# design 1

### Pin placement, design 1

Pins as bars across the die edge, other pins in grey.
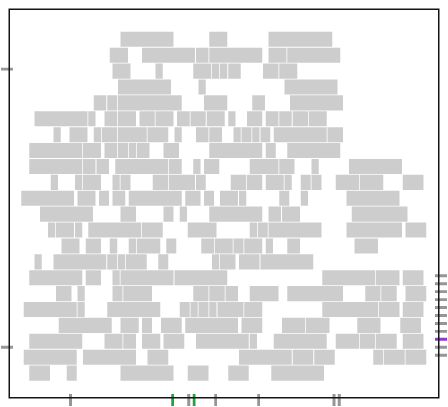
### Cell outlines without signal wires, design 1

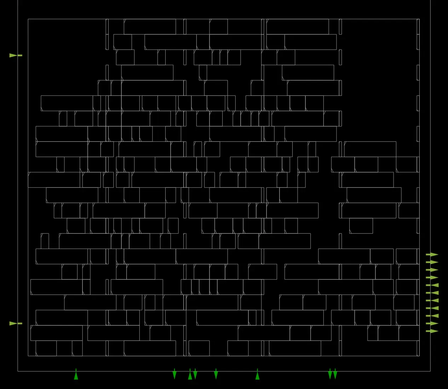
[src/rtl/scroll_pkg.sv]
// Shared types and constants for the scroll controller.
// Character width, FSM encoding, reset characters, select rotation.
package scroll_pkg;

  localparam int CHAR_W = 2;
  localparam int unsigned TICK_DIV_DEF = 50_000_000;

  typedef logic [CHAR_W-1:0] char_t;

  typedef enum logic [1:0] {
    IDLE = 2'd0,
    RUN  = 2'd1,
    HOLD = 2'd2
  } state_t;

  localparam char_t RST_U = 2'd0;
  localparam char_t RST_V = 2'd1;
  localparam char_t RST_W = 2'd2;
  localparam char_t RST_X = 2'd3;

  function automatic char_t rot_sel(
    input char_t cur,
    input logic  down
  );
    return down ? cur - char_t'(1) : cur + char_t'(1);
  endfunction

endpackage

[src/rtl/scroll_ctrl_tick_gen.sv]
// Rotation prescaler: counts 0..TICK_DIV-1 while run is high.
// tc marks the wrap edge; the count is kept when run drops.
module tick_gen #(
  parameter int unsigned TICK_DIV = 4
) (
  input  logic clk,
  input  logic resetn,
  input  logic run,
  output logic tc
);

  localparam int CW = $clog2(TICK_DIV);
  localparam logic [CW-1:0] LAST = CW'(TICK_DIV - 1);

  logic [CW-1:0] r_cnt;

  assign tc = run && (r_cnt == LAST);

  always_ff @(posedge clk or negedge resetn) begin
    if (!resetn) begin
      r_cnt <= '0;
    end else if (run) begin
      r_cnt <= tc ? '0 : r_cnt + CW'(1);
    end
  end

endmodule

[src/rtl/scroll_ctrl.sv]
// Scroll controller: run/hold FSM, rotating select and the
// four character registers feeding the downstream mux.
module scroll_ctrl
  import scroll_pkg::*;
#(
  parameter int unsigned TICK_DIV = TICK_DIV_DEF
) (
  input  logic              clk,
  input  logic              resetn,
  input  logic              en,
  input  logic              dir,
  input  logic              step,
  input  logic              wr_en,
  input  logic [1:0]        wr_addr,
  input  logic [CHAR_W-1:0] wr_data,
  output logic [CHAR_W-1:0] s,
  output logic [CHAR_W-1:0] u,
  output logic [CHAR_W-1:0] v,
  output logic [CHAR_W-1:0] w,
  output logic [CHAR_W-1:0] x,
  output logic              tick
);

  state_t r_state;
  state_t w_state_nxt;

  logic  r_sync1, r_sync2, r_prev;
  logic  r_vld, r_armed;
  logic  r_tick;
  char_t r_s, r_u, r_v, r_w, r_x;

  logic  w_run, w_tc, w_step_edge, w_adv;

  always_comb begin
    w_state_nxt = r_state;
    unique case (r_state)
      IDLE:    if (en)  w_state_nxt = RUN;
      RUN:     if (!en) w_state_nxt = HOLD;
      HOLD:    if (en)  w_state_nxt = RUN;
      default: w_state_nxt = IDLE;
    endcase
  end

  assign w_run = (w_state_nxt == RUN);

  tick_gen #(
    .TICK_DIV (TICK_DIV)
  ) u_tick_gen (
    .clk    (clk),
    .resetn (resetn),
    .run    (w_run),
    .tc     (w_tc)
  );

  // armed only after a genuine low sample, so a step held
  // through reset release never looks like a new press
  assign w_step_edge = r_sync2 & ~r_prev & r_armed;
  assign w_adv = w_tc | (w_step_edge & ~w_run);

  always_ff @(posedge clk or negedge resetn) begin
    if (!resetn) begin
      r_state <= IDLE;
      r_sync1 <= 1'b0;
      r_sync2 <= 1'b0;
      r_prev  <= 1'b0;
      r_vld   <= 1'b0;
      r_armed <= 1'b0;
      r_s     <= '0;
      r_tick  <= 1'b0;
    end else begin
      r_state <= w_state_nxt;
      r_sync1 <= step;
      r_sync2 <= r_sync1;
      r_prev  <= r_sync2;
      r_vld   <= 1'b1;
      r_armed <= r_armed | (r_vld & ~r_sync1);
      r_tick  <= w_adv;
      if (w_adv) r_s <= rot_sel(r_s, dir);
    end
  end

  always_ff @(posedge clk or negedge resetn) begin
    if (!resetn) begin
      r_u <= RST_U;
      r_v <= RST_V;
      r_w <= RST_W;
      r_x <= RST_X;
    end else if (wr_en) begin
      unique case (wr_addr)
        2'd0: r_u <= wr_data;
        2'd1: r_v <= wr_data;
        2'd2: r_w <= wr_data;
        2'd3: r_x <= wr_data;
        default: ;
      endcase
    end
  end

  assign s    = r_s;
  assign u    = r_u;
  assign v    = r_v;
  assign w    = r_w;
  assign x    = r_x;
  assign tick = r_tick;

endmodule
[config.mk]
export PLATFORM = sky130hd
export DESIGN_NAME = scroll_ctrl
export DESIGN_NICKNAME = d
export VERILOG_FILES = /design/src/rtl/scroll_pkg.sv /design/src/rtl/scroll_ctrl_tick_gen.sv /design/src/rtl/scroll_ctrl.sv
export SDC_FILE = /design/constraint.sdc
export NUM_CORES = 1
export LEC_CHECK = 0
export CORE_ASPECT_RATIO = 0.9
export CORE_MARGIN = 1.5
export CORE_UTILIZATION = 45
export DETAILED_ROUTE_END_ITERATION = 16
export PLACE_DENSITY = 0.66
export SLEW_MARGIN = 20
export SYNTH_ARGS = -nofsm -noshare
export SYNTH_HDL_FRONTEND = slang
export SYNTH_SLANG_ARGS = --single-unit
[constraint.sdc]
create_clock -name clk -period 2.3 [get_ports clk]
set_clock_uncertainty 0.15 [all_clocks]
set_input_delay 0.46 -clock clk [delete_from_list [all_inputs] [get_ports clk]]
set_output_delay 0.46 -clock clk [all_outputs]
set_load 0.01 [all_outputs]
==> PnR_summary.wiki <==
=== Synthesis and place and route ===
{| class="wikitable"
! Metric !! Value
|-
| Crit Path Class || input pin to register
|-
| Leakage power total || 1.035 nW
|-
| Instance count of the mapped netlist || 180
|-
| Endpoint type of the worst setup path || register
|-
| Pwr dens || 818.6 nW/um^2
|-
| Fraction of post-synthesis cell area in the top cell type by area || 0.5009
|-
| Iter 0 DRT Violations || 52
|-
| Run status || completed
|-
| Power after layout || 0.002025 W
|-
| Register bit total from synthesis || 44
|-
| Routed met1 length || 1.846 mm
|-
| Power in the clock group || 0.000686 W
|-
| Cell at the root of the clock tree || clkbuf_8
|-
| Fraction of the yosys area taken by sequential cells || 0.5535
|-
| FA/HA/MAJ Cells, Area Fraction || 0.006262
|-
| Switching Share || 0.2476
|-
| Met1 track demand over resource || 0.2372
|-
| Worst EP arrival || 2.27 ns
|-
| Total net switching power || 0.0005014 W
|-
| Met3 Routed Length || 133 um
|-
| Buffer depth of the longest clock path || 2
|}
About 'Pin placement' of design 1:
[green] s | pins: 2 | direction: output | edge: south
[purple] wr_en | pins: 1 | direction: input | edge: east
all pins by edge: 11 east, 8 south, 2 west
DIE HEIGHT: 66.22 um
Die Wd: 73.24 um
port bufs: 20

About 'Cell outlines without signal wires' of design 1:
Site Rows: 22
sequential cell count of the final layout: 44

==> Yosys cell counts (3+ instances only) <==
cell type	n
o21ai_0	3
xnor2_1	14
and3_1	4
nand2_1	18
a31oi_1	3
dfstp_2	4
mux2_2	8
nor3_1	9
xor2_1	8
nand3_1	9
dfrtp_1	40
nor2_1	11
nand4_1	8
nand3b_1	3
nor4_1	4
inv_1	4
==> registers in the layout (all words and copies together) (netlist names) <==
signal / flops
u_tick_gen.r_cnt: 26
r_state: 2
s: 2
u: 2
v: 2
w: 2
x: 2
r_armed: 1
r_prev: 1
r_sync1: 1
r_sync2: 1
r_vld: 1
tick: 1

# design 2

### Cell outlines without signal wires, design 2

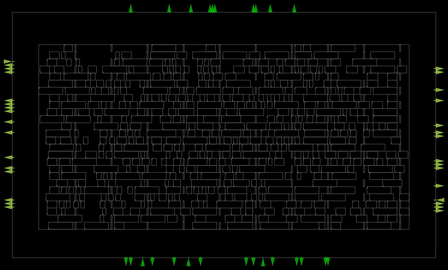
### Pin placement, design 2

Pins as bars across the die edge, other pins in grey.
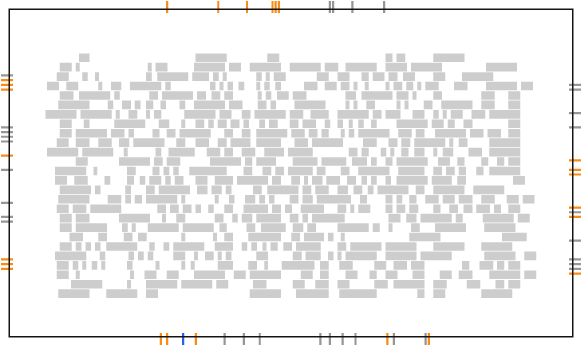
### Routed metal, one colour a layer, design 2

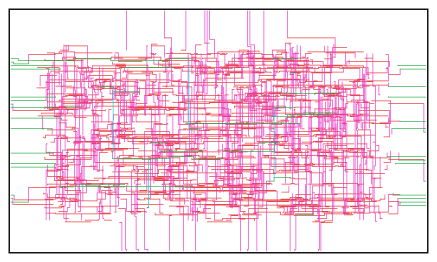
File: config.mk
export PLATFORM = sky130hd
export DESIGN_NAME = trigger_capture
export DESIGN_NICKNAME = d
export VERILOG_FILES = /design/src/rtl/trigger_capture.sv
export SDC_FILE = /design/constraint.sdc
export NUM_CORES = 1
export LEC_CHECK = 0
export ABC_AREA = 0
export CELL_PAD_IN_SITES_DETAIL_PLACEMENT = 1
export CELL_PAD_IN_SITES_GLOBAL_PLACEMENT = 1
export CORE_AREA = 10 10 152 84
export DETAILED_ROUTE_END_ITERATION = 7
export DIE_AREA = 0 0 162 94
export PLACE_DENSITY_LB_ADDON = 0.1
export SLEW_MARGIN = 15
export SYNTH_ARGS = -nofsm -noshare
export SYNTH_HDL_FRONTEND = slang
export SYNTH_SLANG_ARGS = --single-unit
File: constraint.sdc
create_clock -name clk -period 1.9 [get_ports clk]
set_input_delay 0.19 -clock clk [delete_from_list [all_inputs] [get_ports clk]]
set_output_delay 0.19 -clock clk [all_outputs]
set_load 0.01 [all_outputs]
File: src/rtl/trigger_capture.sv
`default_nettype none
// ============================================================================
// Module      : trigger_capture
// Description : Measures an asynchronous trigger pulse train after an arm
//               request. It reports the active-phase width and the
//               leading-to-leading period in clk cycles, then issues a
//               one-cycle done strobe. Results hold until the next arm.
// Revision    : 1.0 - initial release
// ============================================================================
module trigger_capture #(
  parameter int CNT_WIDTH = 24
) (
  input  logic                 clk,
  input  logic                 rst_n,
  input  logic                 trig_in,
  input  logic                 arm,
  input  logic                 edge_sel,
  output logic                 busy,
  output logic                 done,
  output logic [CNT_WIDTH-1:0] width,
  output logic [CNT_WIDTH-1:0] period,
  output logic                 overflow
);

  localparam logic [CNT_WIDTH-1:0] C_CNT_MAX = '1;
  localparam logic [CNT_WIDTH-1:0] C_CNT_ONE = CNT_WIDTH'(1);

  typedef enum logic [2:0] {
    S_IDLE      = 3'd0,
    S_WAIT_LEAD = 3'd1,
    S_HIGH      = 3'd2,
    S_LOW       = 3'd3,
    S_DONE      = 3'd4
  } state_t;

  state_t               r_state;
  logic                 r_s1;
  logic                 r_s2;
  logic                 r_s3;
  logic                 r_edge_sel;
  logic [CNT_WIDTH-1:0] r_cnt;

  logic                 w_act;
  logic                 w_prev;
  logic                 w_lead;
  logic                 w_trail;
  logic                 w_cnt_max;
  logic [CNT_WIDTH-1:0] w_cnt_inc;

  // Two-flop synchronizer for the asynchronous trigger, plus a delay stage
  // so edges can be detected on the synchronized level.
  always_ff @(posedge clk or negedge rst_n) begin
    if (!rst_n) begin
      r_s1 <= 1'b0;
      r_s2 <= 1'b0;
      r_s3 <= 1'b0;
    end else begin
      r_s1 <= trig_in;
      r_s2 <= r_s1;
      r_s3 <= r_s2;
    end
  end

  // Polarity is normalised with the edge select latched at arm, so an
  // active-low pulse train looks exactly like an active-high one.
  assign w_act     = r_s2 ^ r_edge_sel;
  assign w_prev    = r_s3 ^ r_edge_sel;
  assign w_lead    = w_act & ~w_prev;
  assign w_trail   = ~w_act & w_prev;
  assign w_cnt_max = (r_cnt == C_CNT_MAX);
  assign w_cnt_inc = w_cnt_max ? r_cnt : (r_cnt + C_CNT_ONE);

  // Measurement FSM with saturating counter and registered outputs.
  always_ff @(posedge clk or negedge rst_n) begin
    if (!rst_n) begin
      r_state    <= S_IDLE;
      r_edge_sel <= 1'b0;
      r_cnt      <= '0;
      busy       <= 1'b0;
      done       <= 1'b0;
      width      <= '0;
      period     <= '0;
      overflow   <= 1'b0;
    end else begin
      done <= 1'b0;
      case (r_state)
        S_IDLE: begin
          if (arm) begin
            r_edge_sel <= edge_sel;
            width      <= '0;
            period     <= '0;
            overflow   <= 1'b0;
            busy       <= 1'b1;
            r_state    <= S_WAIT_LEAD;
          end
        end
        S_WAIT_LEAD: begin
          // A level already active at arm produces no leading edge here,
          // so a fresh edge is always required.
          if (w_lead) begin
            r_cnt   <= C_CNT_ONE;
            r_state <= S_HIGH;
          end
        end
        S_HIGH: begin
          if (w_trail) begin
            width   <= r_cnt;
            r_cnt   <= w_cnt_inc;
            r_state <= S_LOW;
          end else if (w_cnt_max) begin
            overflow <= 1'b1;
            width    <= C_CNT_MAX;
            period   <= C_CNT_MAX;
            done     <= 1'b1;
            r_state  <= S_DONE;
          end else begin
            r_cnt <= w_cnt_inc;
          end
        end
        S_LOW: begin
          // A leading edge arriving together with saturation still counts
          // as a valid measurement.
          if (w_lead) begin
            period  <= r_cnt;
            done    <= 1'b1;
            r_state <= S_DONE;
          end else if (w_cnt_max) begin
            overflow <= 1'b1;
            period   <= C_CNT_MAX;
            done     <= 1'b1;
            r_state  <= S_DONE;
          end else begin
            r_cnt <= w_cnt_inc;
          end
        end
        S_DONE: begin
          busy    <= 1'b0;
          r_state <= S_IDLE;
        end
        default: begin
          busy    <= 1'b0;
          r_state <= S_IDLE;
        end
      endcase
    end
  end

endmodule
`default_nettype wire

==> PnR_summary.wiki <==
=== Synthesis and place and route ===
{| class="wikitable"
! Metric !! Value
|-
| Sum of negative setup slack || -0.4034 ns
|-
| Switching Share || 0.3347
|-
| Biggest regs || period (24), r_cnt (24), width (24)
|-
| Power after layout || 0.007105 W
|-
| Violations in the final reports || setup timing
|-
| Finished Core Util || 0.5765
|-
| Antenna violation net count after detailed routing || 0
|-
| Total Die Area || 15230 um^2
|-
| Hold/Removal Path Class || input pin to register
|-
| First-pass GRT wire length || 20.92 mm
|-
| Inserted Clock Buffers || 9
|-
| Final Hold Violation Tally || 0
|-
| Run status || complete, but fails checks
|-
| Crit path buffers/inverters || 1
|-
| Fin worst setup slack || -0.04519 ns
|-
| Top cell types by occurrence after synthesis || 82 x dfrtp_1, 33 x a21oi_1, 33 x nand2_1
|-
| Number of endpoints failing setup at the final stage || 25
|-
| Iter 0 DRT Violations || 156
|-
| Post-placement cell count || 605
|-
| Internal power summed over all cells || 0.004727 W
|-
| FFs w/ async S/R, synth || 1.000
|-
| Clock Network Area Fraction || 0.05328
|-
| Clock buffers || 11
|-
| Number of flops mapped to enable cells by yosys || 0
|-
| Power share of the sequential group || 0.328
|-
| Cell area after synthesis || 3862 um^2
|-
| Instance count on the critical path || 6
|-
| Fraction of post-synthesis cell area in the top cell type by area || 0.5313
|-
| Period utilisation layout || 1.024
|-
| Sequence of cells on the critical path || nand4_1, or4_4, o22ai_4, buf_6, xor2_1, nand2_1
|-
| Site Rows || 26
|-
| Worst EP arrival || 2.16 ns
|-
| Largest stage delay, worst path || 0.63 ns
|-
| IO Pins || 56
|-
| Number of cell instances after yosys synthesis || 354
|-
| Placed cell areas || 5120 um^2
|}
Notes on 'Cell outlines without signal wires' of design 2 above:
number of well taps: 140
sequential portion of the cell area: 0.3561
placeable core area: 10020 um^2
sequential cell count of the final layout: 82

Notes on 'Pin placement' of design 2 above:
[orange] period | pins: 24 | direction: output | edge: 7 west, 6 north, 6 east, 5 south
[blue] trig_in | pins: 1 | direction: input | edge: south
DIE HEIGHT: 94 um
port bufs: 55

Notes on 'Routed metal, one colour a layer' of design 2 above:
[cyan] M4 | wire length: 98.6 um
[green] M3 | wire length: 763 um
[red] M1 | wire length: 6490 um
[magenta] M2 | wire length: 6120 um
global router's overall resource usage: 0.1742
wire length reported by the detailed router: 13.48 mm
detailed-route via count: 3526
final routed wire length divided by cell count: 21.29 um

-- logic make-up after synthesis --
family | after synthesis | synth area share
mux | 6 | 0.01587
xor+xnor | 2 | 0.004536
fa+ha+maj | 1 | 0.003239
compound gates | 120 | 0.2339
simple gates | 118 | 0.1756
buf+inv | 25 | 0.03563
flops | 82 | 0.5313
-- per-layer routing --
layer / vias up / share of wire / track usage
met4: 0 / 0.0073 / 0.03991
met2: 77 / 0.45 / 0.2664
met1: 1808 / 0.48 / 0.2377
met3: 11 / 0.057 / 0.05162
li1: 1630 / - / -
met5: - / 0 / 0

# design 3

`src/rtl/cell_bist_ctrl.sv`:
```
// BIST sequencer for one 2-input combinational cell: sweeps all four input vectors PASSES times,
// samples dut_y SETTLE+1 cycles after each vector is applied and records mismatches against a captured truth table.
module cell_bist_ctrl #(
    parameter int SETTLE = 2,
    parameter int PASSES = 4,
    parameter int CNTW   = 8
) (
    input  logic            CLK,
    input  logic            R,
    input  logic            start,
    input  logic            abort,
    input  logic [3:0]      truth,
    output logic            dut_a,
    output logic            dut_b,
    input  logic            dut_y,
    output logic            busy,
    output logic            done,
    output logic            pass,
    output logic [CNTW-1:0] fail_cnt,
    output logic [3:0]      fail_mask,
    output logic [1:0]      first_fail
);

    typedef enum logic [2:0] {
        S_IDLE,
        S_APPLY,
        S_WAIT,
        S_SAMPLE,
        S_DONE
    } state_t;

    localparam logic [CNTW-1:0] CNT_MAX    = '1;
    localparam logic [7:0]      LAST_SWEEP = 8'(PASSES - 1);
    localparam logic [3:0]      SETTLE_LD  = 4'(SETTLE);

    state_t     state;
    logic [3:0] truth_q;
    logic [1:0] vec;
    logic [7:0] sweep;
    logic [3:0] settle_cnt;
    logic [1:0] vec_nxt;
    logic       mismatch;

    assign vec_nxt  = vec + 2'd1;
    assign mismatch = (dut_y != truth_q[vec]);

    always_ff @(posedge CLK or negedge R) begin
        if (!R) begin
            state      <= S_IDLE;
            truth_q    <= '0;
            vec        <= '0;
            sweep      <= '0;
            settle_cnt <= '0;
            dut_a      <= 1'b0;
            dut_b      <= 1'b0;
            busy       <= 1'b0;
            done       <= 1'b0;
            pass       <= 1'b0;
            fail_cnt   <= '0;
            fail_mask  <= '0;
            first_fail <= '0;
        end else begin
            done <= 1'b0;
            case (state)
                S_IDLE: begin
                    dut_a <= 1'b0;
                    dut_b <= 1'b0;
                    if (start) begin
                        truth_q    <= truth;
                        fail_cnt   <= '0;
                        fail_mask  <= '0;
                        first_fail <= '0;
                        pass       <= 1'b0;
                        vec        <= '0;
                        sweep      <= '0;
                        busy       <= 1'b1;
                        state      <= S_APPLY;
                    end
                end
                S_APPLY: begin
                    if (abort) begin
                        state <= S_IDLE;
                        busy  <= 1'b0;
                        dut_a <= 1'b0;
                        dut_b <= 1'b0;
                    end else begin
                        settle_cnt <= SETTLE_LD;
                        state      <= S_WAIT;
                    end
                end
                S_WAIT: begin
                    if (abort) begin
                        state <= S_IDLE;
                        busy  <= 1'b0;
                        dut_a <= 1'b0;
                        dut_b <= 1'b0;
                    end else if (settle_cnt <= 4'd1) begin
                        state <= S_SAMPLE;
                    end else begin
                        settle_cnt <= settle_cnt - 4'd1;
                    end
                end
                S_SAMPLE: begin
                    if (abort) begin
                        // the compare of this cycle is dropped together with the run
                        state <= S_IDLE;
                        busy  <= 1'b0;
                        dut_a <= 1'b0;
                        dut_b <= 1'b0;
                    end else begin
                        if (mismatch) begin
                            if (fail_cnt != CNT_MAX) begin
                                fail_cnt <= fail_cnt + CNTW'(1);
                            end
                            fail_mask[vec] <= 1'b1;
                            if (fail_cnt == '0) begin
                                first_fail <= vec;
                            end
                        end
                        if (vec != 2'd3) begin
                            vec   <= vec_nxt;
                            dut_a <= vec_nxt[1];
                            dut_b <= vec_nxt[0];
                            state <= S_APPLY;
                        end else if (sweep != LAST_SWEEP) begin
                            vec   <= '0;
                            sweep <= sweep + 8'd1;
                            dut_a <= 1'b0;
                            dut_b <= 1'b0;
                            state <= S_APPLY;
                        end else begin
                            // the final sample also decides pass, so fold it in here
                            pass  <= (fail_cnt == '0) && !mismatch;
                            done  <= 1'b1;
                            busy  <= 1'b0;
                            dut_a <= 1'b0;
                            dut_b <= 1'b0;
                            state <= S_DONE;
                        end
                    end
                end
                S_DONE: begin
                    state <= S_IDLE;
                end
                default: begin
                    state <= S_IDLE;
                    busy  <= 1'b0;
                end
            endcase
        end
    end

endmodule

```
`config.mk`:
```
export PLATFORM = sky130hd
export DESIGN_NAME = cell_bist_ctrl
export DESIGN_NICKNAME = d
export VERILOG_FILES = /design/src/rtl/cell_bist_ctrl.sv
export SDC_FILE = /design/constraint.sdc
export NUM_CORES = 1
export LEC_CHECK = 0
export CORE_AREA = 2 2 83 85
export DETAILED_ROUTE_END_ITERATION = 7
export DIE_AREA = 0 0 85 87
export PLACE_DENSITY = 0.63
export RECOVER_POWER = 100
export REMOVE_ABC_BUFFERS = 1
export SYNTH_ARGS = -nofsm -noshare
export SYNTH_HDL_FRONTEND = slang
export SYNTH_SLANG_ARGS = --single-unit
```
`constraint.sdc`:
```
create_clock -name CLK -period 3.6 [get_ports CLK]
set_input_delay 0.72 -clock CLK [delete_from_list [all_inputs] [get_ports CLK]]
set_output_delay 0.72 -clock CLK [all_outputs]
set_load 0.01 [all_outputs]
```
### Pin placement, design 3

Pins as bars across the die edge, other pins in grey.
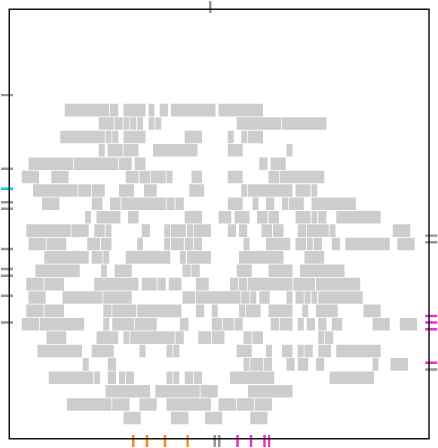
[magenta] fail_cnt | pins: 8 | direction: output | edge: 4 east, 4 south
[cyan] abort | pins: 1 | direction: input | edge: west
[orange] fail_mask | pins: 4 | direction: output | edge: south
port bufs: 27
DIE HEIGHT: 87 um
Die Wd: 85 um

### Cell outlines without signal wires, design 3

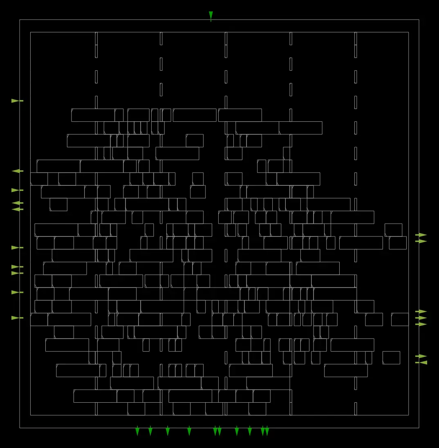
number of well taps: 80
Site Rows: 30
sequential cell count of the final layout: 40
placeable core area: 6569 um^2

==> PnR_summary.wiki <==
=== Synthesis and place and route ===
{| class="wikitable"
! Metric !! Value
|-
| Top cell class by occupied area || combinational gates
|-
| Number of violations of the max-capacitance limit || 1
|-
| Repair and plain buffers || 27
|-
| FMAX || 365.1 MHz
|-
| Global router's overall resource usage || 0.1244
|-
| Final Max Slew Viols || 41
|-
| Synthesis Warnings || 0
|-
| RSZ-0062 raised after global routing || no
|-
| Hold-fix buffers, CTS || 0
|-
| Violations in the final reports || capacitance limit, slew limit
|-
| Clock transition at the registers of the reported paths || 0.08 ns
|-
| Remaining routing DRC violations || 0
|-
| Register bit total from synthesis || 40
|-
| Final design area excluding fillers || 2524 um^2
|-
| Run status || complete, but fails checks
|-
| Initial Utilization || 0.3255
|-
| Clock tree skew after final layout || 0.008089 ns
|-
| Total Die Area || 7395 um^2
|}
synthesized netlist by cell type (2+ instances only):
library cell	count
mux2_2	5
nor2_1	24
nor2b_1	3
and3_1	4
xnor2_1	6
nand2_1	15
o21a_1	2
o22ai_1	4
dfrtp_1	40
a21oi_1	8
nand4_1	3
clkbuf_1	4
nor3_1	2
ha_1	9
a22oi_1	2
nand3_1	9
a211oi_1	2
and2_1	5
inv_1	13
xor2_1	2
o31ai_1	3
o21ai_0	19

# design 4

### Cells coloured by class, design 4

Fill, decap, tap and diode cells in grey.
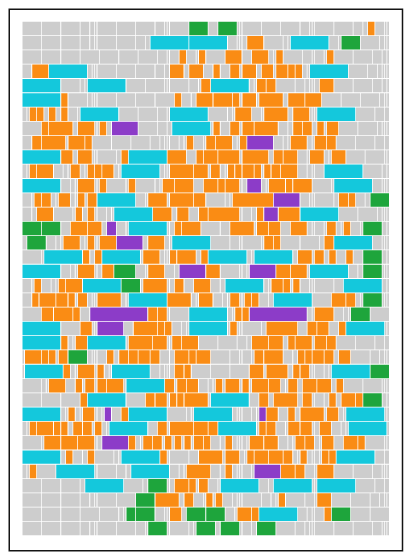
### Clock wires, drivers and flops, design 4

Scale bar: 20 um.
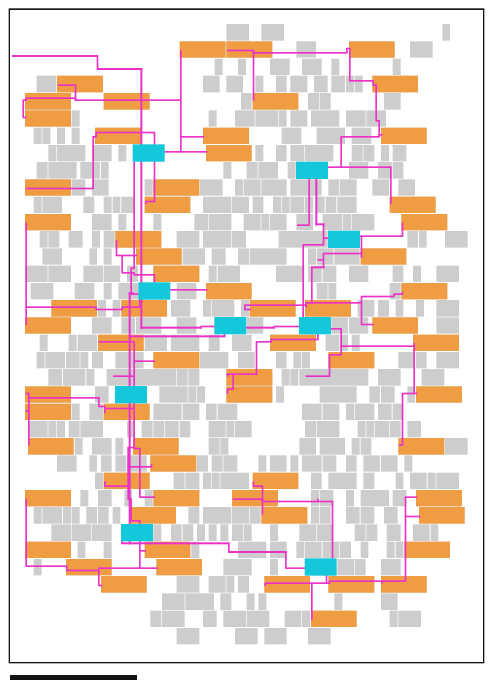
--- config.mk ---
export PLATFORM = sky130hd
export DESIGN_NAME = sprite_motion
export DESIGN_NICKNAME = d
export VERILOG_FILES = /design/src/rtl/sprite_motion.sv
export SDC_FILE = /design/constraint.sdc
export NUM_CORES = 1
export LEC_CHECK = 0
export CAP_MARGIN = 20
export CORE_ASPECT_RATIO = 1.4
export CORE_MARGIN = 2
export CORE_UTILIZATION = 50
export DETAILED_ROUTE_END_ITERATION = 12
export GPL_TIMING_DRIVEN = 0
export PLACE_DENSITY_LB_ADDON = 0.25
export REMOVE_ABC_BUFFERS = 1
export SYNTH_ARGS = -nofsm -noshare
export SYNTH_HDL_FRONTEND = slang
export SYNTH_SLANG_ARGS = --single-unit
--- constraint.sdc ---
create_clock -name clk -period 3.7 [get_ports clk]
set_clock_uncertainty 0.05 [all_clocks]
set_input_delay 0.74 -clock clk [delete_from_list [all_inputs] [get_ports clk]]
set_output_delay 0.74 -clock clk [all_outputs]
set_load 0.03 [all_outputs]
--- src/rtl/sprite_motion.sv ---
// Bouncing 4x4 sprite motion generator: frame-tick divider plus an erase/move/draw
// command sequencer feeding a plotter over a valid/ready handshake.
module sprite_motion #(
   parameter int CLK_HZ   = 50000000,
   parameter int FRAME_HZ = 60,
   parameter int X_MAX    = 124,
   parameter int Y_MAX    = 116
) (
   input  logic       clk,
   input  logic       reset,
   input  logic [2:0] speed,
   input  logic       pause,
   input  logic       out_ready,
   output logic       out_valid,
   output logic       out_erase,
   output logic [7:0] out_x,
   output logic [6:0] out_y,
   output logic [2:0] out_colour,
   output logic       frame_tick,
   output logic       overrun
);

   localparam int             DIV      = CLK_HZ / FRAME_HZ;
   localparam int             CW       = (DIV > 1) ? $clog2(DIV) : 1;
   localparam logic [CW-1:0]  DIV_LAST = CW'(DIV - 1);
   localparam logic [6:0]     XM       = 7'(X_MAX);
   localparam logic [6:0]     YM       = 7'(Y_MAX);

   // Handshake: a command is transferred in any cycle where out_valid && out_ready
   // are both high; while out_valid is high and out_ready low, every out_* signal
   // holds its value.
   typedef enum logic [1:0] {S_WAIT, S_ERASE, S_MOVE, S_DRAW} state_t;

   state_t        state, state_n;
   logic [CW-1:0] div_cnt;
   logic [6:0]    pos_x, pos_y, pos_x_n, pos_y_n;
   logic          dir_x, dir_y, dir_x_n, dir_y_n;
   logic [2:0]    col, col_n, skip, skip_n;
   logic [7:0]    step_x, step_y;
   logic          overrun_n;
   logic          valid_n, erase_n;
   logic [7:0]    x_n;
   logic [6:0]    y_n;
   logic [2:0]    colour_n;

   // Returns {new_dir, new_pos}; a change of direction marks a bounce.
   function automatic logic [7:0] step_axis(input logic [6:0] pos, input logic dir,
                                            input logic [6:0] lim);
      logic [7:0] r;
      if (!dir) begin
         if (pos == lim) r = {1'b1, lim - 7'd1};
         else            r = {1'b0, pos + 7'd1};
      end else begin
         if (pos == 7'd0) r = {1'b0, 7'd1};
         else             r = {1'b1, pos - 7'd1};
      end
      return r;
   endfunction

   always_ff @(posedge clk) begin
      if (reset) begin
         div_cnt    <= '0;
         frame_tick <= 1'b0;
      end else begin
         frame_tick <= (div_cnt == DIV_LAST);
         div_cnt    <= (div_cnt == DIV_LAST) ? '0 : div_cnt + CW'(1);
      end
   end

   always_comb begin
      step_x = step_axis(pos_x, dir_x, XM);
      step_y = step_axis(pos_y, dir_y, YM);
   end

   always_comb begin
      state_n   = state;
      pos_x_n   = pos_x;
      pos_y_n   = pos_y;
      dir_x_n   = dir_x;
      dir_y_n   = dir_y;
      col_n     = col;
      skip_n    = skip;
      overrun_n = overrun;
      valid_n   = out_valid;
      erase_n   = out_erase;
      x_n       = out_x;
      y_n       = out_y;
      colour_n  = out_colour;

      case (state)
         S_WAIT: begin
            if (frame_tick && !pause) begin
               // >= keeps the count from stalling if speed is lowered mid-count
               if (skip >= speed) begin
                  skip_n   = 3'd0;
                  state_n  = S_ERASE;
                  valid_n  = 1'b1;
                  erase_n  = 1'b1;
                  x_n      = {1'b0, pos_x};
                  y_n      = pos_y;
                  colour_n = 3'd0;
               end else begin
                  skip_n = skip + 3'd1;
               end
            end
         end
         S_ERASE: begin
            if (out_ready) begin
               state_n = S_MOVE;
               valid_n = 1'b0;
            end
         end
         S_MOVE: begin
            pos_x_n = step_x[6:0];
            dir_x_n = step_x[7];
            pos_y_n = step_y[6:0];
            dir_y_n = step_y[7];
            if ((step_x[7] != dir_x) || (step_y[7] != dir_y))
               col_n = (col == 3'd7) ? 3'd1 : col + 3'd1;
            state_n  = S_DRAW;
            valid_n  = 1'b1;
            erase_n  = 1'b0;
            x_n      = {1'b0, step_x[6:0]};
            y_n      = step_y[6:0];
            colour_n = ((step_x[7] != dir_x) || (step_y[7] != dir_y)) ?
                       ((col == 3'd7) ? 3'd1 : col + 3'd1) : col;
         end
         S_DRAW: begin
            if (out_ready) begin
               state_n = S_WAIT;
               valid_n = 1'b0;
            end
         end
         default: begin
            state_n = S_WAIT;
            valid_n = 1'b0;
         end
      endcase

      // Ticks landing mid-sequence are dropped, only flagged.
      if (frame_tick && (state != S_WAIT))
         overrun_n = 1'b1;
   end

   always_ff @(posedge clk) begin
      if (reset) begin
         state      <= S_WAIT;
         pos_x      <= 7'd0;
         pos_y      <= 7'd0;
         dir_x      <= 1'b0;
         dir_y      <= 1'b0;
         col        <= 3'd1;
         skip       <= 3'd0;
         overrun    <= 1'b0;
         out_valid  <= 1'b0;
         out_erase  <= 1'b0;
         out_x      <= 8'd0;
         out_y      <= 7'd0;
         out_colour <= 3'd0;
      end else begin
         state      <= state_n;
         pos_x      <= pos_x_n;
         pos_y      <= pos_y_n;
         dir_x      <= dir_x_n;
         dir_y      <= dir_y_n;
         col        <= col_n;
         skip       <= skip_n;
         overrun    <= overrun_n;
         out_valid  <= valid_n;
         out_erase  <= erase_n;
         out_x      <= x_n;
         out_y      <= y_n;
         out_colour <= colour_n;
      end
   end

endmodule
==> PnR_summary.wiki <==
=== Synthesis and place and route ===
{| class="wikitable"
! Metric !! Value
|-
| Run status || completed
|-
| Largest net degree at the start of global routing || 42
|-
| Fin worst setup slack || 0.3568 ns
|-
| Pwr dens || 372.6 nW/um^2
|-
| Stage-log warning count || 32
|-
| First-pass GRT wire length || 12.57 mm
|-
| Endpoint of the lowest-slack register-to-register path || out_x[5]$_SDFFE_PP0P_
|-
| Worst Setup EP || out_x[5]$_SDFFE_PP0P_
|-
| Initial Utilization || 0.5091
|-
| Layout Area Growth over Synthesis || 15.00%
|-
| Number of distinct library cells after synthesis || 62
|-
| Register Area || 1301 um^2
|-
| Final routed wire length divided by cell count || 13.99 um
|-
| DP Wirelength || 5.259 mm
|-
| Routed met1 length || 3.243 mm
|-
| Placeable core area || 6847 um^2
|-
| Clock transition at the registers of the reported paths || 0.07 ns
|-
| Power share of the sequential group || 0.486
|-
| Number of logic inverters in the finished layout || 22
|-
| Sum of negative setup slack || 0 ns
|-
| Buffer depth of the longest clock path || 2
|-
| Worst EP arrival || 3.56 ns
|-
| Peak supply drop || 0.3864 mV
|-
| FMAX || 299.1 MHz
|-
| Power after layout || 0.001494 W
|-
| Number of well taps || 95
|-
| Final weighted congestion in routability-driven placement || 0.8877
|-
| Number of violations of the max-capacitance limit || 0
|-
| Number of flops mapped to enable cells by yosys || 0
|-
| Multiplexer area fraction after synthesis || 0.02046
|-
| R2R Path Start || state[0]$_SDFFE_PP0P_
|-
| Comb pwr || 0.000118 W
|-
| Post-route worst hold slack || 0.3969 ns
|-
| Clock group share of total power || 0.434
|-
| Sequential cell count of the final layout || 65
|-
| Fraction of final layout cells with drive strength greater than 1 || 0.06546
|-
| Average cell area after synthesis || 8.260 um^2
|-
| Cell at the root of the clock tree || clkbuf_8
|-
| FA/HA/MAJ Cells, Area Fraction || 0.06102
|-
| Fraction of post-synthesis cell area in the top cell type by area || 0.3733
|-
| Most repeated library cell on the critical path || inv_1
|-
| Top cell class by occupied area || combinational gates
|-
| Crit path buffers/inverters || 2
|-
| Period utilisation layout || 0.9036
|-
| Crit-path leading delay family || AND-OR/OR-AND gates
|-
| DIE HEIGHT || 102.8 um
|-
| Met3 Routed Length || 229 um
|-
| R2R Setup Slk || 0.36 ns
|-
| Top cells excl fill/tap || 65 x nor2_1, 65 x dfxtp_1, 29 x nand2_1
|-
| Yosys-reported design area after synthesis || 3486 um^2
|-
| Final Max Slew Viols || 0
|-
| Post-synth top area cell || dfxtp_1
|-
| Cell depth of the worst flop-to-flop path || 6
|}
About 'Cells coloured by class' of design 4:
[green] remaining buffers and delay cells | cells: 28
[cyan] registers | cells: 65
[purple] clock drivers and dummy loads | cells: 16
[orange] remaining logic cells | cells: 334
Finished Core Util: 0.5855
Site Rows: 36
sequential portion of the cell area: 0.3246
final design area excluding fillers: 4009 um^2

About 'Clock wires, drivers and flops' of design 4:
[orange] flip-flops | count: 65
[magenta] clock wires | length: 850 um
[cyan] clock-net drivers | count: 9
routed clock nets: 10
worst skew pair latency: 0.34 ns
power in the clock group: 0.000649 W

## state kept, by name, summed over array words and instances (netlist names)
signal and cells:
state 2, overrun 1, pos_x 7, out_y 7
out_erase 1, dir_x 1, pos_y 7, out_x 7
dir_y 1, skip 3, frame_tick 1, out_valid 1
div_cnt 20, out_colour 3, col 3
## metal layers
metal,vias up,GRT usage
met2,56,0.3764
met1,1400,0.2374
met3,14,0.04301
li1,1533,-
met4,0,0.09478
met5,-,0

# design 5

### Clock wires, drivers and flops, design 5

Scale bar: 20 um.
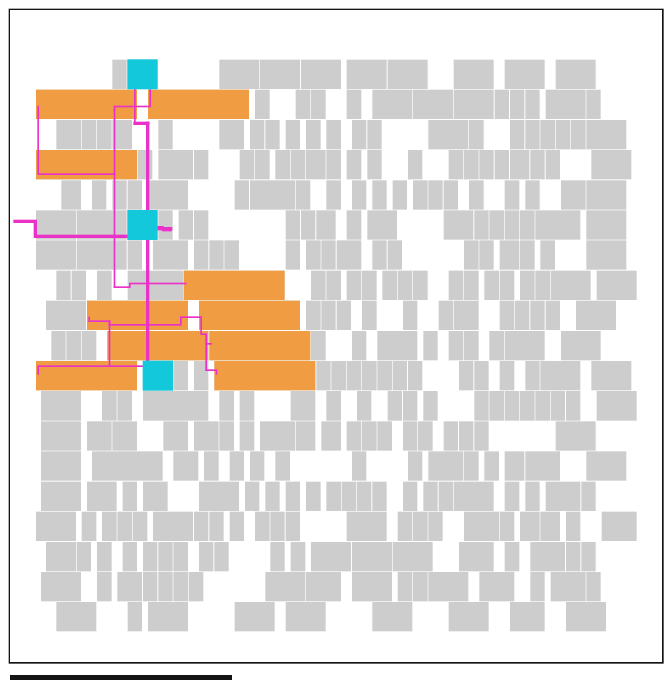
### Cells coloured by class, design 5

Fill, decap, tap and diode cells in grey.
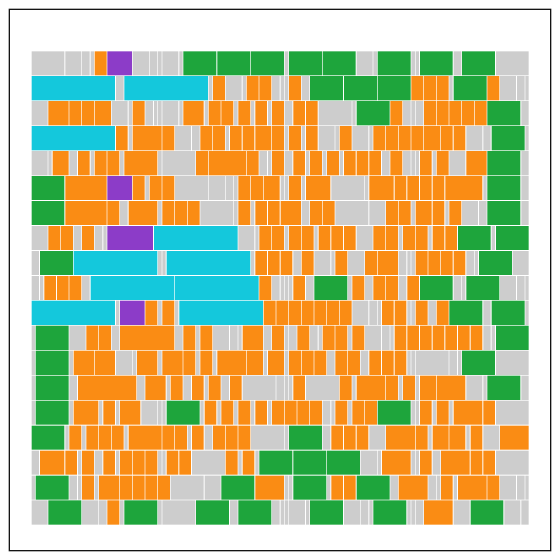
File: src/rtl/fwd_hazard_pkg.sv
// Shared constants and types for the forwarding/hazard unit.
// Latency: n/a (types only).
// Backpressure: n/a.
package fwd_hazard_pkg;

    // Forwarding mux select: 0 picks the register file, k picks producer stage k-1.
    localparam int SEL_RF = 0;

    localparam int CNT_W   = 4;
    // The scoreboard destination field is sized for the widest register address
    // any instance will use; narrower addresses are zero-extended into it.
    localparam int SB_RD_W = 8;

    typedef struct packed {
        logic               busy;
        logic [SB_RD_W-1:0] rd;
        logic [CNT_W-1:0]   cnt;
    } sbEntry_t;

endpackage

File: src/rtl/fwd_sel_prio.sv
// Priority match of one source register against the forwarding producer stages.
// Latency: combinational.
// Backpressure: none.
module fwd_sel_prio
    import fwd_hazard_pkg::*;
#(
    parameter int REG_AW  = 5,
    parameter int NUM_FWD = 2,
    parameter int SELW    = 2
) (
    input  logic [REG_AW-1:0]         src,
    input  logic [NUM_FWD-1:0]        fwdWe,
    input  logic [NUM_FWD*REG_AW-1:0] fwdRd,
    output logic [SELW-1:0]           sel
);

    // Scan oldest to youngest so the youngest matching stage overwrites the result.
    always_comb begin
        sel = SELW'(SEL_RF);
        for (int k = NUM_FWD - 1; k >= 0; k--) begin
            if (fwdWe[k] && (src != '0) && (fwdRd[k*REG_AW +: REG_AW] == src)) begin
                sel = SELW'(k + 1);
            end
        end
    end

endmodule

File: src/rtl/fwd_hazard_unit.sv
// Operand forwarding selects, load-use/long-latency hazard stalls and a one-entry mul scoreboard.
// Latency: fwd_sel_o/stall_o combinational; mul_done_o MUL_LAT cycles after issue.
// Backpressure: stall_o holds PC/IF-ID; optional stall_cnt_o via FWD_HAZARD_STATS_EN.
module fwd_hazard_unit
    import fwd_hazard_pkg::*;
#(
    parameter int REG_AW  = 5,
    parameter int NUM_SRC = 2,
    parameter int NUM_FWD = 2,
    parameter int MUL_LAT = 4,
    localparam int SELW   = $clog2(NUM_FWD + 1)
) (
    input  logic                      clk_i,
    input  logic                      rst_n_i,
    input  logic [NUM_SRC*REG_AW-1:0] ex_src_i,
    input  logic [NUM_FWD-1:0]        fwd_we_i,
    input  logic [NUM_FWD*REG_AW-1:0] fwd_rd_i,
    input  logic                      ex_memread_i,
    input  logic [REG_AW-1:0]         ex_rd_i,
    input  logic                      id_valid_i,
    input  logic [NUM_SRC*REG_AW-1:0] id_src_i,
    input  logic                      id_we_i,
    input  logic                      id_mul_i,
    input  logic [REG_AW-1:0]         id_rd_i,
    output logic [NUM_SRC*SELW-1:0]   fwd_sel_o,
    output logic                      stall_o,
    output logic                      mul_done_o,
    output logic                      mul_busy_o
`ifdef FWD_HAZARD_STATS_EN
    ,
    output logic [15:0]               stall_cnt_o
`endif
);

    sbEntry_t sb;
    logic     loadUse;
    logic     rawHit;
    logic     wawHit;
    logic     structHit;
    logic     issue;

    for (genvar s = 0; s < NUM_SRC; s++) begin : gSrc
        fwd_sel_prio #(
            .REG_AW (REG_AW),
            .NUM_FWD(NUM_FWD),
            .SELW   (SELW)
        ) uSel (
            .src  (ex_src_i[s*REG_AW +: REG_AW]),
            .fwdWe(fwd_we_i),
            .fwdRd(fwd_rd_i),
            .sel  (fwd_sel_o[s*SELW +: SELW])
        );
    end

    // sb.rd is never zero while busy, so register 0 cannot raise RAW/WAW hits.
    always_comb begin
        loadUse = 1'b0;
        rawHit  = 1'b0;
        for (int s = 0; s < NUM_SRC; s++) begin
            if (ex_memread_i && (ex_rd_i != '0) && (ex_rd_i == id_src_i[s*REG_AW +: REG_AW])) begin
                loadUse = 1'b1;
            end
            if (sb.busy && (sb.rd == SB_RD_W'(id_src_i[s*REG_AW +: REG_AW]))) begin
                rawHit = 1'b1;
            end
        end
        wawHit    = sb.busy && id_we_i && (sb.rd == SB_RD_W'(id_rd_i));
        structHit = sb.busy && id_mul_i;
    end

    assign stall_o    = id_valid_i && (loadUse || rawHit || wawHit || structHit);
    assign issue      = id_valid_i && id_mul_i && !stall_o && (id_rd_i != '0);
    assign mul_done_o = sb.busy && (sb.cnt == '0);
    assign mul_busy_o = sb.busy;

    always_ff @(posedge clk_i or negedge rst_n_i) begin
        if (!rst_n_i) begin
            sb <= '0;
        end else if (issue) begin
            sb <= '{busy: 1'b1, rd: SB_RD_W'(id_rd_i), cnt: CNT_W'(MUL_LAT - 1)};
        end else if (sb.busy) begin
            if (sb.cnt == '0) begin
                sb.busy <= 1'b0;
            end else begin
                sb.cnt <= sb.cnt - 1'b1;
            end
        end
    end

`ifdef FWD_HAZARD_STATS_EN
    logic [15:0] stallCnt;

    always_ff @(posedge clk_i or negedge rst_n_i) begin
        if (!rst_n_i) begin
            stallCnt <= '0;
        end else if (stall_o && (stallCnt != 16'hFFFF)) begin
            stallCnt <= stallCnt + 16'd1;
        end
    end

    assign stall_cnt_o = stallCnt;
`endif

endmodule

File: config.mk
export PLATFORM = sky130hd
export DESIGN_NAME = fwd_hazard_unit
export DESIGN_NICKNAME = d
export VERILOG_FILES = /design/src/rtl/fwd_hazard_pkg.sv /design/src/rtl/fwd_sel_prio.sv /design/src/rtl/fwd_hazard_unit.sv
export SDC_FILE = /design/constraint.sdc
export NUM_CORES = 1
export LEC_CHECK = 0
export ABC_AREA = 1
export CORE_MARGIN = 2
export CORE_UTILIZATION = 48
export DETAILED_ROUTE_END_ITERATION = 8
export PLACE_DENSITY = 0.83
export SLEW_MARGIN = 5
export SYNTH_ARGS = -nofsm -noshare
export SYNTH_HDL_FRONTEND = slang
export SYNTH_HIERARCHICAL = 1
export SYNTH_SLANG_ARGS = --single-unit
File: constraint.sdc
create_clock -name clk_i -period 3.71 [get_ports clk_i]
set_input_delay 0.371 -clock clk_i [delete_from_list [all_inputs] [get_ports clk_i]]
set_output_delay 0.371 -clock clk_i [all_outputs]
set_load 0.03 [all_outputs]
==> PnR_summary.wiki <==
=== Synthesis and place and route ===
{| class="wikitable"
! Metric !! Value
|-
| Run status || complete, but fails checks
|-
| Violations in the final reports || DRC
|-
| Endpoint type of the worst setup path || output pin
|-
| Kind of start point of the critical path || input pin
|-
| Met2 wire length || 1.608 mm
|-
| Finished Core Util || 0.7342
|-
| Cell depth of the worst flop-to-flop path || 10
|-
| Final Hold Violation Tally || 0
|-
| Comb pwr || 0.000425 W
|-
| Synthesis Warnings || 6
|-
| Wire length reported by the detailed router || 3.560 mm
|-
| GR met2 Demand/Resource || 0.3921
|-
| Met1 track demand over resource || 0.2964
|-
| Clock H-tree levels || 1
|-
| R2R Setup Slk || 2.16 ns
|-
| Fraction of final layout cells with drive strength greater than 1 || 0.07831
|-
| Post-synth top area cell || nand2_1
|-
| Repair and plain buffers || 54
|-
| Remaining routing DRC violations || 3
|-
| Sum of negative setup slack || 0 ns
|-
| Instance count on the critical path || 8
|-
| Placed cell areas || 2023 um^2
|-
| Clock buffers || 4
|-
| Detailed-route via count || 1670
|-
| Total net switching power || 0.0003365 W
|-
| Group drawing the most power || combinational cells
|-
| Period utilisation layout || 0.7504
|-
| Combinational cell fraction of total power || 0.569
|-
| Register Area || 250.2 um^2
|-
| RSZ-0062 raised after global routing || no
|-
| Switching Share || 0.4511
|-
| Initial Utilization || 0.5147
|-
| Worst setup slack after placement || 0.9089 ns
|-
| Leakage power total || 1.210 nW
|-
| Number of violations of the max-capacitance limit || 0
|-
| Clock transition at the registers of the reported paths || 0.07 ns
|-
| Post CTS Setup Buffer Count || 0
|-
| Sequence of cells on the critical path || clkdlybuf4s50_1, xor2_1, nor2_1, nand3_1, nand2_1, nand2_1, a21boi_0, clkdlybuf4s50_1
|-
| Peak supply drop || 0.4163 mV
|-
| Worst EP arrival || 2.41 ns
|-
| Antenna violation net count after detailed routing || 0
|-
| Grt ovf || 0
|-
| Power share of the sequential group || 0.300
|-
| Sequential Power || 0.000223 W
|-
| CTS tree || done
|-
| Main area contributors || nand2_1 31%, dfrtp_1 17%, inv_1 13%, nor2_1 8.1%, xor2_1 4.9%
|-
| Top cell class by occupied area || combinational gates
|-
| FFs w/ async S/R, synth || 1.000
|-
| Top layer used by detailed routing || met4
|-
| Fraction of post-synthesis cell area in the top cell type by area || 0.3146
|-
| Cell at the root of the clock tree || clkbuf_4
|-
| Power after layout || 0.0007460 W
|-
| Max FO, Critical Path || 7
|-
| Worst Setup EP || stall_o
|-
| Yosys-reported design area after synthesis || 1444 um^2
|-
| Final weighted congestion in routability-driven placement || 0.8919
|-
| Headroom to the max-slew limit || 0.7096
|-
| Clock net sink count || 10
|-
| Antenna violations before repair || 0
|-
| Post-placement cell count || 359
|-
| First-pass GRT wire length || 6.134 mm
|-
| Inserted Clock Buffers || 3
|-
| Sequential cell count of the final layout || 10
|-
| Logic share of the area || 0.4666
|-
| Number of endpoints failing setup at the final stage || 0
|-
| Length of the first detailed-routing pass in iterations || 8
|}
## Picture notes: 'Clock wires, drivers and flops' of design 5
[cyan] clock-net drivers | count: 3
[magenta] clock wires | length: 122 um
[orange] flip-flops | count: 10
routed clock nets: 4
clock group share of total power: 0.131
clock tree skew after final layout: 0.002217 ns
power in the clock group: 0.0000980 W

## Picture notes: 'Cells coloured by class' of design 5
[purple] clock drivers and dummy loads | cells: 4
[green] remaining buffers and delay cells | cells: 54
[orange] remaining logic cells | cells: 264
[cyan] registers | cells: 10
placeable core area: 2805 um^2
Site Rows: 19
sequential portion of the cell area: 0.1215
final design area excluding fillers: 2059 um^2

cell families (layout without fill, tap and decap cells):
| kind of cell | count (synthesis) | in the layout | share of synthesized area |
|---|---|---|---|
| AOI/OAI and AO/OA | 5 | 5 | 0.03207 |
| xor gates and xnor gates | 14 | 14 | 0.08492 |
| adders and majority gates | 2 | 2 | 0.01733 |
| buffers and inverters | 62 | 120 | 0.1612 |
| DFF | 10 | 10 | 0.1733 |
| and+or+nand+nor | 181 | 181 | 0.5312 |
registers in the layout (all words and copies together) (netlist names):
register    count
mul_busy_o      1
sb              9

# design 6

`src/rtl/fifo_thresh_pkg.sv`:
```
// Shared definitions for the threshold FIFO: pointer-width macro, default
// flag margins and the registered status-flag bundle.
`ifndef FIFO_THRESH_DEFS
`define FIFO_THRESH_DEFS
`define CLOG2(x) $clog2(x)
`endif

package fifo_thresh_pkg;

  // almost_full defaults to this many entries below full
  localparam int AF_MARGIN  = 4;
  // almost_empty defaults to this many entries or fewer
  localparam int AE_DEFAULT = 4;

  // Status flags that are registered from the next-state count
  typedef struct packed {
    logic full;
    logic almost_full;
    logic data_available;
    logic almost_empty;
  } flags_t;

  // Empty FIFO: only almost_empty is asserted
  localparam flags_t FLAGS_RESET = '{full: 1'b0, almost_full: 1'b0,
                                     data_available: 1'b0, almost_empty: 1'b1};

endpackage

```
`src/rtl/fifo_thresh_if.sv`:
```
// Bus bundle between a FIFO user (master) and the FIFO (slave).
//
// Handshake: there is no ready signal. A write is taken on a rising clk edge
// when write_strobe is 1 and the FIFO has room (or a read is taken on the same
// edge); otherwise the word is dropped and overflow latches. A read is taken
// when read_strobe is 1 and level != 0; otherwise underflow latches. flush
// wins over both strobes on the same edge. read_valid qualifies read_data.
interface fifo_thresh_if #(
  parameter int WIDTH = 8,
  parameter int BITS  = 8
);
  logic              flush;
  logic [WIDTH-1:0]  write_data;
  logic              write_strobe;
  logic              full;
  logic              almost_full;
  logic              read_strobe;
  logic [WIDTH-1:0]  read_data;
  logic              read_valid;
  logic              data_available;
  logic              almost_empty;
  logic [BITS:0]     level;
  logic              overflow;
  logic              underflow;

  modport master (
    output flush, write_data, write_strobe, read_strobe,
    input  full, almost_full, read_data, read_valid, data_available,
           almost_empty, level, overflow, underflow
  );

  modport slave (
    input  flush, write_data, write_strobe, read_strobe,
    output full, almost_full, read_data, read_valid, data_available,
           almost_empty, level, overflow, underflow
  );
endinterface

```
`src/rtl/fifo_thresh_ram.sv`:
```
// Simple dual-port storage: one synchronous write port, one synchronous
// read port with registered output. Contents and output are never reset.
// A read and write to the same address on one edge returns the old word.
module fifo_ram #(
  parameter int WIDTH = 8,
  parameter int NUM   = 256,
  parameter int BITS  = 8
) (
  input  logic             clk,
  input  logic             we_i,
  input  logic [BITS-1:0]  waddr_i,
  input  logic [WIDTH-1:0] wdata_i,
  input  logic             re_i,
  input  logic [BITS-1:0]  raddr_i,
  output logic [WIDTH-1:0] rdata_o
);

  logic [WIDTH-1:0] mem [NUM];
  logic [WIDTH-1:0] rdata_q;

  // Write port
  always_ff @(posedge clk) begin
    if (we_i) mem[waddr_i] <= wdata_i;
  end

  // Read port: output register holds when not enabled
  always_ff @(posedge clk) begin
    if (re_i) rdata_q <= mem[raddr_i];
  end

  assign rdata_o = rdata_q;

endmodule

```
`src/rtl/fifo_thresh.sv`:
```
// Synchronous FIFO with almost-full / almost-empty thresholds, sticky error
// flags, flush, and either first-word-fallthrough or registered read data.
module fifo_thresh
  import fifo_thresh_pkg::*;
#(
  parameter int WIDTH    = 8,
  parameter int NUM      = 256,
  parameter int BITS     = `CLOG2(NUM),
  parameter int FWFT     = 1,
  parameter int AF_LEVEL = NUM - AF_MARGIN,
  parameter int AE_LEVEL = AE_DEFAULT
) (
  input  logic           clk,
  input  logic           reset_n,
  fifo_thresh_if.slave   bus
);

  localparam logic [BITS:0] NUM_C = (BITS+1)'(NUM);
  localparam logic [BITS:0] AF_C  = (BITS+1)'(AF_LEVEL);
  localparam logic [BITS:0] AE_C  = (BITS+1)'(AE_LEVEL);
  localparam logic [BITS-1:0] PTR_ONE = {{(BITS-1){1'b0}}, 1'b1};

  logic [BITS-1:0]  wr_ptr_q, wr_ptr_d;
  logic [BITS-1:0]  rd_ptr_q, rd_ptr_d;
  logic [BITS:0]    count_q, count_d;
  flags_t           flags_q, flags_d;
  logic             overflow_q, overflow_d;
  logic             underflow_q, underflow_d;
  logic             rvalid_q, rvalid_d;
  logic             shown_q, shown_d;     // a real word has reached read_data
  logic             bypass_q, bypass_d;   // head word was written on last edge
  logic [WIDTH-1:0] wdata_q, wdata_d;

  logic             wr_acc, rd_acc;
  logic             ram_re;
  logic [BITS-1:0]  ram_raddr;
  logic [WIDTH-1:0] ram_rdata;

  // Acceptance: flush discards both strobes; writing into an empty FIFO
  // never makes a same-cycle read legal.
  always_comb begin
    rd_acc = bus.read_strobe && (count_q != '0) && !bus.flush;
    wr_acc = bus.write_strobe && ((count_q != NUM_C) || rd_acc) && !bus.flush;
  end

  // Next-state pointers, count, flags and read-path bookkeeping
  always_comb begin
    wr_ptr_d    = wr_ptr_q;
    rd_ptr_d    = rd_ptr_q;
    count_d     = count_q;
    overflow_d  = overflow_q;
    underflow_d = underflow_q;
    wdata_d     = wdata_q;
    if (bus.flush) begin
      wr_ptr_d    = '0;
      rd_ptr_d    = '0;
      count_d     = '0;
      overflow_d  = 1'b0;
      underflow_d = 1'b0;
    end else begin
      if (wr_acc) begin
        wr_ptr_d = wr_ptr_q + PTR_ONE;
        wdata_d  = bus.write_data;
      end
      if (rd_acc) rd_ptr_d = rd_ptr_q + PTR_ONE;
      count_d = count_q + {{BITS{1'b0}}, wr_acc} - {{BITS{1'b0}}, rd_acc};
      if (bus.write_strobe && !wr_acc) overflow_d  = 1'b1;
      if (bus.read_strobe  && !rd_acc) underflow_d = 1'b1;
    end

    flags_d.full           = (count_d == NUM_C);
    flags_d.almost_full    = (count_d >= AF_C);
    flags_d.data_available = (count_d != '0);
    flags_d.almost_empty   = (count_d <= AE_C);

    // Registered-read mode pulses valid once per accepted read (zero on flush
    // because rd_acc is suppressed).
    rvalid_d = rd_acc;

    if (FWFT != 0) begin
      // Prefetch the next head every cycle; a write landing on that head
      // address is forwarded since the RAM returns the old word.
      ram_re    = 1'b1;
      ram_raddr = rd_ptr_d;
      bypass_d  = wr_acc && (wr_ptr_q == rd_ptr_d);
      shown_d   = shown_q || (count_d != '0);
    end else begin
      ram_re    = rd_acc;
      ram_raddr = rd_ptr_q;
      bypass_d  = 1'b0;
      shown_d   = shown_q || rd_acc;
    end
  end

  // State registers
  always_ff @(posedge clk or negedge reset_n) begin
    if (!reset_n) begin
      wr_ptr_q    <= '0;
      rd_ptr_q    <= '0;
      count_q     <= '0;
      flags_q     <= FLAGS_RESET;
      overflow_q  <= 1'b0;
      underflow_q <= 1'b0;
      rvalid_q    <= 1'b0;
      shown_q     <= 1'b0;
      bypass_q    <= 1'b0;
      wdata_q     <= '0;
    end else begin
      wr_ptr_q    <= wr_ptr_d;
      rd_ptr_q    <= rd_ptr_d;
      count_q     <= count_d;
      flags_q     <= flags_d;
      overflow_q  <= overflow_d;
      underflow_q <= underflow_d;
      rvalid_q    <= rvalid_d;
      shown_q     <= shown_d;
      bypass_q    <= bypass_d;
      wdata_q     <= wdata_d;
    end
  end

  fifo_ram #(
    .WIDTH (WIDTH),
    .NUM   (NUM),
    .BITS  (BITS)
  ) u_ram (
    .clk     (clk),
    .we_i    (wr_acc),
    .waddr_i (wr_ptr_q),
    .wdata_i (bus.write_data),
    .re_i    (ram_re),
    .raddr_i (ram_raddr),
    .rdata_o (ram_rdata)
  );

  assign bus.full           = flags_q.full;
  assign bus.almost_full    = flags_q.almost_full;
  assign bus.data_available = flags_q.data_available;
  assign bus.almost_empty   = flags_q.almost_empty;
  assign bus.level          = count_q;
  assign bus.overflow       = overflow_q;
  assign bus.underflow      = underflow_q;
  assign bus.read_valid     = (FWFT != 0) ? flags_q.data_available : rvalid_q;
  assign bus.read_data      = !shown_q ? '0 : (bypass_q ? wdata_q : ram_rdata);

endmodule
```
`src/flat_wrapper.sv`:
```
// flat-port wrapper written by rule: the top's interface ports become plain ports
module fifo_thresh_flat import fifo_thresh_pkg::*;
#(
  parameter int WIDTH    = 8,
  parameter int NUM      = 256,
  parameter int BITS     = `CLOG2(NUM),
  parameter int FWFT     = 1,
  parameter int AF_LEVEL = NUM - AF_MARGIN,
  parameter int AE_LEVEL = AE_DEFAULT
)
  (clk, reset_n, bus_flush, bus_write_data, bus_write_strobe, bus_read_strobe, bus_full, bus_almost_full, bus_read_data, bus_read_valid, bus_data_available, bus_almost_empty, bus_level, bus_overflow, bus_underflow);
  fifo_thresh_if #(.WIDTH(WIDTH), .BITS(BITS)) bus_i ();
  input  logic clk;
  input  logic reset_n;
  input wire logic [$bits(bus_i.flush)-1:0] bus_flush;
  input wire logic [$bits(bus_i.write_data)-1:0] bus_write_data;
  input wire logic [$bits(bus_i.write_strobe)-1:0] bus_write_strobe;
  input wire logic [$bits(bus_i.read_strobe)-1:0] bus_read_strobe;
  output wire logic [$bits(bus_i.full)-1:0] bus_full;
  output wire logic [$bits(bus_i.almost_full)-1:0] bus_almost_full;
  output wire logic [$bits(bus_i.read_data)-1:0] bus_read_data;
  output wire logic [$bits(bus_i.read_valid)-1:0] bus_read_valid;
  output wire logic [$bits(bus_i.data_available)-1:0] bus_data_available;
  output wire logic [$bits(bus_i.almost_empty)-1:0] bus_almost_empty;
  output wire logic [$bits(bus_i.level)-1:0] bus_level;
  output wire logic [$bits(bus_i.overflow)-1:0] bus_overflow;
  output wire logic [$bits(bus_i.underflow)-1:0] bus_underflow;
  assign bus_i.flush = bus_flush;
  assign bus_i.write_data = bus_write_data;
  assign bus_i.write_strobe = bus_write_strobe;
  assign bus_i.read_strobe = bus_read_strobe;
  assign bus_full = bus_i.full;
  assign bus_almost_full = bus_i.almost_full;
  assign bus_read_data = bus_i.read_data;
  assign bus_read_valid = bus_i.read_valid;
  assign bus_data_available = bus_i.data_available;
  assign bus_almost_empty = bus_i.almost_empty;
  assign bus_level = bus_i.level;
  assign bus_overflow = bus_i.overflow;
  assign bus_underflow = bus_i.underflow;
  fifo_thresh #(.WIDTH(WIDTH), .NUM(NUM), .BITS(BITS), .FWFT(FWFT), .AF_LEVEL(AF_LEVEL), .AE_LEVEL(AE_LEVEL)) u_core (.clk(clk), .reset_n(reset_n), .bus(bus_i));
endmodule
```
`config.mk`:
```
export PLATFORM = sky130hd
export DESIGN_NAME = fifo_thresh_flat
export DESIGN_NICKNAME = d
export VERILOG_FILES = /design/src/rtl/fifo_thresh_pkg.sv /design/src/rtl/fifo_thresh_if.sv /design/src/rtl/fifo_thresh_ram.sv /design/src/rtl/fifo_thresh.sv /design/src/flat_wrapper.sv
export SDC_FILE = /design/constraint.sdc
export NUM_CORES = 2
export LEC_CHECK = 0
export CAP_MARGIN = 20
export CORE_MARGIN = 3
export CORE_UTILIZATION = 55
export CTS_CLUSTER_DIAMETER = 150
export DETAILED_ROUTE_END_ITERATION = 16
export PLACE_DENSITY = 0.7
export SETUP_SLACK_MARGIN = 0.05
export SLEW_MARGIN = 20
export SYNTH_ARGS = -nofsm -noshare
export SYNTH_HDL_FRONTEND = slang
export SYNTH_SLANG_ARGS = --single-unit
```
`constraint.sdc`:
```
create_clock -name clk -period 5.65 [get_ports clk]
set_input_delay 1.695 -clock clk [delete_from_list [all_inputs] [get_ports clk]]
set_output_delay 1.695 -clock clk [all_outputs]
set_load 0.05 [all_outputs]
```
### Pin placement, design 6

Pins as bars across the die edge, other pins in grey.
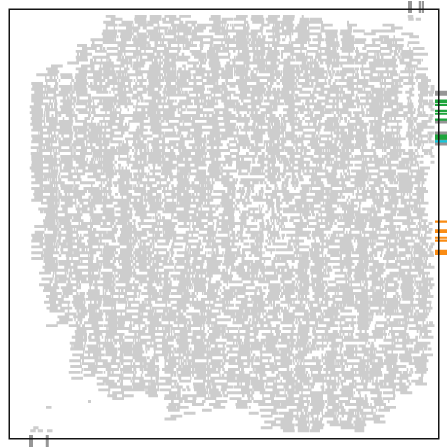
[cyan] bus_overflow | pins: 1 | direction: output | edge: east
[orange] bus_read_data | pins: 8 | direction: output | edge: east
[green] bus_level | pins: 9 | direction: output | edge: east
all pins by edge: 28 east, 5 south, 4 north
DIE HEIGHT: 399.0 um
Die Wd: 399.0 um
port bufs: 36

### Cells coloured by class, design 6

Fill, decap, tap and diode cells in grey.
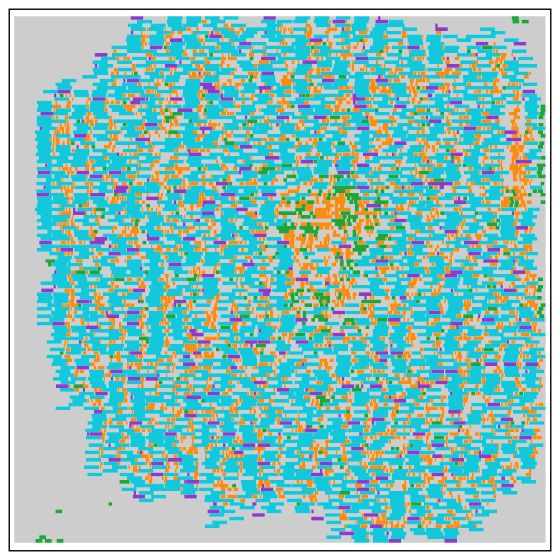
[cyan] registers | cells: 2097
[orange] remaining logic cells | cells: 3637
[purple] clock drivers and dummy loads | cells: 379
[green] remaining buffers and delay cells | cells: 425
sequential portion of the cell area: 0.6511
Site Rows: 143
Finished Core Util: 0.6309
final design area excluding fillers: 96280 um^2
placeable core area: 152600 um^2

==> PnR_summary.wiki <==
=== Synthesis and place and route ===
{| class="wikitable"
! Metric !! Value
|-
| Clock net sink count || 2097
|-
| Number of violations of the max-capacitance limit || 0
|-
| Largest logic family || simple AND/OR/NAND/NOR gates
|-
| Via count of the first global-routing pass || 54600
|-
| Leakage power total || 32.29 nW
|-
| Post-CTS Resized || 0
|-
| Clock H-tree levels || 4
|-
| Clock tree skew after final layout || 0.03919 ns
|-
| Number of distinct library cells after synthesis || 103
|-
| Proportion of final cell area spent on non-clock buffers || 0.04418
|-
| Total net switching power || 0.01069 W
|-
| Yosys top cell by instances || edfxtp_1
|-
| Clock transition at the registers of the reported paths || 0.06 ns
|-
| Final Max Slew Viols || 0
|-
| CTS tree || done
|-
| Run status || completed
|-
| Largest net degree at the start of global routing || 158
|-
| Layout multi-input combinational cell count || 3609
|-
| Total Die Area || 159200 um^2
|-
| Post-synth top area cell || edfxtp_1
|-
| Register Area || 62690 um^2
|-
| Inserted Clock Buffers || 202
|-
| Worst-Margin Slew || 1.073 ns
|-
| Length of the first detailed-routing pass in iterations || 8
|-
| Post CTS Setup Buffer Count || 0
|-
| Instance count along the most critical hold path || 2
|-
| Peak supply drop || 0.2749 mV
|-
| Stage-log warning count || 42
|-
| Top cell class by occupied area || sequential cells
|-
| Number of cell instances after yosys synthesis || 6171
|-
| Hold/Removal Path Class || register to register
|-
| Layout Area Growth over Synthesis || 13.37%
|-
| RSZ-0062 raised after global routing || no
|-
| Highest-delay cell along the critical path || o32ai_2
|-
| Synthesis Warnings || 0
|-
| Power share of the sequential group || 0.462
|-
| Register bit total from synthesis || 2097
|-
| Headroom to the max-slew limit || 0.2757
|-
| Endpoint type of the worst setup path || register
|-
| Kind of start point of the critical path || input pin
|-
| Max FO, Critical Path || 39
|-
| Final Hold Violation Tally || 0
|-
| Fraction of final layout cells with drive strength greater than 1 || 0.1213
|-
| Buffer depth of the longest clock path || 3
|}
## state kept, by name (all words and copies together), names as in the netlist, 8 cells and up
name,flops
u_core.u_ram.mem,2048
u_core.bus.level,9
u_core.rd_ptr_q,8
u_core.u_ram.rdata_o,8
u_core.wdata_q,8
u_core.wr_ptr_q,8
## metal layers
metal,up-vias,global-route usage
li1,23860,-
met1,28240,0.4408
met2,4037,0.4981
met3,775,0.09060
met4,10,0.1703
met5,-,0

# design 7

### Routed metal, one colour a layer, design 7

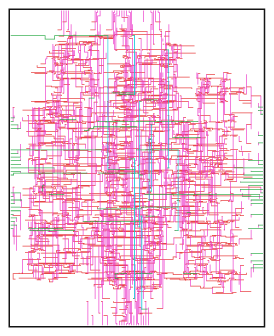
[src/rtl/lfsr_rng_stream.sv]
// lfsr_rng_stream: Galois LFSR random bit source that packs successive
// output bits into OUT_W-bit words offered through a valid/ready slot.
// Bits are assembled LSB-first in time: the first bit of a word ends up
// in rnd_number[0].
module lfsr_rng_stream #(
  parameter int               WIDTH = 64,
  parameter logic [WIDTH-1:0] TAPS  = 64'hD800_0000_0000_0000,
  parameter logic [WIDTH-1:0] SEED  = {{(WIDTH-1){1'b0}}, 1'b1},
  parameter int               OUT_W = 16
) (
  input  logic             clk,
  input  logic             rst,
  input  logic             en,
  input  logic             seed_load,
  input  logic [WIDTH-1:0] seed_in,
  input  logic             rnd_ready,
  output logic             rnd_valid,
  output logic [OUT_W-1:0] rnd_number,
  output logic             rbit,
  output logic             lockup
);

  localparam int CW = (OUT_W > 1) ? $clog2(OUT_W) : 1;

  logic [WIDTH-1:0] state_q, state_d;
  logic [OUT_W-1:0] asm_q, asm_d;
  logic [CW-1:0]    cnt_q, cnt_d;
  logic             valid_q, valid_d;
  logic [OUT_W-1:0] num_q, num_d;
  logic             lockup_q, lockup_d;

  logic [WIDTH-1:0] lfsr_next;
  logic [OUT_W-1:0] asm_shift;
  logic             at_last;
  logic             slot_free;
  logic             step;

  // Next-state logic: seed load wins over stepping; the last bit of a word
  // only advances when the output slot can take the completed word.
  always_comb begin
    lfsr_next = state_q[0] ? ((state_q >> 1) ^ TAPS) : (state_q >> 1);
    asm_shift = (asm_q >> 1) | (OUT_W'(state_q[0]) << (OUT_W - 1));
    at_last   = (cnt_q == CW'(OUT_W - 1));
    slot_free = !valid_q || rnd_ready;
    step      = en && !seed_load && (!at_last || slot_free);

    state_d  = state_q;
    asm_d    = asm_q;
    cnt_d    = cnt_q;
    valid_d  = valid_q;
    num_d    = num_q;
    lockup_d = lockup_q;

    if (valid_q && rnd_ready) begin
      valid_d = 1'b0;
    end

    if (seed_load) begin
      // An all-zero seed would lock the LFSR; substitute SEED and flag it.
      if (seed_in == '0) begin
        state_d  = SEED;
        lockup_d = 1'b1;
      end else begin
        state_d  = seed_in;
        lockup_d = 1'b0;
      end
      cnt_d = '0;
      asm_d = '0;
    end else if (step) begin
      state_d = lfsr_next;
      asm_d   = asm_shift;
      if (at_last) begin
        cnt_d   = '0;
        num_d   = asm_shift;
        valid_d = 1'b1;
      end else begin
        cnt_d = cnt_q + CW'(1);
      end
    end
  end

  // State registers with synchronous active-high reset.
  always_ff @(posedge clk) begin
    if (rst) begin
      state_q  <= SEED;
      asm_q    <= '0;
      cnt_q    <= '0;
      valid_q  <= 1'b0;
      num_q    <= '0;
      lockup_q <= 1'b0;
    end else begin
      state_q  <= state_d;
      asm_q    <= asm_d;
      cnt_q    <= cnt_d;
      valid_q  <= valid_d;
      num_q    <= num_d;
      lockup_q <= lockup_d;
    end
  end

  assign rnd_valid  = valid_q;
  assign rnd_number = num_q;
  assign rbit       = state_q[0];
  assign lockup     = lockup_q;

endmodule

[config.mk]
export PLATFORM = sky130hd
export DESIGN_NAME = lfsr_rng_stream
export DESIGN_NICKNAME = d
export VERILOG_FILES = /design/src/rtl/lfsr_rng_stream.sv
export SDC_FILE = /design/constraint.sdc
export NUM_CORES = 1
export LEC_CHECK = 0
export CORE_ASPECT_RATIO = 1.25
export CORE_UTILIZATION = 40
export CTS_BUF_LIST = sky130_fd_sc_hd__clkbuf_4
export CTS_CLUSTER_SIZE = 10
export DETAILED_ROUTE_END_ITERATION = 7
export GPL_TIMING_DRIVEN = 0
export HOLD_SLACK_MARGIN = 0.12
export PLACE_DENSITY = 0.67
export SLEW_MARGIN = 15
export SYNTH_ARGS = -nofsm -noshare
export SYNTH_HDL_FRONTEND = slang
export SYNTH_SLANG_ARGS = --single-unit
[constraint.sdc]
create_clock -name clk -period 1.7 [get_ports clk]
set_input_delay 0.34 -clock clk [delete_from_list [all_inputs] [get_ports clk]]
set_output_delay 0.34 -clock clk [all_outputs]
set_load 0.02 [all_outputs]
==> PnR_summary.wiki <==
=== Synthesis and place and route ===
{| class="wikitable"
! Metric !! Value
|-
| R2R Path Start || cnt_q[0]$_SDFFE_PP0P_
|-
| Final weighted congestion in routability-driven placement || 0.8976
|-
| Placed cell areas || 5510 um^2
|-
| Number of violations of the max-capacitance limit || 0
|-
| Antenna violations before repair || 1
|-
| Sequential cell count of the final layout || 101
|-
| Worst hold endpoint || state_q[31]$_SDFFE_PP0P_
|-
| Count of fill cells added during filler insertion || 1042
|-
| Startpoint of the worst setup timing path || cnt_q[0]$_SDFFE_PP0P_
|-
| Violations in the final reports || setup timing
|-
| Antenna violation net count after detailed routing || 0
|-
| Iter 0 DRT Violations || 169
|-
| Largest net degree at the start of global routing || 19
|-
| Clock tree skew after final layout || 0.02069 ns
|-
| Instance count of the mapped netlist || 557
|-
| Post-synthesis simple-gate area fraction || 0.2682
|-
| DR vias/cell || 5.453
|-
| Number of logic inverters in the finished layout || 3
|-
| Endpoint type of the worst setup path || register
|-
| Register Area || 2024 um^2
|-
| Number of endpoints failing setup at the final stage || 1
|-
| Site Rows || 42
|-
| Startpoint of the worst hold path || seed_in[31]
|-
| Clock buffers || 9
|-
| Sum of negative setup slack || -0.004587 ns
|-
| Final Non-Filler Cells || 799
|-
| Fin worst setup slack || -0.004587 ns
|-
| Top cell class by occupied area || combinational gates
|-
| Crit path buffers/inverters || 2
|-
| Post-placement cell count || 776
|-
| Fraction of post-synthesis cell area in the top cell type by area || 0.4519
|-
| Port bufs || 87
|-
| Wire length reported by the detailed router || 12.12 mm
|-
| Clock H-tree levels || 3
|-
| Run status || complete, but fails checks
|-
| Cell area after synthesis || 4474 um^2
|-
| Buffer depth of the longest clock path || 2
|-
| Die Wd || 96.60 um
|-
| Period utilisation layout || 1.003
|-
| Kind of start point of the critical path || register
|-
| Proportion of final cell area spent on non-clock buffers || 0.2147
|-
| Fraction of the yosys area taken by sequential cells || 0.4519
|-
| Cell at the root of the clock tree || clkbuf_4
|-
| Post CTS Setup Buffer Count || 5
|-
| Most flops, register || state_q
|-
| Cell depth of the worst flop-to-flop path || 7
|-
| FFs w/ async S/R, synth || 0
|}
About 'Routed metal, one colour a layer' of design 7:
[magenta] M2 | wire length: 6090 um
[red] M1 | wire length: 5110 um
[green] M3 | wire length: 587 um
[cyan] M4 | wire length: 333 um
detailed-route via count: 4357
final routed wire length divided by cell count: 15.17 um

[routing by layer]
metal / GRT usage / vias to the layer above / part of all wire
li1: - / 2142 / -
met1: 0.2556 / 2077 / 0.42
met2: 0.3662 / 115 / 0.50
met3: 0.03019 / 23 / 0.048
met4: 0.1029 / 0 / 0.027
met5: 0 / - / 0
[report_power, final]
| part | internal, W | switching [W] |
|---|---|---|
| sequential | 0.00248 | 0.0000612 |
| combinational | 0.000340 | 0.000360 |
| clock | 0.000323 | 0.000862 |

# design 8

### Pin placement, design 8

Pins as bars across the die edge, other pins in grey.
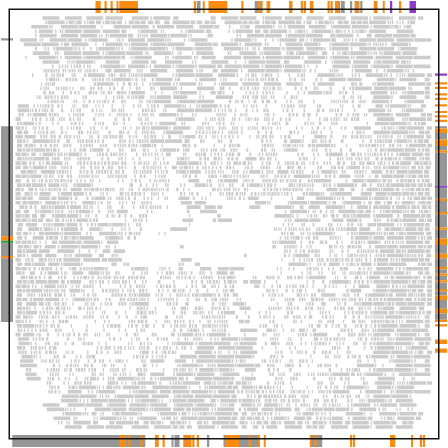
### Cells coloured by class, design 8

Fill, decap, tap and diode cells in grey.
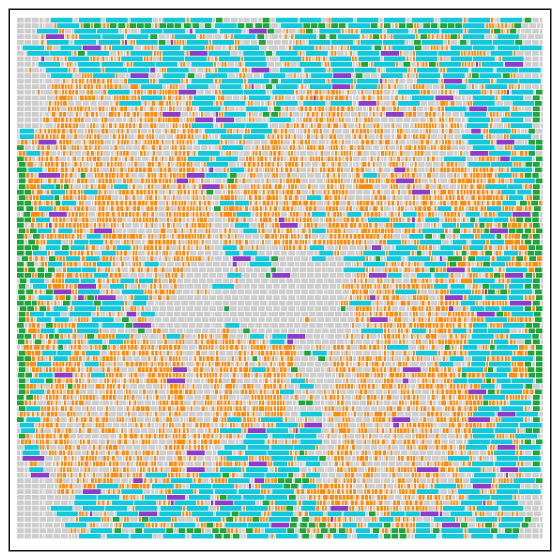
### Clock wires, drivers and flops, design 8

Scale bar: 100 um.
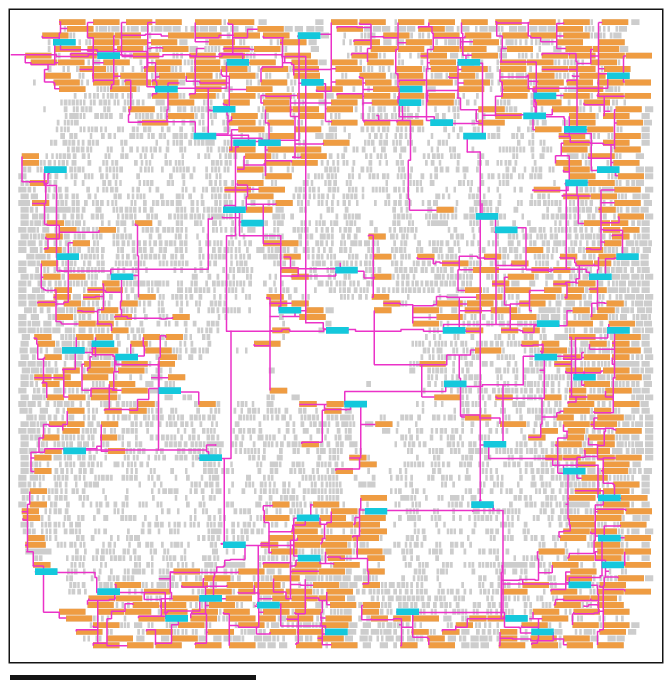
File: config.mk
export PLATFORM = sky130hd
export DESIGN_NAME = spu_rotate_mask_unit_flat
export DESIGN_NICKNAME = d
export VERILOG_FILES = /design/src/rtl/spu_rotate_mask_unit_if.sv /design/src/rtl/spu_rotate_mask_unit.sv /design/src/flat_wrapper.sv
export SDC_FILE = /design/constraint.sdc
export NUM_CORES = 2
export LEC_CHECK = 0
export ABC_AREA = 1
export CORE_MARGIN = 3
export CORE_UTILIZATION = 55
export CTS_CLUSTER_SIZE = 40
export DETAILED_ROUTE_END_ITERATION = 6
export HOLD_SLACK_MARGIN = 0.12
export PLACE_DENSITY = 0.88
export SYNTH_ARGS = -nofsm -noshare
export SYNTH_HDL_FRONTEND = slang
export SYNTH_SLANG_ARGS = --single-unit
File: constraint.sdc
create_clock -name clk -period 40.2 [get_ports clk]
set_clock_uncertainty 0.2 [all_clocks]
set_input_delay 4.02 -clock clk [delete_from_list [all_inputs] [get_ports clk]]
set_output_delay 4.02 -clock clk [all_outputs]
set_load 0.05 [all_outputs]
File: src/rtl/spu_rotate_mask_unit_if.sv
// Operand/result bundle between the even-pipe operand latch, the
// rotate-and-mask unit and the forwarding/writeback path.
interface spu_rotate_mask_unit_if #(
  parameter int TAG_W = 7
);
  logic             in_valid;
  logic             in_ready;
  logic [1:0]       op;
  logic [TAG_W-1:0] rt_tag;
  logic [127:0]     register_RA;
  logic [127:0]     register_RB;
  logic             stall;
  logic             flush;
  logic             out_valid;
  logic [TAG_W-1:0] out_tag;
  logic [127:0]     register_RT;

  modport master (
    output in_valid, op, rt_tag, register_RA, register_RB, stall, flush,
    input  in_ready, out_valid, out_tag, register_RT
  );

  modport slave (
    input  in_valid, op, rt_tag, register_RA, register_RB, stall, flush,
    output in_ready, out_valid, out_tag, register_RT
  );
endinterface

File: src/rtl/spu_rotate_mask_unit.sv
// Pipelined right shift for rotmh/rotm/rotmah/rotma (zero or sign fill),
// carrying the destination tag, with stall and flush.
module spu_rotate_mask_unit #(
  parameter int STAGES = 4,
  parameter int TAG_W  = 7
) (
  input  logic                  clk,
  input  logic                  reset,
  spu_rotate_mask_unit_if.slave bus
);

  // op[0] selects word elements, op[1] selects sign fill
  function automatic logic [4:0] f_cnt_h(input logic [15:0] rb);
    logic [15:0] neg;
    neg = 16'd0 - rb;
    return neg[4:0];
  endfunction

  function automatic logic [5:0] f_cnt_w(input logic [31:0] rb);
    logic [31:0] neg;
    neg = 32'd0 - rb;
    return neg[5:0];
  endfunction

  function automatic logic [127:0] f_shift(input logic [1:0]   op,
                                           input logic [127:0] ra,
                                           input logic [39:0]  cnt_h,
                                           input logic [23:0]  cnt_w);
    logic [127:0] res;
    logic [15:0]  h;
    logic [31:0]  w;
    logic [4:0]   ch;
    logic [5:0]   cw;
    res = '0;
    if (op[0]) begin
      for (int i = 0; i < 4; i++) begin
        w  = ra[32*i +: 32];
        cw = cnt_w[6*i +: 6];
        if (cw[5])
          res[32*i +: 32] = {32{op[1] & w[31]}};
        else if (op[1])
          res[32*i +: 32] = $signed(w) >>> cw[4:0];
        else
          res[32*i +: 32] = w >> cw[4:0];
      end
    end else begin
      for (int i = 0; i < 8; i++) begin
        h  = ra[16*i +: 16];
        ch = cnt_h[5*i +: 5];
        if (ch[4])
          res[16*i +: 16] = {16{op[1] & h[15]}};
        else if (op[1])
          res[16*i +: 16] = $signed(h) >>> ch[3:0];
        else
          res[16*i +: 16] = h >> ch[3:0];
      end
    end
    return res;
  endfunction

  logic [39:0]  w_cnt_h_in;
  logic [23:0]  w_cnt_w_in;
  logic [127:0] w_res_next;

  always_comb begin
    w_cnt_h_in = '0;
    w_cnt_w_in = '0;
    for (int i = 0; i < 8; i++)
      w_cnt_h_in[5*i +: 5] = f_cnt_h(bus.register_RB[16*i +: 16]);
    for (int i = 0; i < 4; i++)
      w_cnt_w_in[6*i +: 6] = f_cnt_w(bus.register_RB[32*i +: 32]);
  end

  // Stage 1 payload: shifted result for the 2-deep pipe, else operands + counts
  generate
    if (STAGES == 2) begin : g_direct
      logic [127:0] r_s1_res;

      always_ff @(posedge clk) begin
        if (reset)
          r_s1_res <= '0;
        else if (!bus.stall)
          r_s1_res <= f_shift(bus.op, bus.register_RA, w_cnt_h_in, w_cnt_w_in);
      end

      assign w_res_next = r_s1_res;
    end else begin : g_split
      logic [1:0]   r_op;
      logic [127:0] r_ra;
      logic [39:0]  r_cnt_h;
      logic [23:0]  r_cnt_w;

      always_ff @(posedge clk) begin
        if (reset) begin
          r_op    <= '0;
          r_ra    <= '0;
          r_cnt_h <= '0;
          r_cnt_w <= '0;
        end else if (!bus.stall) begin
          r_op    <= bus.op;
          r_ra    <= bus.register_RA;
          r_cnt_h <= w_cnt_h_in;
          r_cnt_w <= w_cnt_w_in;
        end
      end

      assign w_res_next = f_shift(r_op, r_ra, r_cnt_h, r_cnt_w);
    end
  endgenerate

  logic [STAGES-1:0] r_valid;
  logic [TAG_W-1:0]  r_tag [STAGES];
  logic [127:0]      r_res [STAGES-1];

  // Flush clears only valids; data left behind is never qualified
  always_ff @(posedge clk) begin
    if (reset) begin
      r_valid <= '0;
      for (int s = 0; s < STAGES; s++)
        r_tag[s] <= '0;
      for (int s = 0; s < STAGES - 1; s++)
        r_res[s] <= '0;
    end else if (bus.flush) begin
      r_valid <= '0;
    end else if (!bus.stall) begin
      r_valid  <= {r_valid[STAGES-2:0], bus.in_valid};
      r_tag[0] <= bus.rt_tag;
      for (int s = 1; s < STAGES; s++)
        r_tag[s] <= r_tag[s-1];
      r_res[0] <= w_res_next;
      for (int s = 1; s < STAGES - 1; s++)
        r_res[s] <= r_res[s-1];
    end
  end

  assign bus.in_ready    = !bus.stall;
  assign bus.out_valid   = r_valid[STAGES-1];
  assign bus.out_tag     = r_tag[STAGES-1];
  assign bus.register_RT = r_res[STAGES-2];

endmodule

File: src/flat_wrapper.sv
// flat-port wrapper written by rule: the top's interface ports become plain ports
module spu_rotate_mask_unit_flat 
#(
  parameter int STAGES = 4,
  parameter int TAG_W  = 7
)
  (clk, reset, bus_in_valid, bus_op, bus_rt_tag, bus_register_RA, bus_register_RB, bus_stall, bus_flush, bus_in_ready, bus_out_valid, bus_out_tag, bus_register_RT);
  spu_rotate_mask_unit_if #(.TAG_W(TAG_W)) bus_i ();
  input  logic clk;
  input  logic reset;
  input wire logic [$bits(bus_i.in_valid)-1:0] bus_in_valid;
  input wire logic [$bits(bus_i.op)-1:0] bus_op;
  input wire logic [$bits(bus_i.rt_tag)-1:0] bus_rt_tag;
  input wire logic [$bits(bus_i.register_RA)-1:0] bus_register_RA;
  input wire logic [$bits(bus_i.register_RB)-1:0] bus_register_RB;
  input wire logic [$bits(bus_i.stall)-1:0] bus_stall;
  input wire logic [$bits(bus_i.flush)-1:0] bus_flush;
  output wire logic [$bits(bus_i.in_ready)-1:0] bus_in_ready;
  output wire logic [$bits(bus_i.out_valid)-1:0] bus_out_valid;
  output wire logic [$bits(bus_i.out_tag)-1:0] bus_out_tag;
  output wire logic [$bits(bus_i.register_RT)-1:0] bus_register_RT;
  assign bus_i.in_valid = bus_in_valid;
  assign bus_i.op = bus_op;
  assign bus_i.rt_tag = bus_rt_tag;
  assign bus_i.register_RA = bus_register_RA;
  assign bus_i.register_RB = bus_register_RB;
  assign bus_i.stall = bus_stall;
  assign bus_i.flush = bus_flush;
  assign bus_in_ready = bus_i.in_ready;
  assign bus_out_valid = bus_i.out_valid;
  assign bus_out_tag = bus_i.out_tag;
  assign bus_register_RT = bus_i.register_RT;
  spu_rotate_mask_unit #(.STAGES(STAGES), .TAG_W(TAG_W)) u_core (.clk(clk), .reset(reset), .bus(bus_i));
endmodule
==> PnR_summary.wiki <==
=== Synthesis and place and route ===
{| class="wikitable"
! Metric !! Value
|-
| Number of logic inverters in the finished layout || 547
|-
| Fraction of final layout cells with drive strength greater than 1 || 0.03916
|-
| Grt ovf || 0
|-
| Leakage power total || 18.07 nW
|-
| Cell at the root of the clock tree || clkbuf_16
|-
| Layout multi-input combinational cell count || 3701
|-
| Antenna fix cells || 3
|-
| Antenna violation net count after detailed routing || 0
|-
| Sum of negative setup slack || 0 ns
|-
| XOR Share, Synth || 0.006662
|-
| CTS tree || done
|-
| Internal power summed over all cells || 0.001156 W
|-
| Run status || complete, but fails checks
|-
| Stage-log warning count || 119
|-
| Global router's overall resource usage || 0.3121
|-
| Repair and plain buffers || 358
|-
| R2R Setup Slk || 36.67 ns
|-
| Remaining routing DRC violations || 15
|-
| Endpoint of the lowest-slack register-to-register path || u_core.r_res[0][30]$_SDFFCE_PN0P_
|-
| Peak supply drop || 0.03519 mV
|-
| Violations in the final reports || DRC
|-
| Instance count of the mapped netlist || 5261
|-
| Post-route worst hold slack || 0.2702 ns
|-
| Via count of the first global-routing pass || 32110
|-
| Length of the first detailed-routing pass in iterations || 7
|-
| Final Hold Violation Tally || 0
|-
| Clock net sink count || 590
|}
About 'Pin placement' of design 8:
[green] reset | pins: 1 | direction: input | edge: west
[purple] bus_out_tag | pins: 7 | direction: output | edge: 5 north, 2 east
[orange] bus_register_RT | pins: 128 | direction: output | edge: 53 north, 36 east, 36 south, 3 west
Die Wd: 264.7 um
port bufs: 322
DIE HEIGHT: 264.7 um

About 'Cells coloured by class' of design 8:
[orange] remaining logic cells | cells: 4248
[cyan] registers | cells: 590
[green] remaining buffers and delay cells | cells: 358
[purple] clock drivers and dummy loads | cells: 115
Finished Core Util: 0.6236
sequential portion of the cell area: 0.3874
placeable core area: 65980 um^2

About 'Clock wires, drivers and flops' of design 8:
[orange] flip-flops | count: 590
[cyan] clock-net drivers | count: 66
[magenta] clock wires | length: 7440 um
flops lie: spread over the die
routed clock nets: 67
clock group share of total power: 0.354
power in the clock group: 0.000601 W
worst skew pair latency: 0.61 ns

[critical path: stages]
cell and delay (ns):
clkbuf_8 0.50, clkinv_2 0.16, clkdlybuf4s50_1 0.74
[metrics by stage]
step / worst slack [ns] / power, W
final: 30.49 / 0.001699
after global routing: 30.43 / 0.001774
after CTS: 30.51 / 0.001698
after detailed placement: 30.52 / 0.001099
after global placement: 30.52 / 0.001095
after floorplan: 4.994 / 0.001023
[metal layers]
metal,share of wire,up-vias,GRT usage
met4,0.036,10,0.1077
met2,0.45,1930,0.5005
li1,-,17020,-
met5,0.00062,-,0
met3,0.10,292,0.05439
met1,0.41,16040,0.4305

# design 9

`config.mk`:
```
export PLATFORM = sky130hd
export DESIGN_NAME = spi_master_sched
export DESIGN_NICKNAME = d
export VERILOG_FILES = /design/src/rtl/spi_master_sched_pkg.sv /design/src/rtl/spi_master_sched_rr_arb.sv /design/src/rtl/spi_master_sched.sv
export SDC_FILE = /design/constraint.sdc
export NUM_CORES = 1
export LEC_CHECK = 0
export CAP_MARGIN = 20
export CORE_MARGIN = 1
export CORE_UTILIZATION = 46
export DETAILED_ROUTE_END_ITERATION = 8
export GPL_TIMING_DRIVEN = 0
export PLACE_DENSITY = 0.75
export SLEW_MARGIN = 20
export SYNTH_ARGS = -nofsm -noshare
export SYNTH_HDL_FRONTEND = slang
export SYNTH_SLANG_ARGS = --single-unit
```
`constraint.sdc`:
```
create_clock -name clk -period 1.8 [get_ports clk]
set_input_delay 0.36 -clock clk [delete_from_list [all_inputs] [get_ports clk]]
set_output_delay 0.36 -clock clk [all_outputs]
set_load 0.05 [all_outputs]
```
`src/rtl/spi_master_sched_pkg.sv`:
```
// Shared definitions for the SPI master scheduler: FSM encoding, mode-0 bus levels
// and a width helper.
package spi_master_sched_pkg;

    typedef enum logic [2:0] {
        ST_IDLE,
        ST_SETUP,
        ST_XFER,
        ST_HOLD,
        ST_GAP
    } state_t;

    localparam logic SCK_IDLE    = 1'b0;
    localparam logic SS_INACTIVE = 1'b1;

    // Width of an index into v items; never zero so single-entry configurations still elaborate.
    function automatic int clog2_min1(input int v);
        return (v > 1) ? $clog2(v) : 1;
    endfunction

endpackage

```
`src/rtl/spi_master_sched_rr_arb.sv`:
```
// Round-robin arbiter: first set request at or after the pointer, wrapping.
// Purely combinational; the pointer register lives in the caller.
module rr_arb
    import spi_master_sched_pkg::*;
#(
    parameter int N  = 2,
    parameter int PW = clog2_min1(N)
) (
    input  logic [N-1:0]  i_req,
    input  logic [PW-1:0] i_ptr,
    output logic [N-1:0]  o_gnt,
    output logic [PW-1:0] o_idx,
    output logic          o_valid
);

    always_comb begin
        // NOTE: every output gets a default before the search loop so no latch is inferred.
        o_gnt   = '0;
        o_idx   = '0;
        o_valid = 1'b0;
        for (int i = 0; i < N; i++) begin
            if (!o_valid && i_req[(int'(i_ptr) + i) % N]) begin
                o_valid                        = 1'b1;
                o_gnt[(int'(i_ptr) + i) % N]   = 1'b1;
                o_idx                          = PW'((int'(i_ptr) + i) % N);
            end
        end
    end

endmodule

```
`src/rtl/spi_master_sched.sv`:
```
// SPI mode-0 master shared by NREQ requesters through round-robin arbitration;
// one frame per grant, framed by SETUP/HOLD/GAP half-periods of sck.
module spi_master_sched
    import spi_master_sched_pkg::*;
#(
    parameter int DATA_LENGTH = 8,
    parameter int NREQ        = 2,
    parameter int SCK_DIV     = 2
) (
    input  logic                        clk,
    input  logic                        nrst,
    input  logic [NREQ-1:0]             req,
    input  logic [NREQ*DATA_LENGTH-1:0] wdata,
    output logic [NREQ-1:0]             gnt,
    output logic [NREQ-1:0]             done,
    output logic [DATA_LENGTH-1:0]      rdata,
    output logic                        busy,
    output logic                        sck,
    output logic [NREQ-1:0]             ss,
    output logic                        mosi,
    input  logic                        miso
);

    localparam int DIV_W = clog2_min1(SCK_DIV);
    localparam int CNT_W = $clog2(DATA_LENGTH + 1);
    localparam int PTR_W = clog2_min1(NREQ);

    state_t                 r_state, w_next_state;
    logic [DIV_W-1:0]       r_div;
    logic [CNT_W-1:0]       r_bits;
    logic [PTR_W-1:0]       r_ptr, r_sel;
    logic [DATA_LENGTH-1:0] r_tx, r_rx;
    logic                   r_sck, r_mosi, r_busy;
    logic [NREQ-1:0]        r_gnt, r_done, r_ss;
    logic [DATA_LENGTH-1:0] r_rdata;

    logic [NREQ-1:0]        w_win;
    logic [PTR_W-1:0]       w_win_idx;
    logic                   w_valid;
    logic [DATA_LENGTH-1:0] w_word;
    logic                   w_tick, w_all_bits;
    logic                   w_start, w_rise, w_fall, w_last_fall, w_done_evt, w_gap_end;
    logic [NREQ-1:0]        w_done_vec;

    rr_arb #(.N(NREQ), .PW(PTR_W)) u_arb (
        .i_req   (req),
        .i_ptr   (r_ptr),
        .o_gnt   (w_win),
        .o_idx   (w_win_idx),
        .o_valid (w_valid)
    );

    assign w_word     = wdata[int'(w_win_idx)*DATA_LENGTH +: DATA_LENGTH];
    assign w_tick     = (r_div == DIV_W'(SCK_DIV - 1));
    assign w_all_bits = (r_bits == CNT_W'(DATA_LENGTH));

    always_ff @(posedge clk or negedge nrst) begin
        if (!nrst) r_state <= ST_IDLE;
        else       r_state <= w_next_state;
    end

    always_comb begin
        w_next_state = r_state;
        case (r_state)
            ST_IDLE:  if (w_valid) w_next_state = ST_SETUP;
            ST_SETUP: if (w_tick) w_next_state = ST_XFER;
            // A trailing low half-period follows the last fall before HOLD begins.
            ST_XFER:  if (w_tick && !r_sck && w_all_bits) w_next_state = ST_HOLD;
            ST_HOLD:  if (w_tick) w_next_state = ST_GAP;
            ST_GAP:   if (w_tick) w_next_state = w_valid ? ST_SETUP : ST_IDLE;
            default:  w_next_state = ST_IDLE;
        endcase
    end

    always_comb begin
        w_start     = w_valid && ((r_state == ST_IDLE) || (r_state == ST_GAP && w_tick));
        w_rise      = w_tick && ((r_state == ST_SETUP) ||
                                 (r_state == ST_XFER && !r_sck && !w_all_bits));
        w_fall      = w_tick && (r_state == ST_XFER) && r_sck;
        w_last_fall = w_fall && w_all_bits;
        w_done_evt  = w_tick && (r_state == ST_HOLD);
        w_gap_end   = w_tick && (r_state == ST_GAP);
        w_done_vec  = '0;
        for (int i = 0; i < NREQ; i++) w_done_vec[i] = (r_sel == PTR_W'(i));
    end

    // NOTE: sequential state uses non-blocking assignments so every register sees pre-edge values.
    always_ff @(posedge clk or negedge nrst) begin
        if (!nrst) begin
            r_div   <= '0;
            r_bits  <= '0;
            r_ptr   <= '0;
            r_sel   <= '0;
            r_tx    <= '0;
            r_rx    <= '0;
            r_sck   <= SCK_IDLE;
            r_mosi  <= 1'b0;
            r_busy  <= 1'b0;
            r_gnt   <= '0;
            r_done  <= '0;
            r_ss    <= {NREQ{SS_INACTIVE}};
            r_rdata <= '0;
        end else begin
            r_div  <= (r_state == ST_IDLE || w_tick) ? '0 : r_div + 1'b1;
            r_gnt  <= w_start ? w_win : '0;
            r_done <= w_done_evt ? w_done_vec : '0;

            if (w_start) begin
                r_sel  <= w_win_idx;
                r_ptr  <= (w_win_idx == PTR_W'(NREQ - 1)) ? '0 : w_win_idx + 1'b1;
                r_ss   <= ~w_win;
                r_busy <= 1'b1;
                r_tx   <= w_word;
                r_mosi <= w_word[DATA_LENGTH-1];
                r_rx   <= '0;
                r_bits <= '0;
            end else if (w_gap_end) begin
                r_busy <= 1'b0;
            end

            if (w_rise) begin
                r_sck  <= 1'b1;
                r_rx   <= {r_rx[DATA_LENGTH-2:0], miso};
                r_bits <= r_bits + 1'b1;
            end

            if (w_fall) begin
                r_sck <= SCK_IDLE;
                if (!w_last_fall) begin
                    r_tx   <= r_tx << 1;
                    r_mosi <= r_tx[DATA_LENGTH-2];
                end
            end

            if (w_done_evt) begin
                r_ss    <= {NREQ{SS_INACTIVE}};
                r_mosi  <= 1'b0;
                r_rdata <= r_rx;
            end
        end
    end

    assign gnt   = r_gnt;
    assign done  = r_done;
    assign rdata = r_rdata;
    assign busy  = r_busy;
    assign sck   = r_sck;
    assign ss    = r_ss;
    assign mosi  = r_mosi;

endmodule
```
### Cell outlines without signal wires, design 9

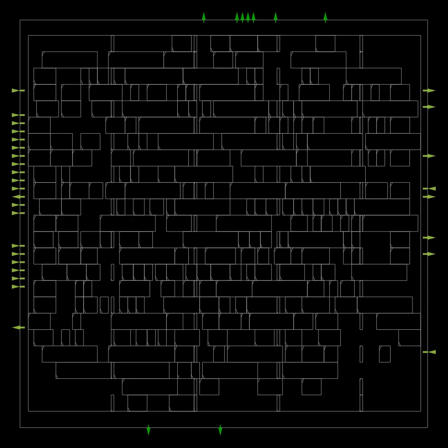
Finished Core Util: 0.6531
Site Rows: 23
placeable core area: 4086 um^2

### Routed metal, one colour a layer, design 9

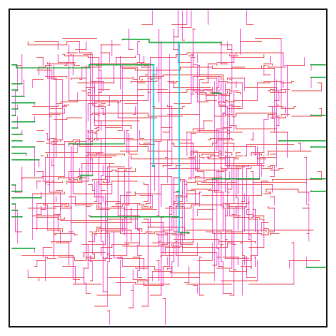
[green] M3 | wire length: 188 um
[cyan] M4 | wire length: 62.6 um
[magenta] M2 | wire length: 1870 um
[red] M1 | wire length: 1940 um
detailed-route via count: 1632
global router's overall resource usage: 0.2053
final routed wire length divided by cell count: 13.12 um

==> PnR_summary.wiki <==
=== Synthesis and place and route ===
{| class="wikitable"
! Metric !! Value
|-
| Post-synthesis simple-gate area fraction || 0.2146
|-
| Endpoint of the lowest-slack register-to-register path || r_rx[2]$_DFFE_PN0P_
|-
| FFs w/ async S/R, synth || 1.000
|-
| Main area contributors || dfrtp_1 50%, nand2_1 7.9%, o21ai_0 5.5%, a32oi_1 3.1%, nand3_1 2.8%
|-
| Largest logic family || simple AND/OR/NAND/NOR gates
|-
| MI comb area || 868.3 um^2
|-
| Length of the first detailed-routing pass in iterations || 5
|-
| Leakage power total || 1.279 nW
|-
| Sequence of cells on the critical path || buf_6, or2_1, buf_6, or3_4, clkbuf_16, nand2_1, o21ai_0
|-
| Proportion of final cell area spent on non-clock buffers || 0.2053
|-
| Logic share of the area || 0.3254
|-
| Power share of the sequential group || 0.336
|-
| Number of cell instances after yosys synthesis || 207
|-
| Met1 track demand over resource || 0.2680
|-
| Synthesis Warnings || 0
|-
| Period minus WS final || 1.747 ns
|-
| DP Wirelength || 2.781 mm
|-
| Largest net degree at the start of global routing || 33
|-
| Run status || completed
|-
| Met2 wire length || 1.874 mm
|-
| Total Die Area || 4603 um^2
|-
| Grt ovf || 0
|-
| Net total in the final layout || 282
|-
| Period utilisation layout || 0.9703
|-
| Crit-path leading delay family || simple AND/OR/NAND/NOR gates
|-
| IO Pins || 38
|-
| Buffer depth of the longest clock path || 2
|-
| Cell depth of the worst flop-to-flop path || 7
|-
| Top cell types by occurrence after synthesis || 42 x nand2_1, 40 x dfrtp_1, 22 x o21ai_0
|-
| Hold/Removal Path Class || register to register
|-
| Sequential portion of the cell area || 0.3947
|-
| Number of violations of the max-capacitance limit || 0
|-
| GR met2 Demand/Resource || 0.3255
|-
| Instance count along the most critical hold path || 1
|-
| Fraction of the yosys area taken by sequential cells || 0.5282
|-
| Yosys top cell by instances || nand2_1
|-
| Remaining routing DRC violations || 0
|-
| Pwr dens || 1741 nW/um^2
|-
| Comb pwr || 0.00234 W
|-
| First-pass GRT wire length || 6.920 mm
|-
| Worst hold endpoint || done[0]$_DFF_PN0_
|-
| Clock H-tree levels || 2
|-
| Top cell class by occupied area || sequential cells
|}
## layout by cell type (no fill, tap or decap), types with 5 or more instances in the layout
master and n:
dlygate4sd2_1 15, dfrtp_1 40, a2bb2oi_1 5, inv_1 7, a32oi_1 7, clkbuf_8 5, nor2_1 12, nand3_1 11
o21ai_0 19, nand2_1 42, buf_4 9, clkdlybuf4s50_1 19
## registers in the layout, summed over array words and instances, names as in the netlist, 2 cells and up
name	cells
r_bits	4
r_tx	7
r_state	3
r_rx	8
rdata	8
ss	2
done	2
gnt	2

# design 10

<file path="src/rtl/cordic_fixed_to_float_if.sv">
// Start/done handshake bundle between the CORDIC core side and the fixed-to-float normaliser.
// The master drives the request and stall control; the slave returns the float and its done pulse.
interface cordic_fixed_to_float_if #(
  parameter int WIDTH = 23
);
  logic             clk_en;
  logic             start;
  logic [WIDTH-1:0] fixedPoint_in;
  logic [31:0]      floatingPoint_result;
  logic             done;

  modport master (
    output clk_en,
    output start,
    output fixedPoint_in,
    input  floatingPoint_result,
    input  done
  );

  modport slave (
    input  clk_en,
    input  start,
    input  fixedPoint_in,
    output floatingPoint_result,
    output done
  );
endinterface

</file>
<file path="src/rtl/cordic_fixed_to_float.sv">
// Iterative signed Q(WIDTH-FRAC).FRAC to IEEE-754 single converter: one normalising left shift
// per enabled cycle, result registered and held until the next completion.
module cordic_fixed_to_float #(
  parameter int WIDTH = 23,
  parameter int FRAC  = 21
) (
  input  logic                    clk,
  input  logic                    reset,
  cordic_fixed_to_float_if.slave  bus
);

  typedef enum logic {
    IDLE,
    NORM
  } state_t;

  // Biased exponent of the value when the input MSB position (WIDTH-1) is the leading one.
  localparam logic [7:0] EXP_INIT = 8'(127 + (WIDTH - 1) - FRAC);

  state_t           state_q;
  logic             sign_q;
  logic [WIDTH-1:0] mag_q;
  logic [7:0]       exp_q;
  logic [31:0]      result_q;
  logic             done_q;

  logic [WIDTH-1:0] mag_d;

  // Hidden bit sits at mag[WIDTH-1]; the bits below it become the top of the 23-bit fraction.
  function automatic logic [22:0] left_align(input logic [WIDTH-1:0] m);
    logic [23:0] wide;
    wide = 24'(m) << (24 - WIDTH);
    return wide[22:0];
  endfunction

  // Negating the most negative input wraps to 2^(WIDTH-1), which is the correct unsigned magnitude.
  always_comb begin
    mag_d = bus.fixedPoint_in;
    if (bus.fixedPoint_in[WIDTH-1]) begin
      mag_d = ~bus.fixedPoint_in + WIDTH'(1);
    end
  end

  always_ff @(posedge clk or negedge reset) begin
    if (!reset) begin
      state_q  <= IDLE;
      sign_q   <= 1'b0;
      mag_q    <= '0;
      exp_q    <= '0;
      result_q <= '0;
      done_q   <= 1'b0;
    end else if (bus.clk_en) begin
      done_q <= 1'b0;
      case (state_q)
        IDLE: begin
          if (bus.start) begin
            sign_q  <= bus.fixedPoint_in[WIDTH-1];
            mag_q   <= mag_d;
            exp_q   <= EXP_INIT;
            state_q <= NORM;
          end
        end
        NORM: begin
          if (mag_q == '0) begin
            result_q <= 32'h0000_0000;
            done_q   <= 1'b1;
            state_q  <= IDLE;
          end else if (mag_q[WIDTH-1]) begin
            result_q <= {sign_q, exp_q, left_align(mag_q)};
            done_q   <= 1'b1;
            state_q  <= IDLE;
          end else begin
            mag_q <= mag_q << 1;
            exp_q <= exp_q - 8'd1;
          end
        end
        default: state_q <= IDLE;
      endcase
    end
  end

  assign bus.floatingPoint_result = result_q;
  assign bus.done                 = done_q;

endmodule

</file>
<file path="src/flat_wrapper.sv">
// flat-port wrapper written by rule: the top's interface ports become plain ports
module cordic_fixed_to_float_flat 
#(
  parameter int WIDTH = 23,
  parameter int FRAC  = 21
)
  (clk, reset, bus_clk_en, bus_start, bus_fixedPoint_in, bus_floatingPoint_result, bus_done);
  cordic_fixed_to_float_if #(.WIDTH(WIDTH)) bus_i ();
  input  logic clk;
  input  logic reset;
  input wire logic [$bits(bus_i.clk_en)-1:0] bus_clk_en;
  input wire logic [$bits(bus_i.start)-1:0] bus_start;
  input wire logic [$bits(bus_i.fixedPoint_in)-1:0] bus_fixedPoint_in;
  output wire logic [$bits(bus_i.floatingPoint_result)-1:0] bus_floatingPoint_result;
  output wire logic [$bits(bus_i.done)-1:0] bus_done;
  assign bus_i.clk_en = bus_clk_en;
  assign bus_i.start = bus_start;
  assign bus_i.fixedPoint_in = bus_fixedPoint_in;
  assign bus_floatingPoint_result = bus_i.floatingPoint_result;
  assign bus_done = bus_i.done;
  cordic_fixed_to_float #(.WIDTH(WIDTH), .FRAC(FRAC)) u_core (.clk(clk), .reset(reset), .bus(bus_i));
endmodule
</file>
<file path="config.mk">
export PLATFORM = sky130hd
export DESIGN_NAME = cordic_fixed_to_float_flat
export DESIGN_NICKNAME = d
export VERILOG_FILES = /design/src/rtl/cordic_fixed_to_float_if.sv /design/src/rtl/cordic_fixed_to_float.sv /design/src/flat_wrapper.sv
export SDC_FILE = /design/constraint.sdc
export NUM_CORES = 1
export LEC_CHECK = 0
export CORE_UTILIZATION = 60
export DETAILED_ROUTE_END_ITERATION = 16
export DONT_BUFFER_PORTS = 1
export GPL_TIMING_DRIVEN = 0
export PLACE_DENSITY = 0.83
export SLEW_MARGIN = 5
export SYNTH_ARGS = -nofsm -noshare
export SYNTH_HDL_FRONTEND = slang
export SYNTH_SLANG_ARGS = --single-unit
</file>
<file path="constraint.sdc">
create_clock -name clk -period 2.5 [get_ports clk]
set_clock_uncertainty 0.1 [all_clocks]
set_input_delay 0.375 -clock clk [delete_from_list [all_inputs] [get_ports clk]]
set_output_delay 0.375 -clock clk [all_outputs]
set_load 0.02 [all_outputs]
</file>
### Cell outlines without signal wires, design 10

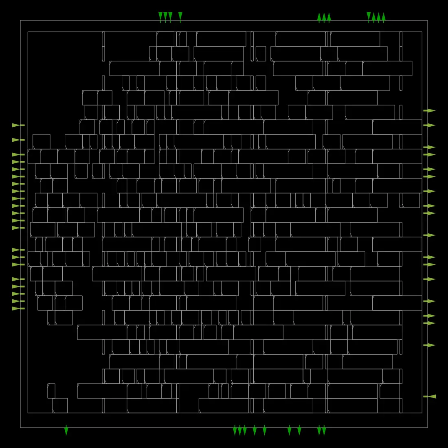
sequential cell count of the final layout: 65
Finished Core Util: 0.6959
Site Rows: 26
Final Non-Filler Cells: 406
number of well taps: 70

==> PnR_summary.wiki <==
=== Synthesis and place and route ===
{| class="wikitable"
! Metric !! Value
|-
| Run status || completed
|-
| GR met2 Demand/Resource || 0.4673
|-
| Multiplexer area fraction after synthesis || 0.01927
|-
| Iter 0 DRT Violations || 188
|-
| Clock net sink count || 65
|-
| Headroom to the max-slew limit || 0.4901
|-
| Post-synth top area cell || dfrtp_1
|-
| Total Die Area || 5709 um^2
|-
| Max FO, Critical Path || 10
|-
| Post-placement cell count || 386
|-
| Sequential portion of the cell area || 0.4519
|-
| Startpoint of the worst hold path || bus_clk_en
|-
| Layout multi-input combinational cell count || 222
|-
| Total net switching power || 0.001788 W
|-
| Inserted Clock Buffers || 9
|-
| Met1 track demand over resource || 0.4211
|-
| Top cells excl fill/tap || 65 x dfrtp_1, 29 x nand2_1, 29 x a22o_1
|-
| Antenna violations before repair || 0
|-
| Register Area || 1627 um^2
|-
| DIE HEIGHT || 75.56 um
|-
| Instance count along the most critical hold path || 1
|-
| Post-CTS Resized || 0
|-
| Yosys top cell by instances || dfrtp_1
|-
| Switching Share || 0.4107
|-
| Internal power summed over all cells || 0.002566 W
|-
| Top layer used by detailed routing || met4
|-
| Met3 Routed Length || 746 um
|-
| Buffer depth of the longest clock path || 2
|-
| Antenna violation net count after detailed routing || 0
|-
| Repair and plain buffers || 26
|-
| Startpoint of the worst setup timing path || u_core.mag_q[3]$_DFFE_PN0P_
|-
| Crit Path Class || register to register
|-
| Endpoint type of the worst setup path || register
|-
| Post CTS Setup Buffer Count || 0
|-
| Instance count of the mapped netlist || 316
|-
| Final Hold Violation Tally || 0
|-
| Synthesized Nets || 345
|}
### Routed metal, one colour a layer, design 10

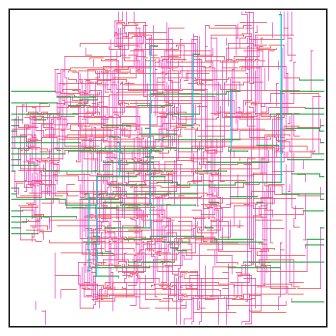
[cyan] M4 | wire length: 165 um
[red] M1 | wire length: 3510 um
[green] M3 | wire length: 747 um
[magenta] M2 | wire length: 3760 um
global router's overall resource usage: 0.3065
detailed-route via count: 2696
wire length reported by the detailed router: 8.186 mm

[sequential cells by signal (all words and copies together), names as in the netlist]
register                         count
u_core.bus.done                      1
u_core.bus.floatingPoint_result     31
u_core.exp_q                         8
u_core.mag_q                        23
u_core.sign_q                        1
u_core.state_q                       1
[worst max-delay path, stage by stage, from the launching register on]
cell,delay [ns]
dfrtp_1,0.43
nor4_1,0.32
nand4_1,0.27
o31a_1,0.34
clkbuf_1,0.24
clkbuf_1,0.32
nor2_1,0.18
a21oi_1,0.07

# design 11

### Clock wires, drivers and flops, design 11

Scale bar: 20 um.
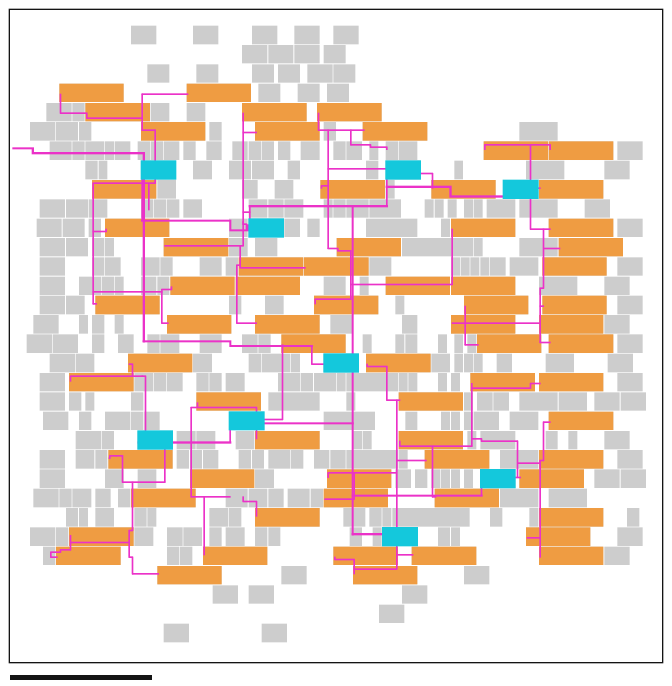
### Routed metal, one colour a layer, design 11

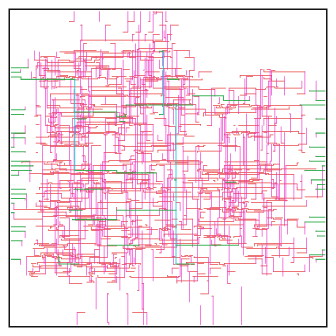
File: config.mk
export PLATFORM = sky130hd
export DESIGN_NAME = seq_addsub
export DESIGN_NICKNAME = d
export VERILOG_FILES = /design/src/rtl/addsub_pkg.sv /design/src/rtl/digit_adder.sv /design/src/rtl/seq_addsub.sv
export SDC_FILE = /design/constraint.sdc
export NUM_CORES = 1
export LEC_CHECK = 0
export ABC_CLOCK_PERIOD_IN_PS = 4650
export CAP_MARGIN = 20
export CELL_PAD_IN_SITES_DETAIL_PLACEMENT = 0
export CELL_PAD_IN_SITES_GLOBAL_PLACEMENT = 1
export CORE_MARGIN = 2
export CORE_UTILIZATION = 44
export CTS_CLUSTER_SIZE = 40
export DETAILED_ROUTE_END_ITERATION = 12
export PLACE_DENSITY = 0.91
export SYNTH_ARGS = -nofsm -noshare
export SYNTH_HDL_FRONTEND = slang
export SYNTH_SLANG_ARGS = --single-unit
File: constraint.sdc
create_clock -name clk -period 4.65 [get_ports clk]
set_input_delay 0.93 -clock clk [delete_from_list [all_inputs] [get_ports clk]]
set_output_delay 0.93 -clock clk [all_outputs]
set_load 0.02 [all_outputs]
File: src/rtl/addsub_pkg.sv
// ============================================================================
// Module      : addsub_pkg
// Description : Shared types and helpers for the digit-serial adder/subtractor.
// Revision    : 1.0 - initial release
// ============================================================================
`default_nettype none

package addsub_pkg;

   // Control states of the serial adder
   typedef enum logic [1:0] {
      IDLE = 2'd0,
      RUN  = 2'd1,
      DONE = 2'd2
   } state_e;

   // Result flags, latched together with the result
   typedef struct packed {
      logic cout;
      logic overflow;
      logic zero;
      logic negative;
   } flags_t;

   // Ceiling log2, used to size the digit counter
   function automatic int clog2(input int value);
      int r;
      int v;
      r = 0;
      v = value - 1;
      while (v > 0) begin
         r = r + 1;
         v = v >> 1;
      end
      return r;
   endfunction

endpackage

`default_nettype wire

File: src/rtl/digit_adder.sv
// ============================================================================
// Module      : digit_adder
// Description : Combinational ripple of DIGIT full adders. Also exposes the
//               carry into the top bit so the caller can derive signed overflow.
// Revision    : 1.0 - initial release
// ============================================================================
`default_nettype none

module digit_adder #(
   parameter int DIGIT = 4
) (
   input  logic [DIGIT-1:0] a,
   input  logic [DIGIT-1:0] b,
   input  logic             cin,
   output logic [DIGIT-1:0] sum,
   output logic             cout,
   output logic             c_msb
);

   // Ripple the carry through the digit, noting the carry entering the top bit
   always_comb begin
      logic carry;
      carry = cin;
      c_msb = cin;
      sum   = '0;
      for (int i = 0; i < DIGIT; i++) begin
         if (i == DIGIT - 1) begin
            c_msb = carry;
         end
         sum[i] = a[i] ^ b[i] ^ carry;
         carry  = (a[i] & b[i]) | (carry & (a[i] ^ b[i]));
      end
      cout = carry;
   end

endmodule

`default_nettype wire

File: src/rtl/seq_addsub.sv
// ============================================================================
// Module      : seq_addsub
// Description : Digit-serial two's-complement adder/subtractor with valid/ready
//               handshakes. WIDTH-bit operands, DIGIT bits per clock, so one
//               operation takes WIDTH/DIGIT RUN cycles.
//               Optional macro SEQ_ADDSUB_SATURATE_EN clamps the result on
//               signed overflow instead of wrapping.
// Revision    : 1.0 - initial release
// ============================================================================
`default_nettype none

module seq_addsub
   import addsub_pkg::*;
#(
   parameter int WIDTH = 16,
   parameter int DIGIT = 4
) (
   input  logic             clk,
   input  logic             rst_n,
   input  logic             in_valid,
   output logic             in_ready,
   input  logic [WIDTH-1:0] a,
   input  logic [WIDTH-1:0] b,
   input  logic             sub,
   output logic             out_valid,
   input  logic             out_ready,
   output logic [WIDTH-1:0] result,
   output logic             cout,
   output logic             overflow,
   output logic             zero,
   output logic             negative
);

   localparam int c_n     = WIDTH / DIGIT;
   localparam int c_cnt_w = (c_n > 1) ? clog2(c_n) : 1;
   localparam logic [c_cnt_w-1:0] c_cnt_last = c_cnt_w'(c_n - 1);

   // Reject parameter sets that do not split into whole digits
   if ((DIGIT < 1) || (DIGIT > WIDTH) || ((WIDTH % DIGIT) != 0)) begin : g_param_check
      $error("seq_addsub: WIDTH must be a positive multiple of DIGIT");
   end

   state_e             r_state;
   state_e             w_state_next;
   logic [c_cnt_w-1:0] r_cnt;
   logic [WIDTH-1:0]   r_a;         // operand A, consumed LSB digit first
   logic [WIDTH-1:0]   r_b;         // effective operand B (already inverted for subtract)
   logic [WIDTH-1:0]   r_acc;       // partial sum, filled from the top down
   logic               r_carry;
   logic [WIDTH-1:0]   r_result;
   flags_t             r_flags;

   logic [DIGIT-1:0]   w_sum;
   logic               w_cout;
   logic               w_c_msb;
   logic               w_ovf;
   logic [WIDTH-1:0]   w_acc_next;
   logic [WIDTH-1:0]   w_final;
   logic               w_last;

   digit_adder #(
      .DIGIT (DIGIT)
   ) u_digit_adder (
      .a     (r_a[DIGIT-1:0]),
      .b     (r_b[DIGIT-1:0]),
      .cin   (r_carry),
      .sum   (w_sum),
      .cout  (w_cout),
      .c_msb (w_c_msb)
   );

   assign w_last     = (r_cnt == c_cnt_last);
   assign w_ovf      = w_c_msb ^ w_cout;
   // New digit enters at the top; after N shifts digit 0 sits at the bottom
   assign w_acc_next = (r_acc >> DIGIT) | (WIDTH'(w_sum) << (WIDTH - DIGIT));

   // Final result, clamped on overflow when saturation is built in
   always_comb begin
      w_final = w_acc_next;
`ifdef SEQ_ADDSUB_SATURATE_EN
      // On overflow both addends share a sign; the top bit of the last B digit
      // is that sign, so 0 means the true result is positive
      if (w_ovf) begin
         if (r_b[DIGIT-1]) begin
            w_final = {1'b1, {(WIDTH-1){1'b0}}};
         end else begin
            w_final = {1'b0, {(WIDTH-1){1'b1}}};
         end
      end
`endif
   end

   // State register
   always_ff @(posedge clk or negedge rst_n) begin
      if (!rst_n) begin
         r_state <= IDLE;
      end else begin
         r_state <= w_state_next;
      end
   end

   // Next-state and handshake outputs
   always_comb begin
      w_state_next = r_state;
      in_ready     = 1'b0;
      out_valid    = 1'b0;
      case (r_state)
         IDLE: begin
            in_ready = 1'b1;
            if (in_valid) begin
               w_state_next = RUN;
            end
         end
         RUN: begin
            if (w_last) begin
               w_state_next = DONE;
            end
         end
         DONE: begin
            out_valid = 1'b1;
            if (out_ready) begin
               w_state_next = IDLE;
            end
         end
         default: begin
            w_state_next = IDLE;
         end
      endcase
   end

   // Operand capture, digit-serial accumulation and result/flag latch
   always_ff @(posedge clk or negedge rst_n) begin
      if (!rst_n) begin
         r_cnt    <= '0;
         r_a      <= '0;
         r_b      <= '0;
         r_acc    <= '0;
         r_carry  <= 1'b0;
         r_result <= '0;
         r_flags  <= '0;
      end else begin
         case (r_state)
            IDLE: begin
               if (in_valid) begin
                  r_a     <= a;
                  r_b     <= b ^ {WIDTH{sub}};
                  r_carry <= sub;
                  r_cnt   <= '0;
               end
            end
            RUN: begin
               r_a     <= r_a >> DIGIT;
               r_b     <= r_b >> DIGIT;
               r_acc   <= w_acc_next;
               r_carry <= w_cout;
               r_cnt   <= r_cnt + 1'b1;
               if (w_last) begin
                  r_result          <= w_final;
                  r_flags.cout      <= w_cout;
                  r_flags.overflow  <= w_ovf;
                  r_flags.zero      <= (w_final == '0);
                  r_flags.negative  <= w_final[WIDTH-1];
               end
            end
            default: begin
            end
         endcase
      end
   end

   assign result   = r_result;
   assign cout     = r_flags.cout;
   assign overflow = r_flags.overflow;
   assign zero     = r_flags.zero;
   assign negative = r_flags.negative;

endmodule

`default_nettype wire
==> PnR_summary.wiki <==
=== Synthesis and place and route ===
{| class="wikitable"
! Metric !! Value
|-
| Met2 wire length || 3.238 mm
|-
| Period utilisation layout || 0.6133
|-
| DP Wirelength || 4.538 mm
|-
| Total net switching power || 0.001061 W
|-
| Count of fill cells added during filler insertion || 669
|-
| Finished Core Util || 0.5516
|-
| Crit path buffers/inverters || 3
|-
| Worst Path Required || 3.72 ns
|-
| First-pass GRT wire length || 11.70 mm
|-
| Cell area after synthesis || 3401 um^2
|-
| Highest-delay cell along the critical path || clkdlybuf4s50_1
|-
| Routed met1 length || 3.208 mm
|-
| Top layer used by detailed routing || met4
|-
| Hold/Removal Path Class || register to register
|-
| Power after layout || 0.002766 W
|-
| Repair and plain buffers || 63
|-
| Clock transition at the registers of the reported paths || 0.07 ns
|-
| Clock Network Area Fraction || 0.04800
|-
| Grt ovf || 0
|-
| FFs w/ async S/R, synth || 1.000
|-
| Run status || completed
|-
| Clock H-tree levels || 3
|-
| Sequential portion of the cell area || 0.4055
|-
| Number of distinct library cells after synthesis || 33
|-
| Inserted Clock Buffers || 9
|-
| Switching Share || 0.3837
|-
| CTS tree || done
|-
| Period minus WS final || 2.852 ns
|-
| Met1 track demand over resource || 0.2433
|-
| Synthesis Warnings || 0
|-
| Global router's overall resource usage || 0.1752
|-
| Crit-path leading delay family || buffers and inverters
|-
| Logic share of the area || 0.3572
|-
| Number of well taps || 102
|-
| Post-placement cell count || 467
|-
| Clock buffers || 10
|-
| Crit Path Class || register to output pin
|-
| Largest net degree at the start of global routing || 45
|-
| Largest stage delay, worst path || 0.61 ns
|-
| Cell at the root of the clock tree || clkbuf_8
|-
| Hold-fix buffers, CTS || 0
|-
| Largest logic family || AND-OR/OR-AND gates
|-
| Met3 track demand over resource in global routing || 0.05177
|-
| Worst EP arrival || 1.92 ns
|-
| Number of violations of the max-capacitance limit || 0
|-
| Iter 0 DRT Violations || 152
|-
| Group drawing the most power || combinational cells
|-
| Final Hold Violation Tally || 0
|-
| Top flip-flop cell by instance count after synthesis || dfrtp_1
|-
| Synthesized Nets || 368
|-
| Placeable core area || 7607 um^2
|-
| Most frequent standard cell in the layout excluding fill and tap cells || dfrtp_1
|-
| Average cell area after synthesis || 10.43 um^2
|-
| Top cell types by occurrence after synthesis || 68 x dfrtp_1, 46 x nand2_1, 33 x a21oi_1
|-
| Via count of the first global-routing pass || 2451
|-
| Fraction of final layout cells with drive strength greater than 1 || 0.1050
|-
| Number of endpoints failing setup at the final stage || 0
|-
| Number of flops mapped to enable cells by yosys || 0
|}
About 'Clock wires, drivers and flops' of design 11:
[magenta] clock wires | length: 839 um
[cyan] clock-net drivers | count: 9
[orange] flip-flops | count: 68
routed clock nets: 10
power in the clock group: 0.000490 W
clock group share of total power: 0.177

About 'Routed metal, one colour a layer' of design 11:
[red] M1 | wire length: 3210 um
[magenta] M2 | wire length: 3240 um
[green] M3 | wire length: 334 um
[cyan] M4 | wire length: 91.1 um
detailed-route via count: 2534
final routed wire length divided by cell count: 14.23 um
wire length reported by the detailed router: 6.871 mm

worst paths after layout:
check | startpoint | endpoint | cells after the start
worst max register to register | r_a[0]$_DFFE_PN0P_ | zero$_DFFE_PN0P_ | 10
worst min-delay path | zero$_DFFE_PN0P_ | zero$_DFFE_PN0P_ | 2
max in group asynchronous | rst_n | r_a[5]$_DFFE_PN0P_ | 2
worst min register to register | zero$_DFFE_PN0P_ | zero$_DFFE_PN0P_ | 2
min in group asynchronous | rst_n | result[8]$_DFFE_PN0P_ | 1
worst max-delay path | r_state[0]$_DFFE_PN0P_ | out_valid | 4


==> notes/layouts.md <==
Pictures saved along the way, in no particular order.

Cell outlines without signal wires.
(a)
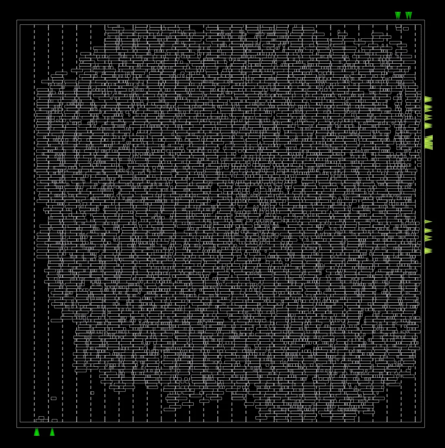
(b)
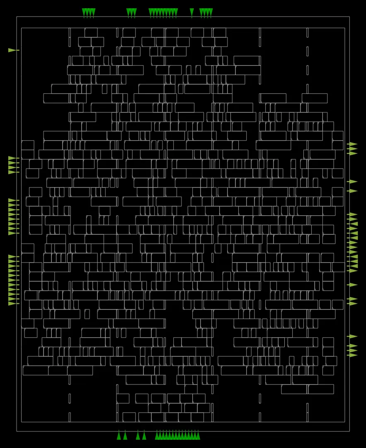
(c)
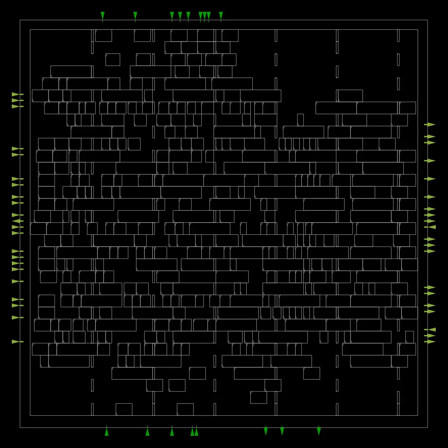
(d)
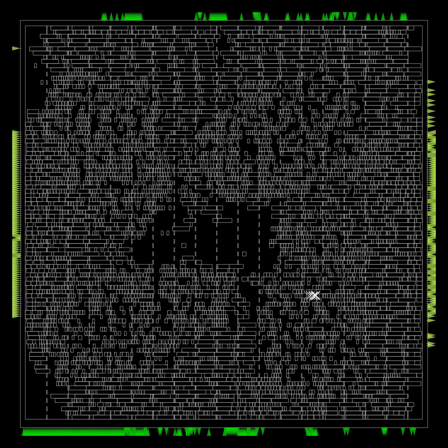
(e)
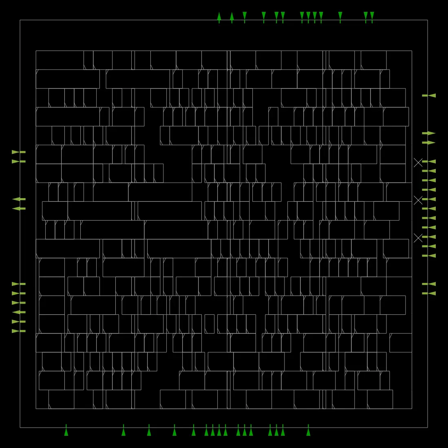
(f)
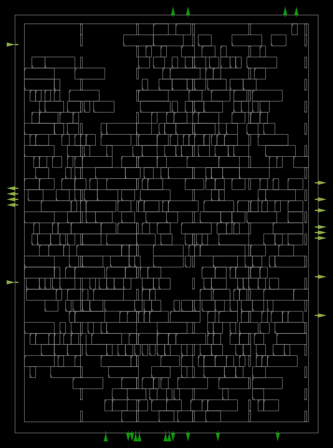
- design 7 = (b)
- design 11 = (c)
- design 5 = (e)
- design 8 = (d)
- design 6 = (a)
- design 4 = (f)
- most cells: (a)
- fewest cells: (e)


==> layout pictures side by side <==
Clock wires, drivers and flops.
shot_01.png
Scale bar: 20 um.
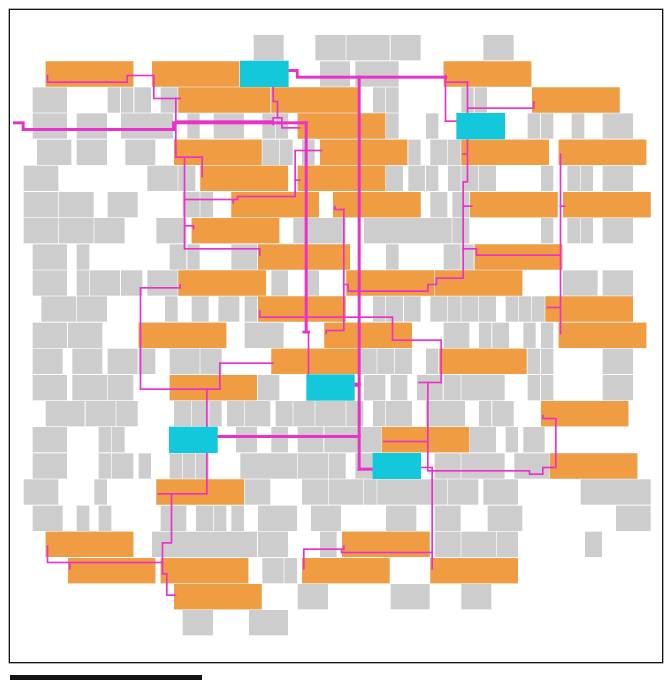
shot_02.png
Scale bar: 20 um.
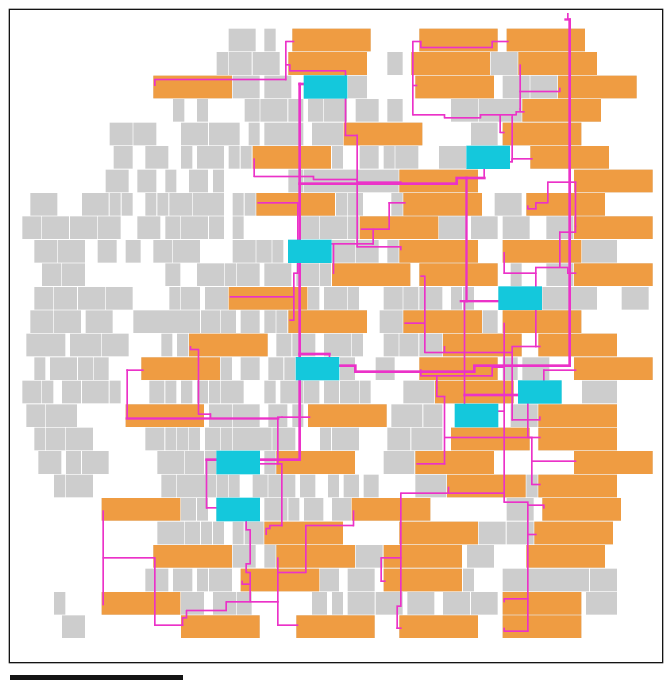
shot_03.png
Scale bar: 20 um.
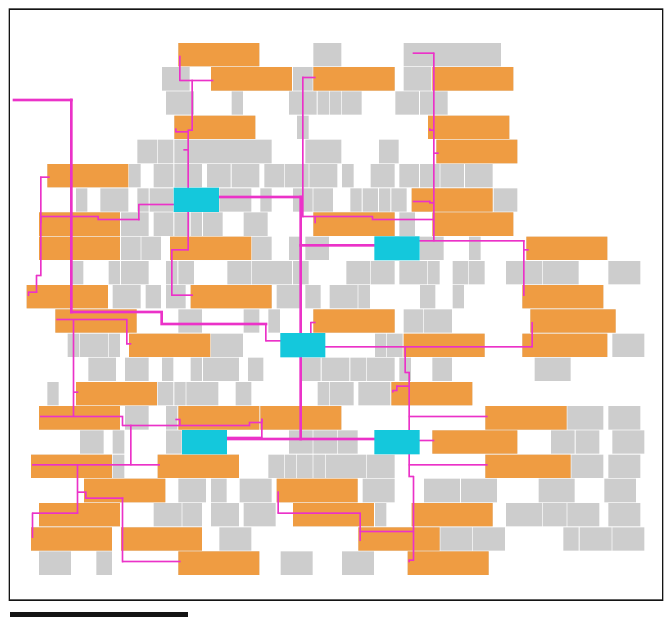
shot_04.png
Scale bar: 50 um.
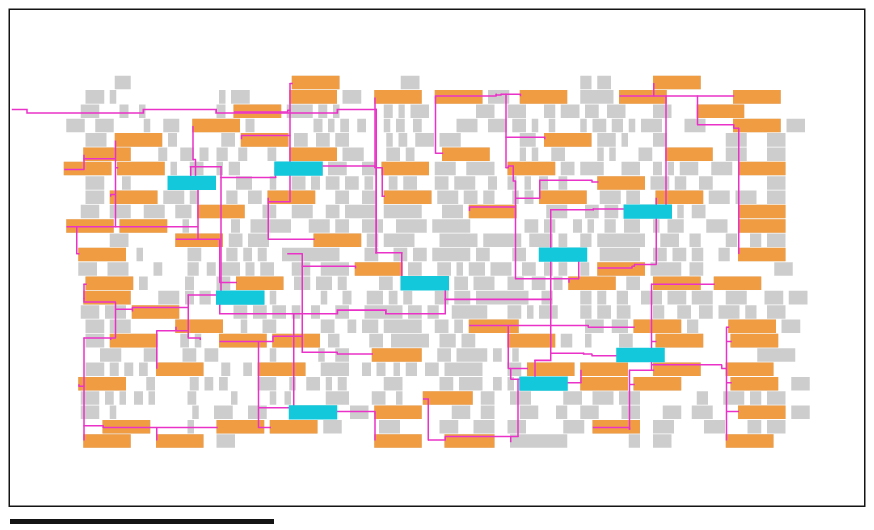
shot_05.png
Scale bar: 20 um.
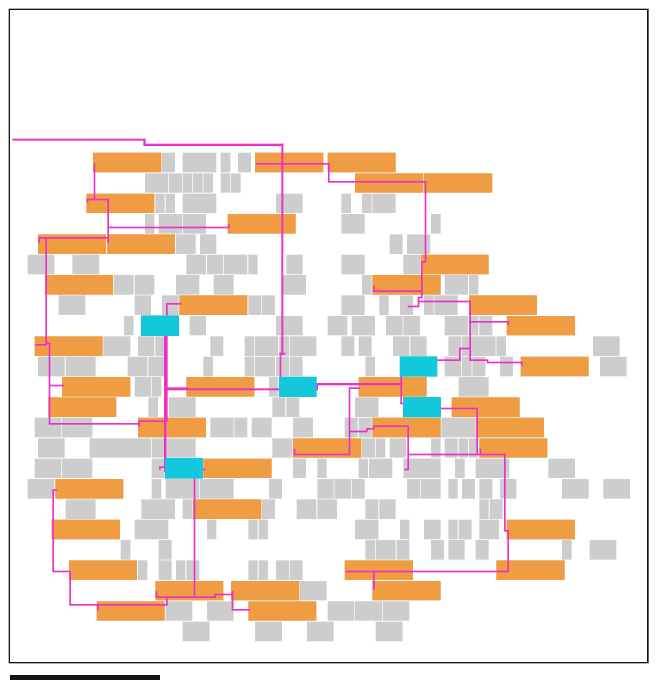
shot_06.png
Scale bar: 20 um.
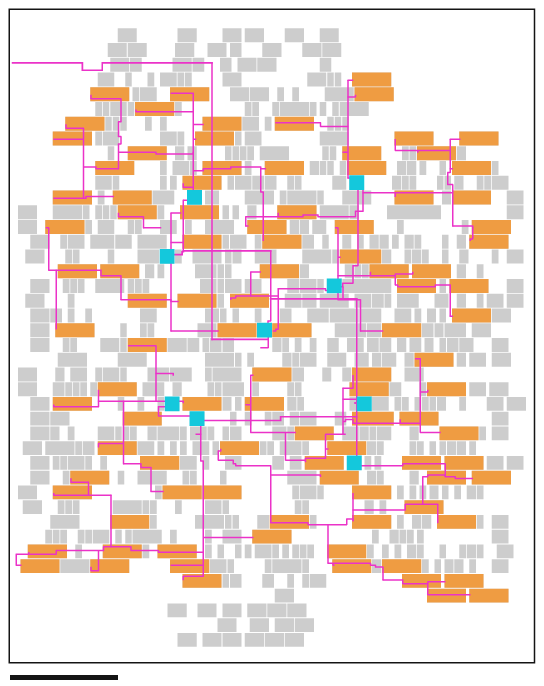
shot_05.png -> design 3
shot_04.png -> design 2
shot_03.png -> design 1
shot_02.png -> design 10
shot_01.png -> design 9
shot_06.png -> design 7

Key to shot_03.png:
[magenta] clock wires | length: 493 um
[cyan] clock-net drivers | count: 5
[orange] flip-flops | count: 44
flops lie: spread over the die

No activity file was given, so power comes from the tool's default toggle rates.
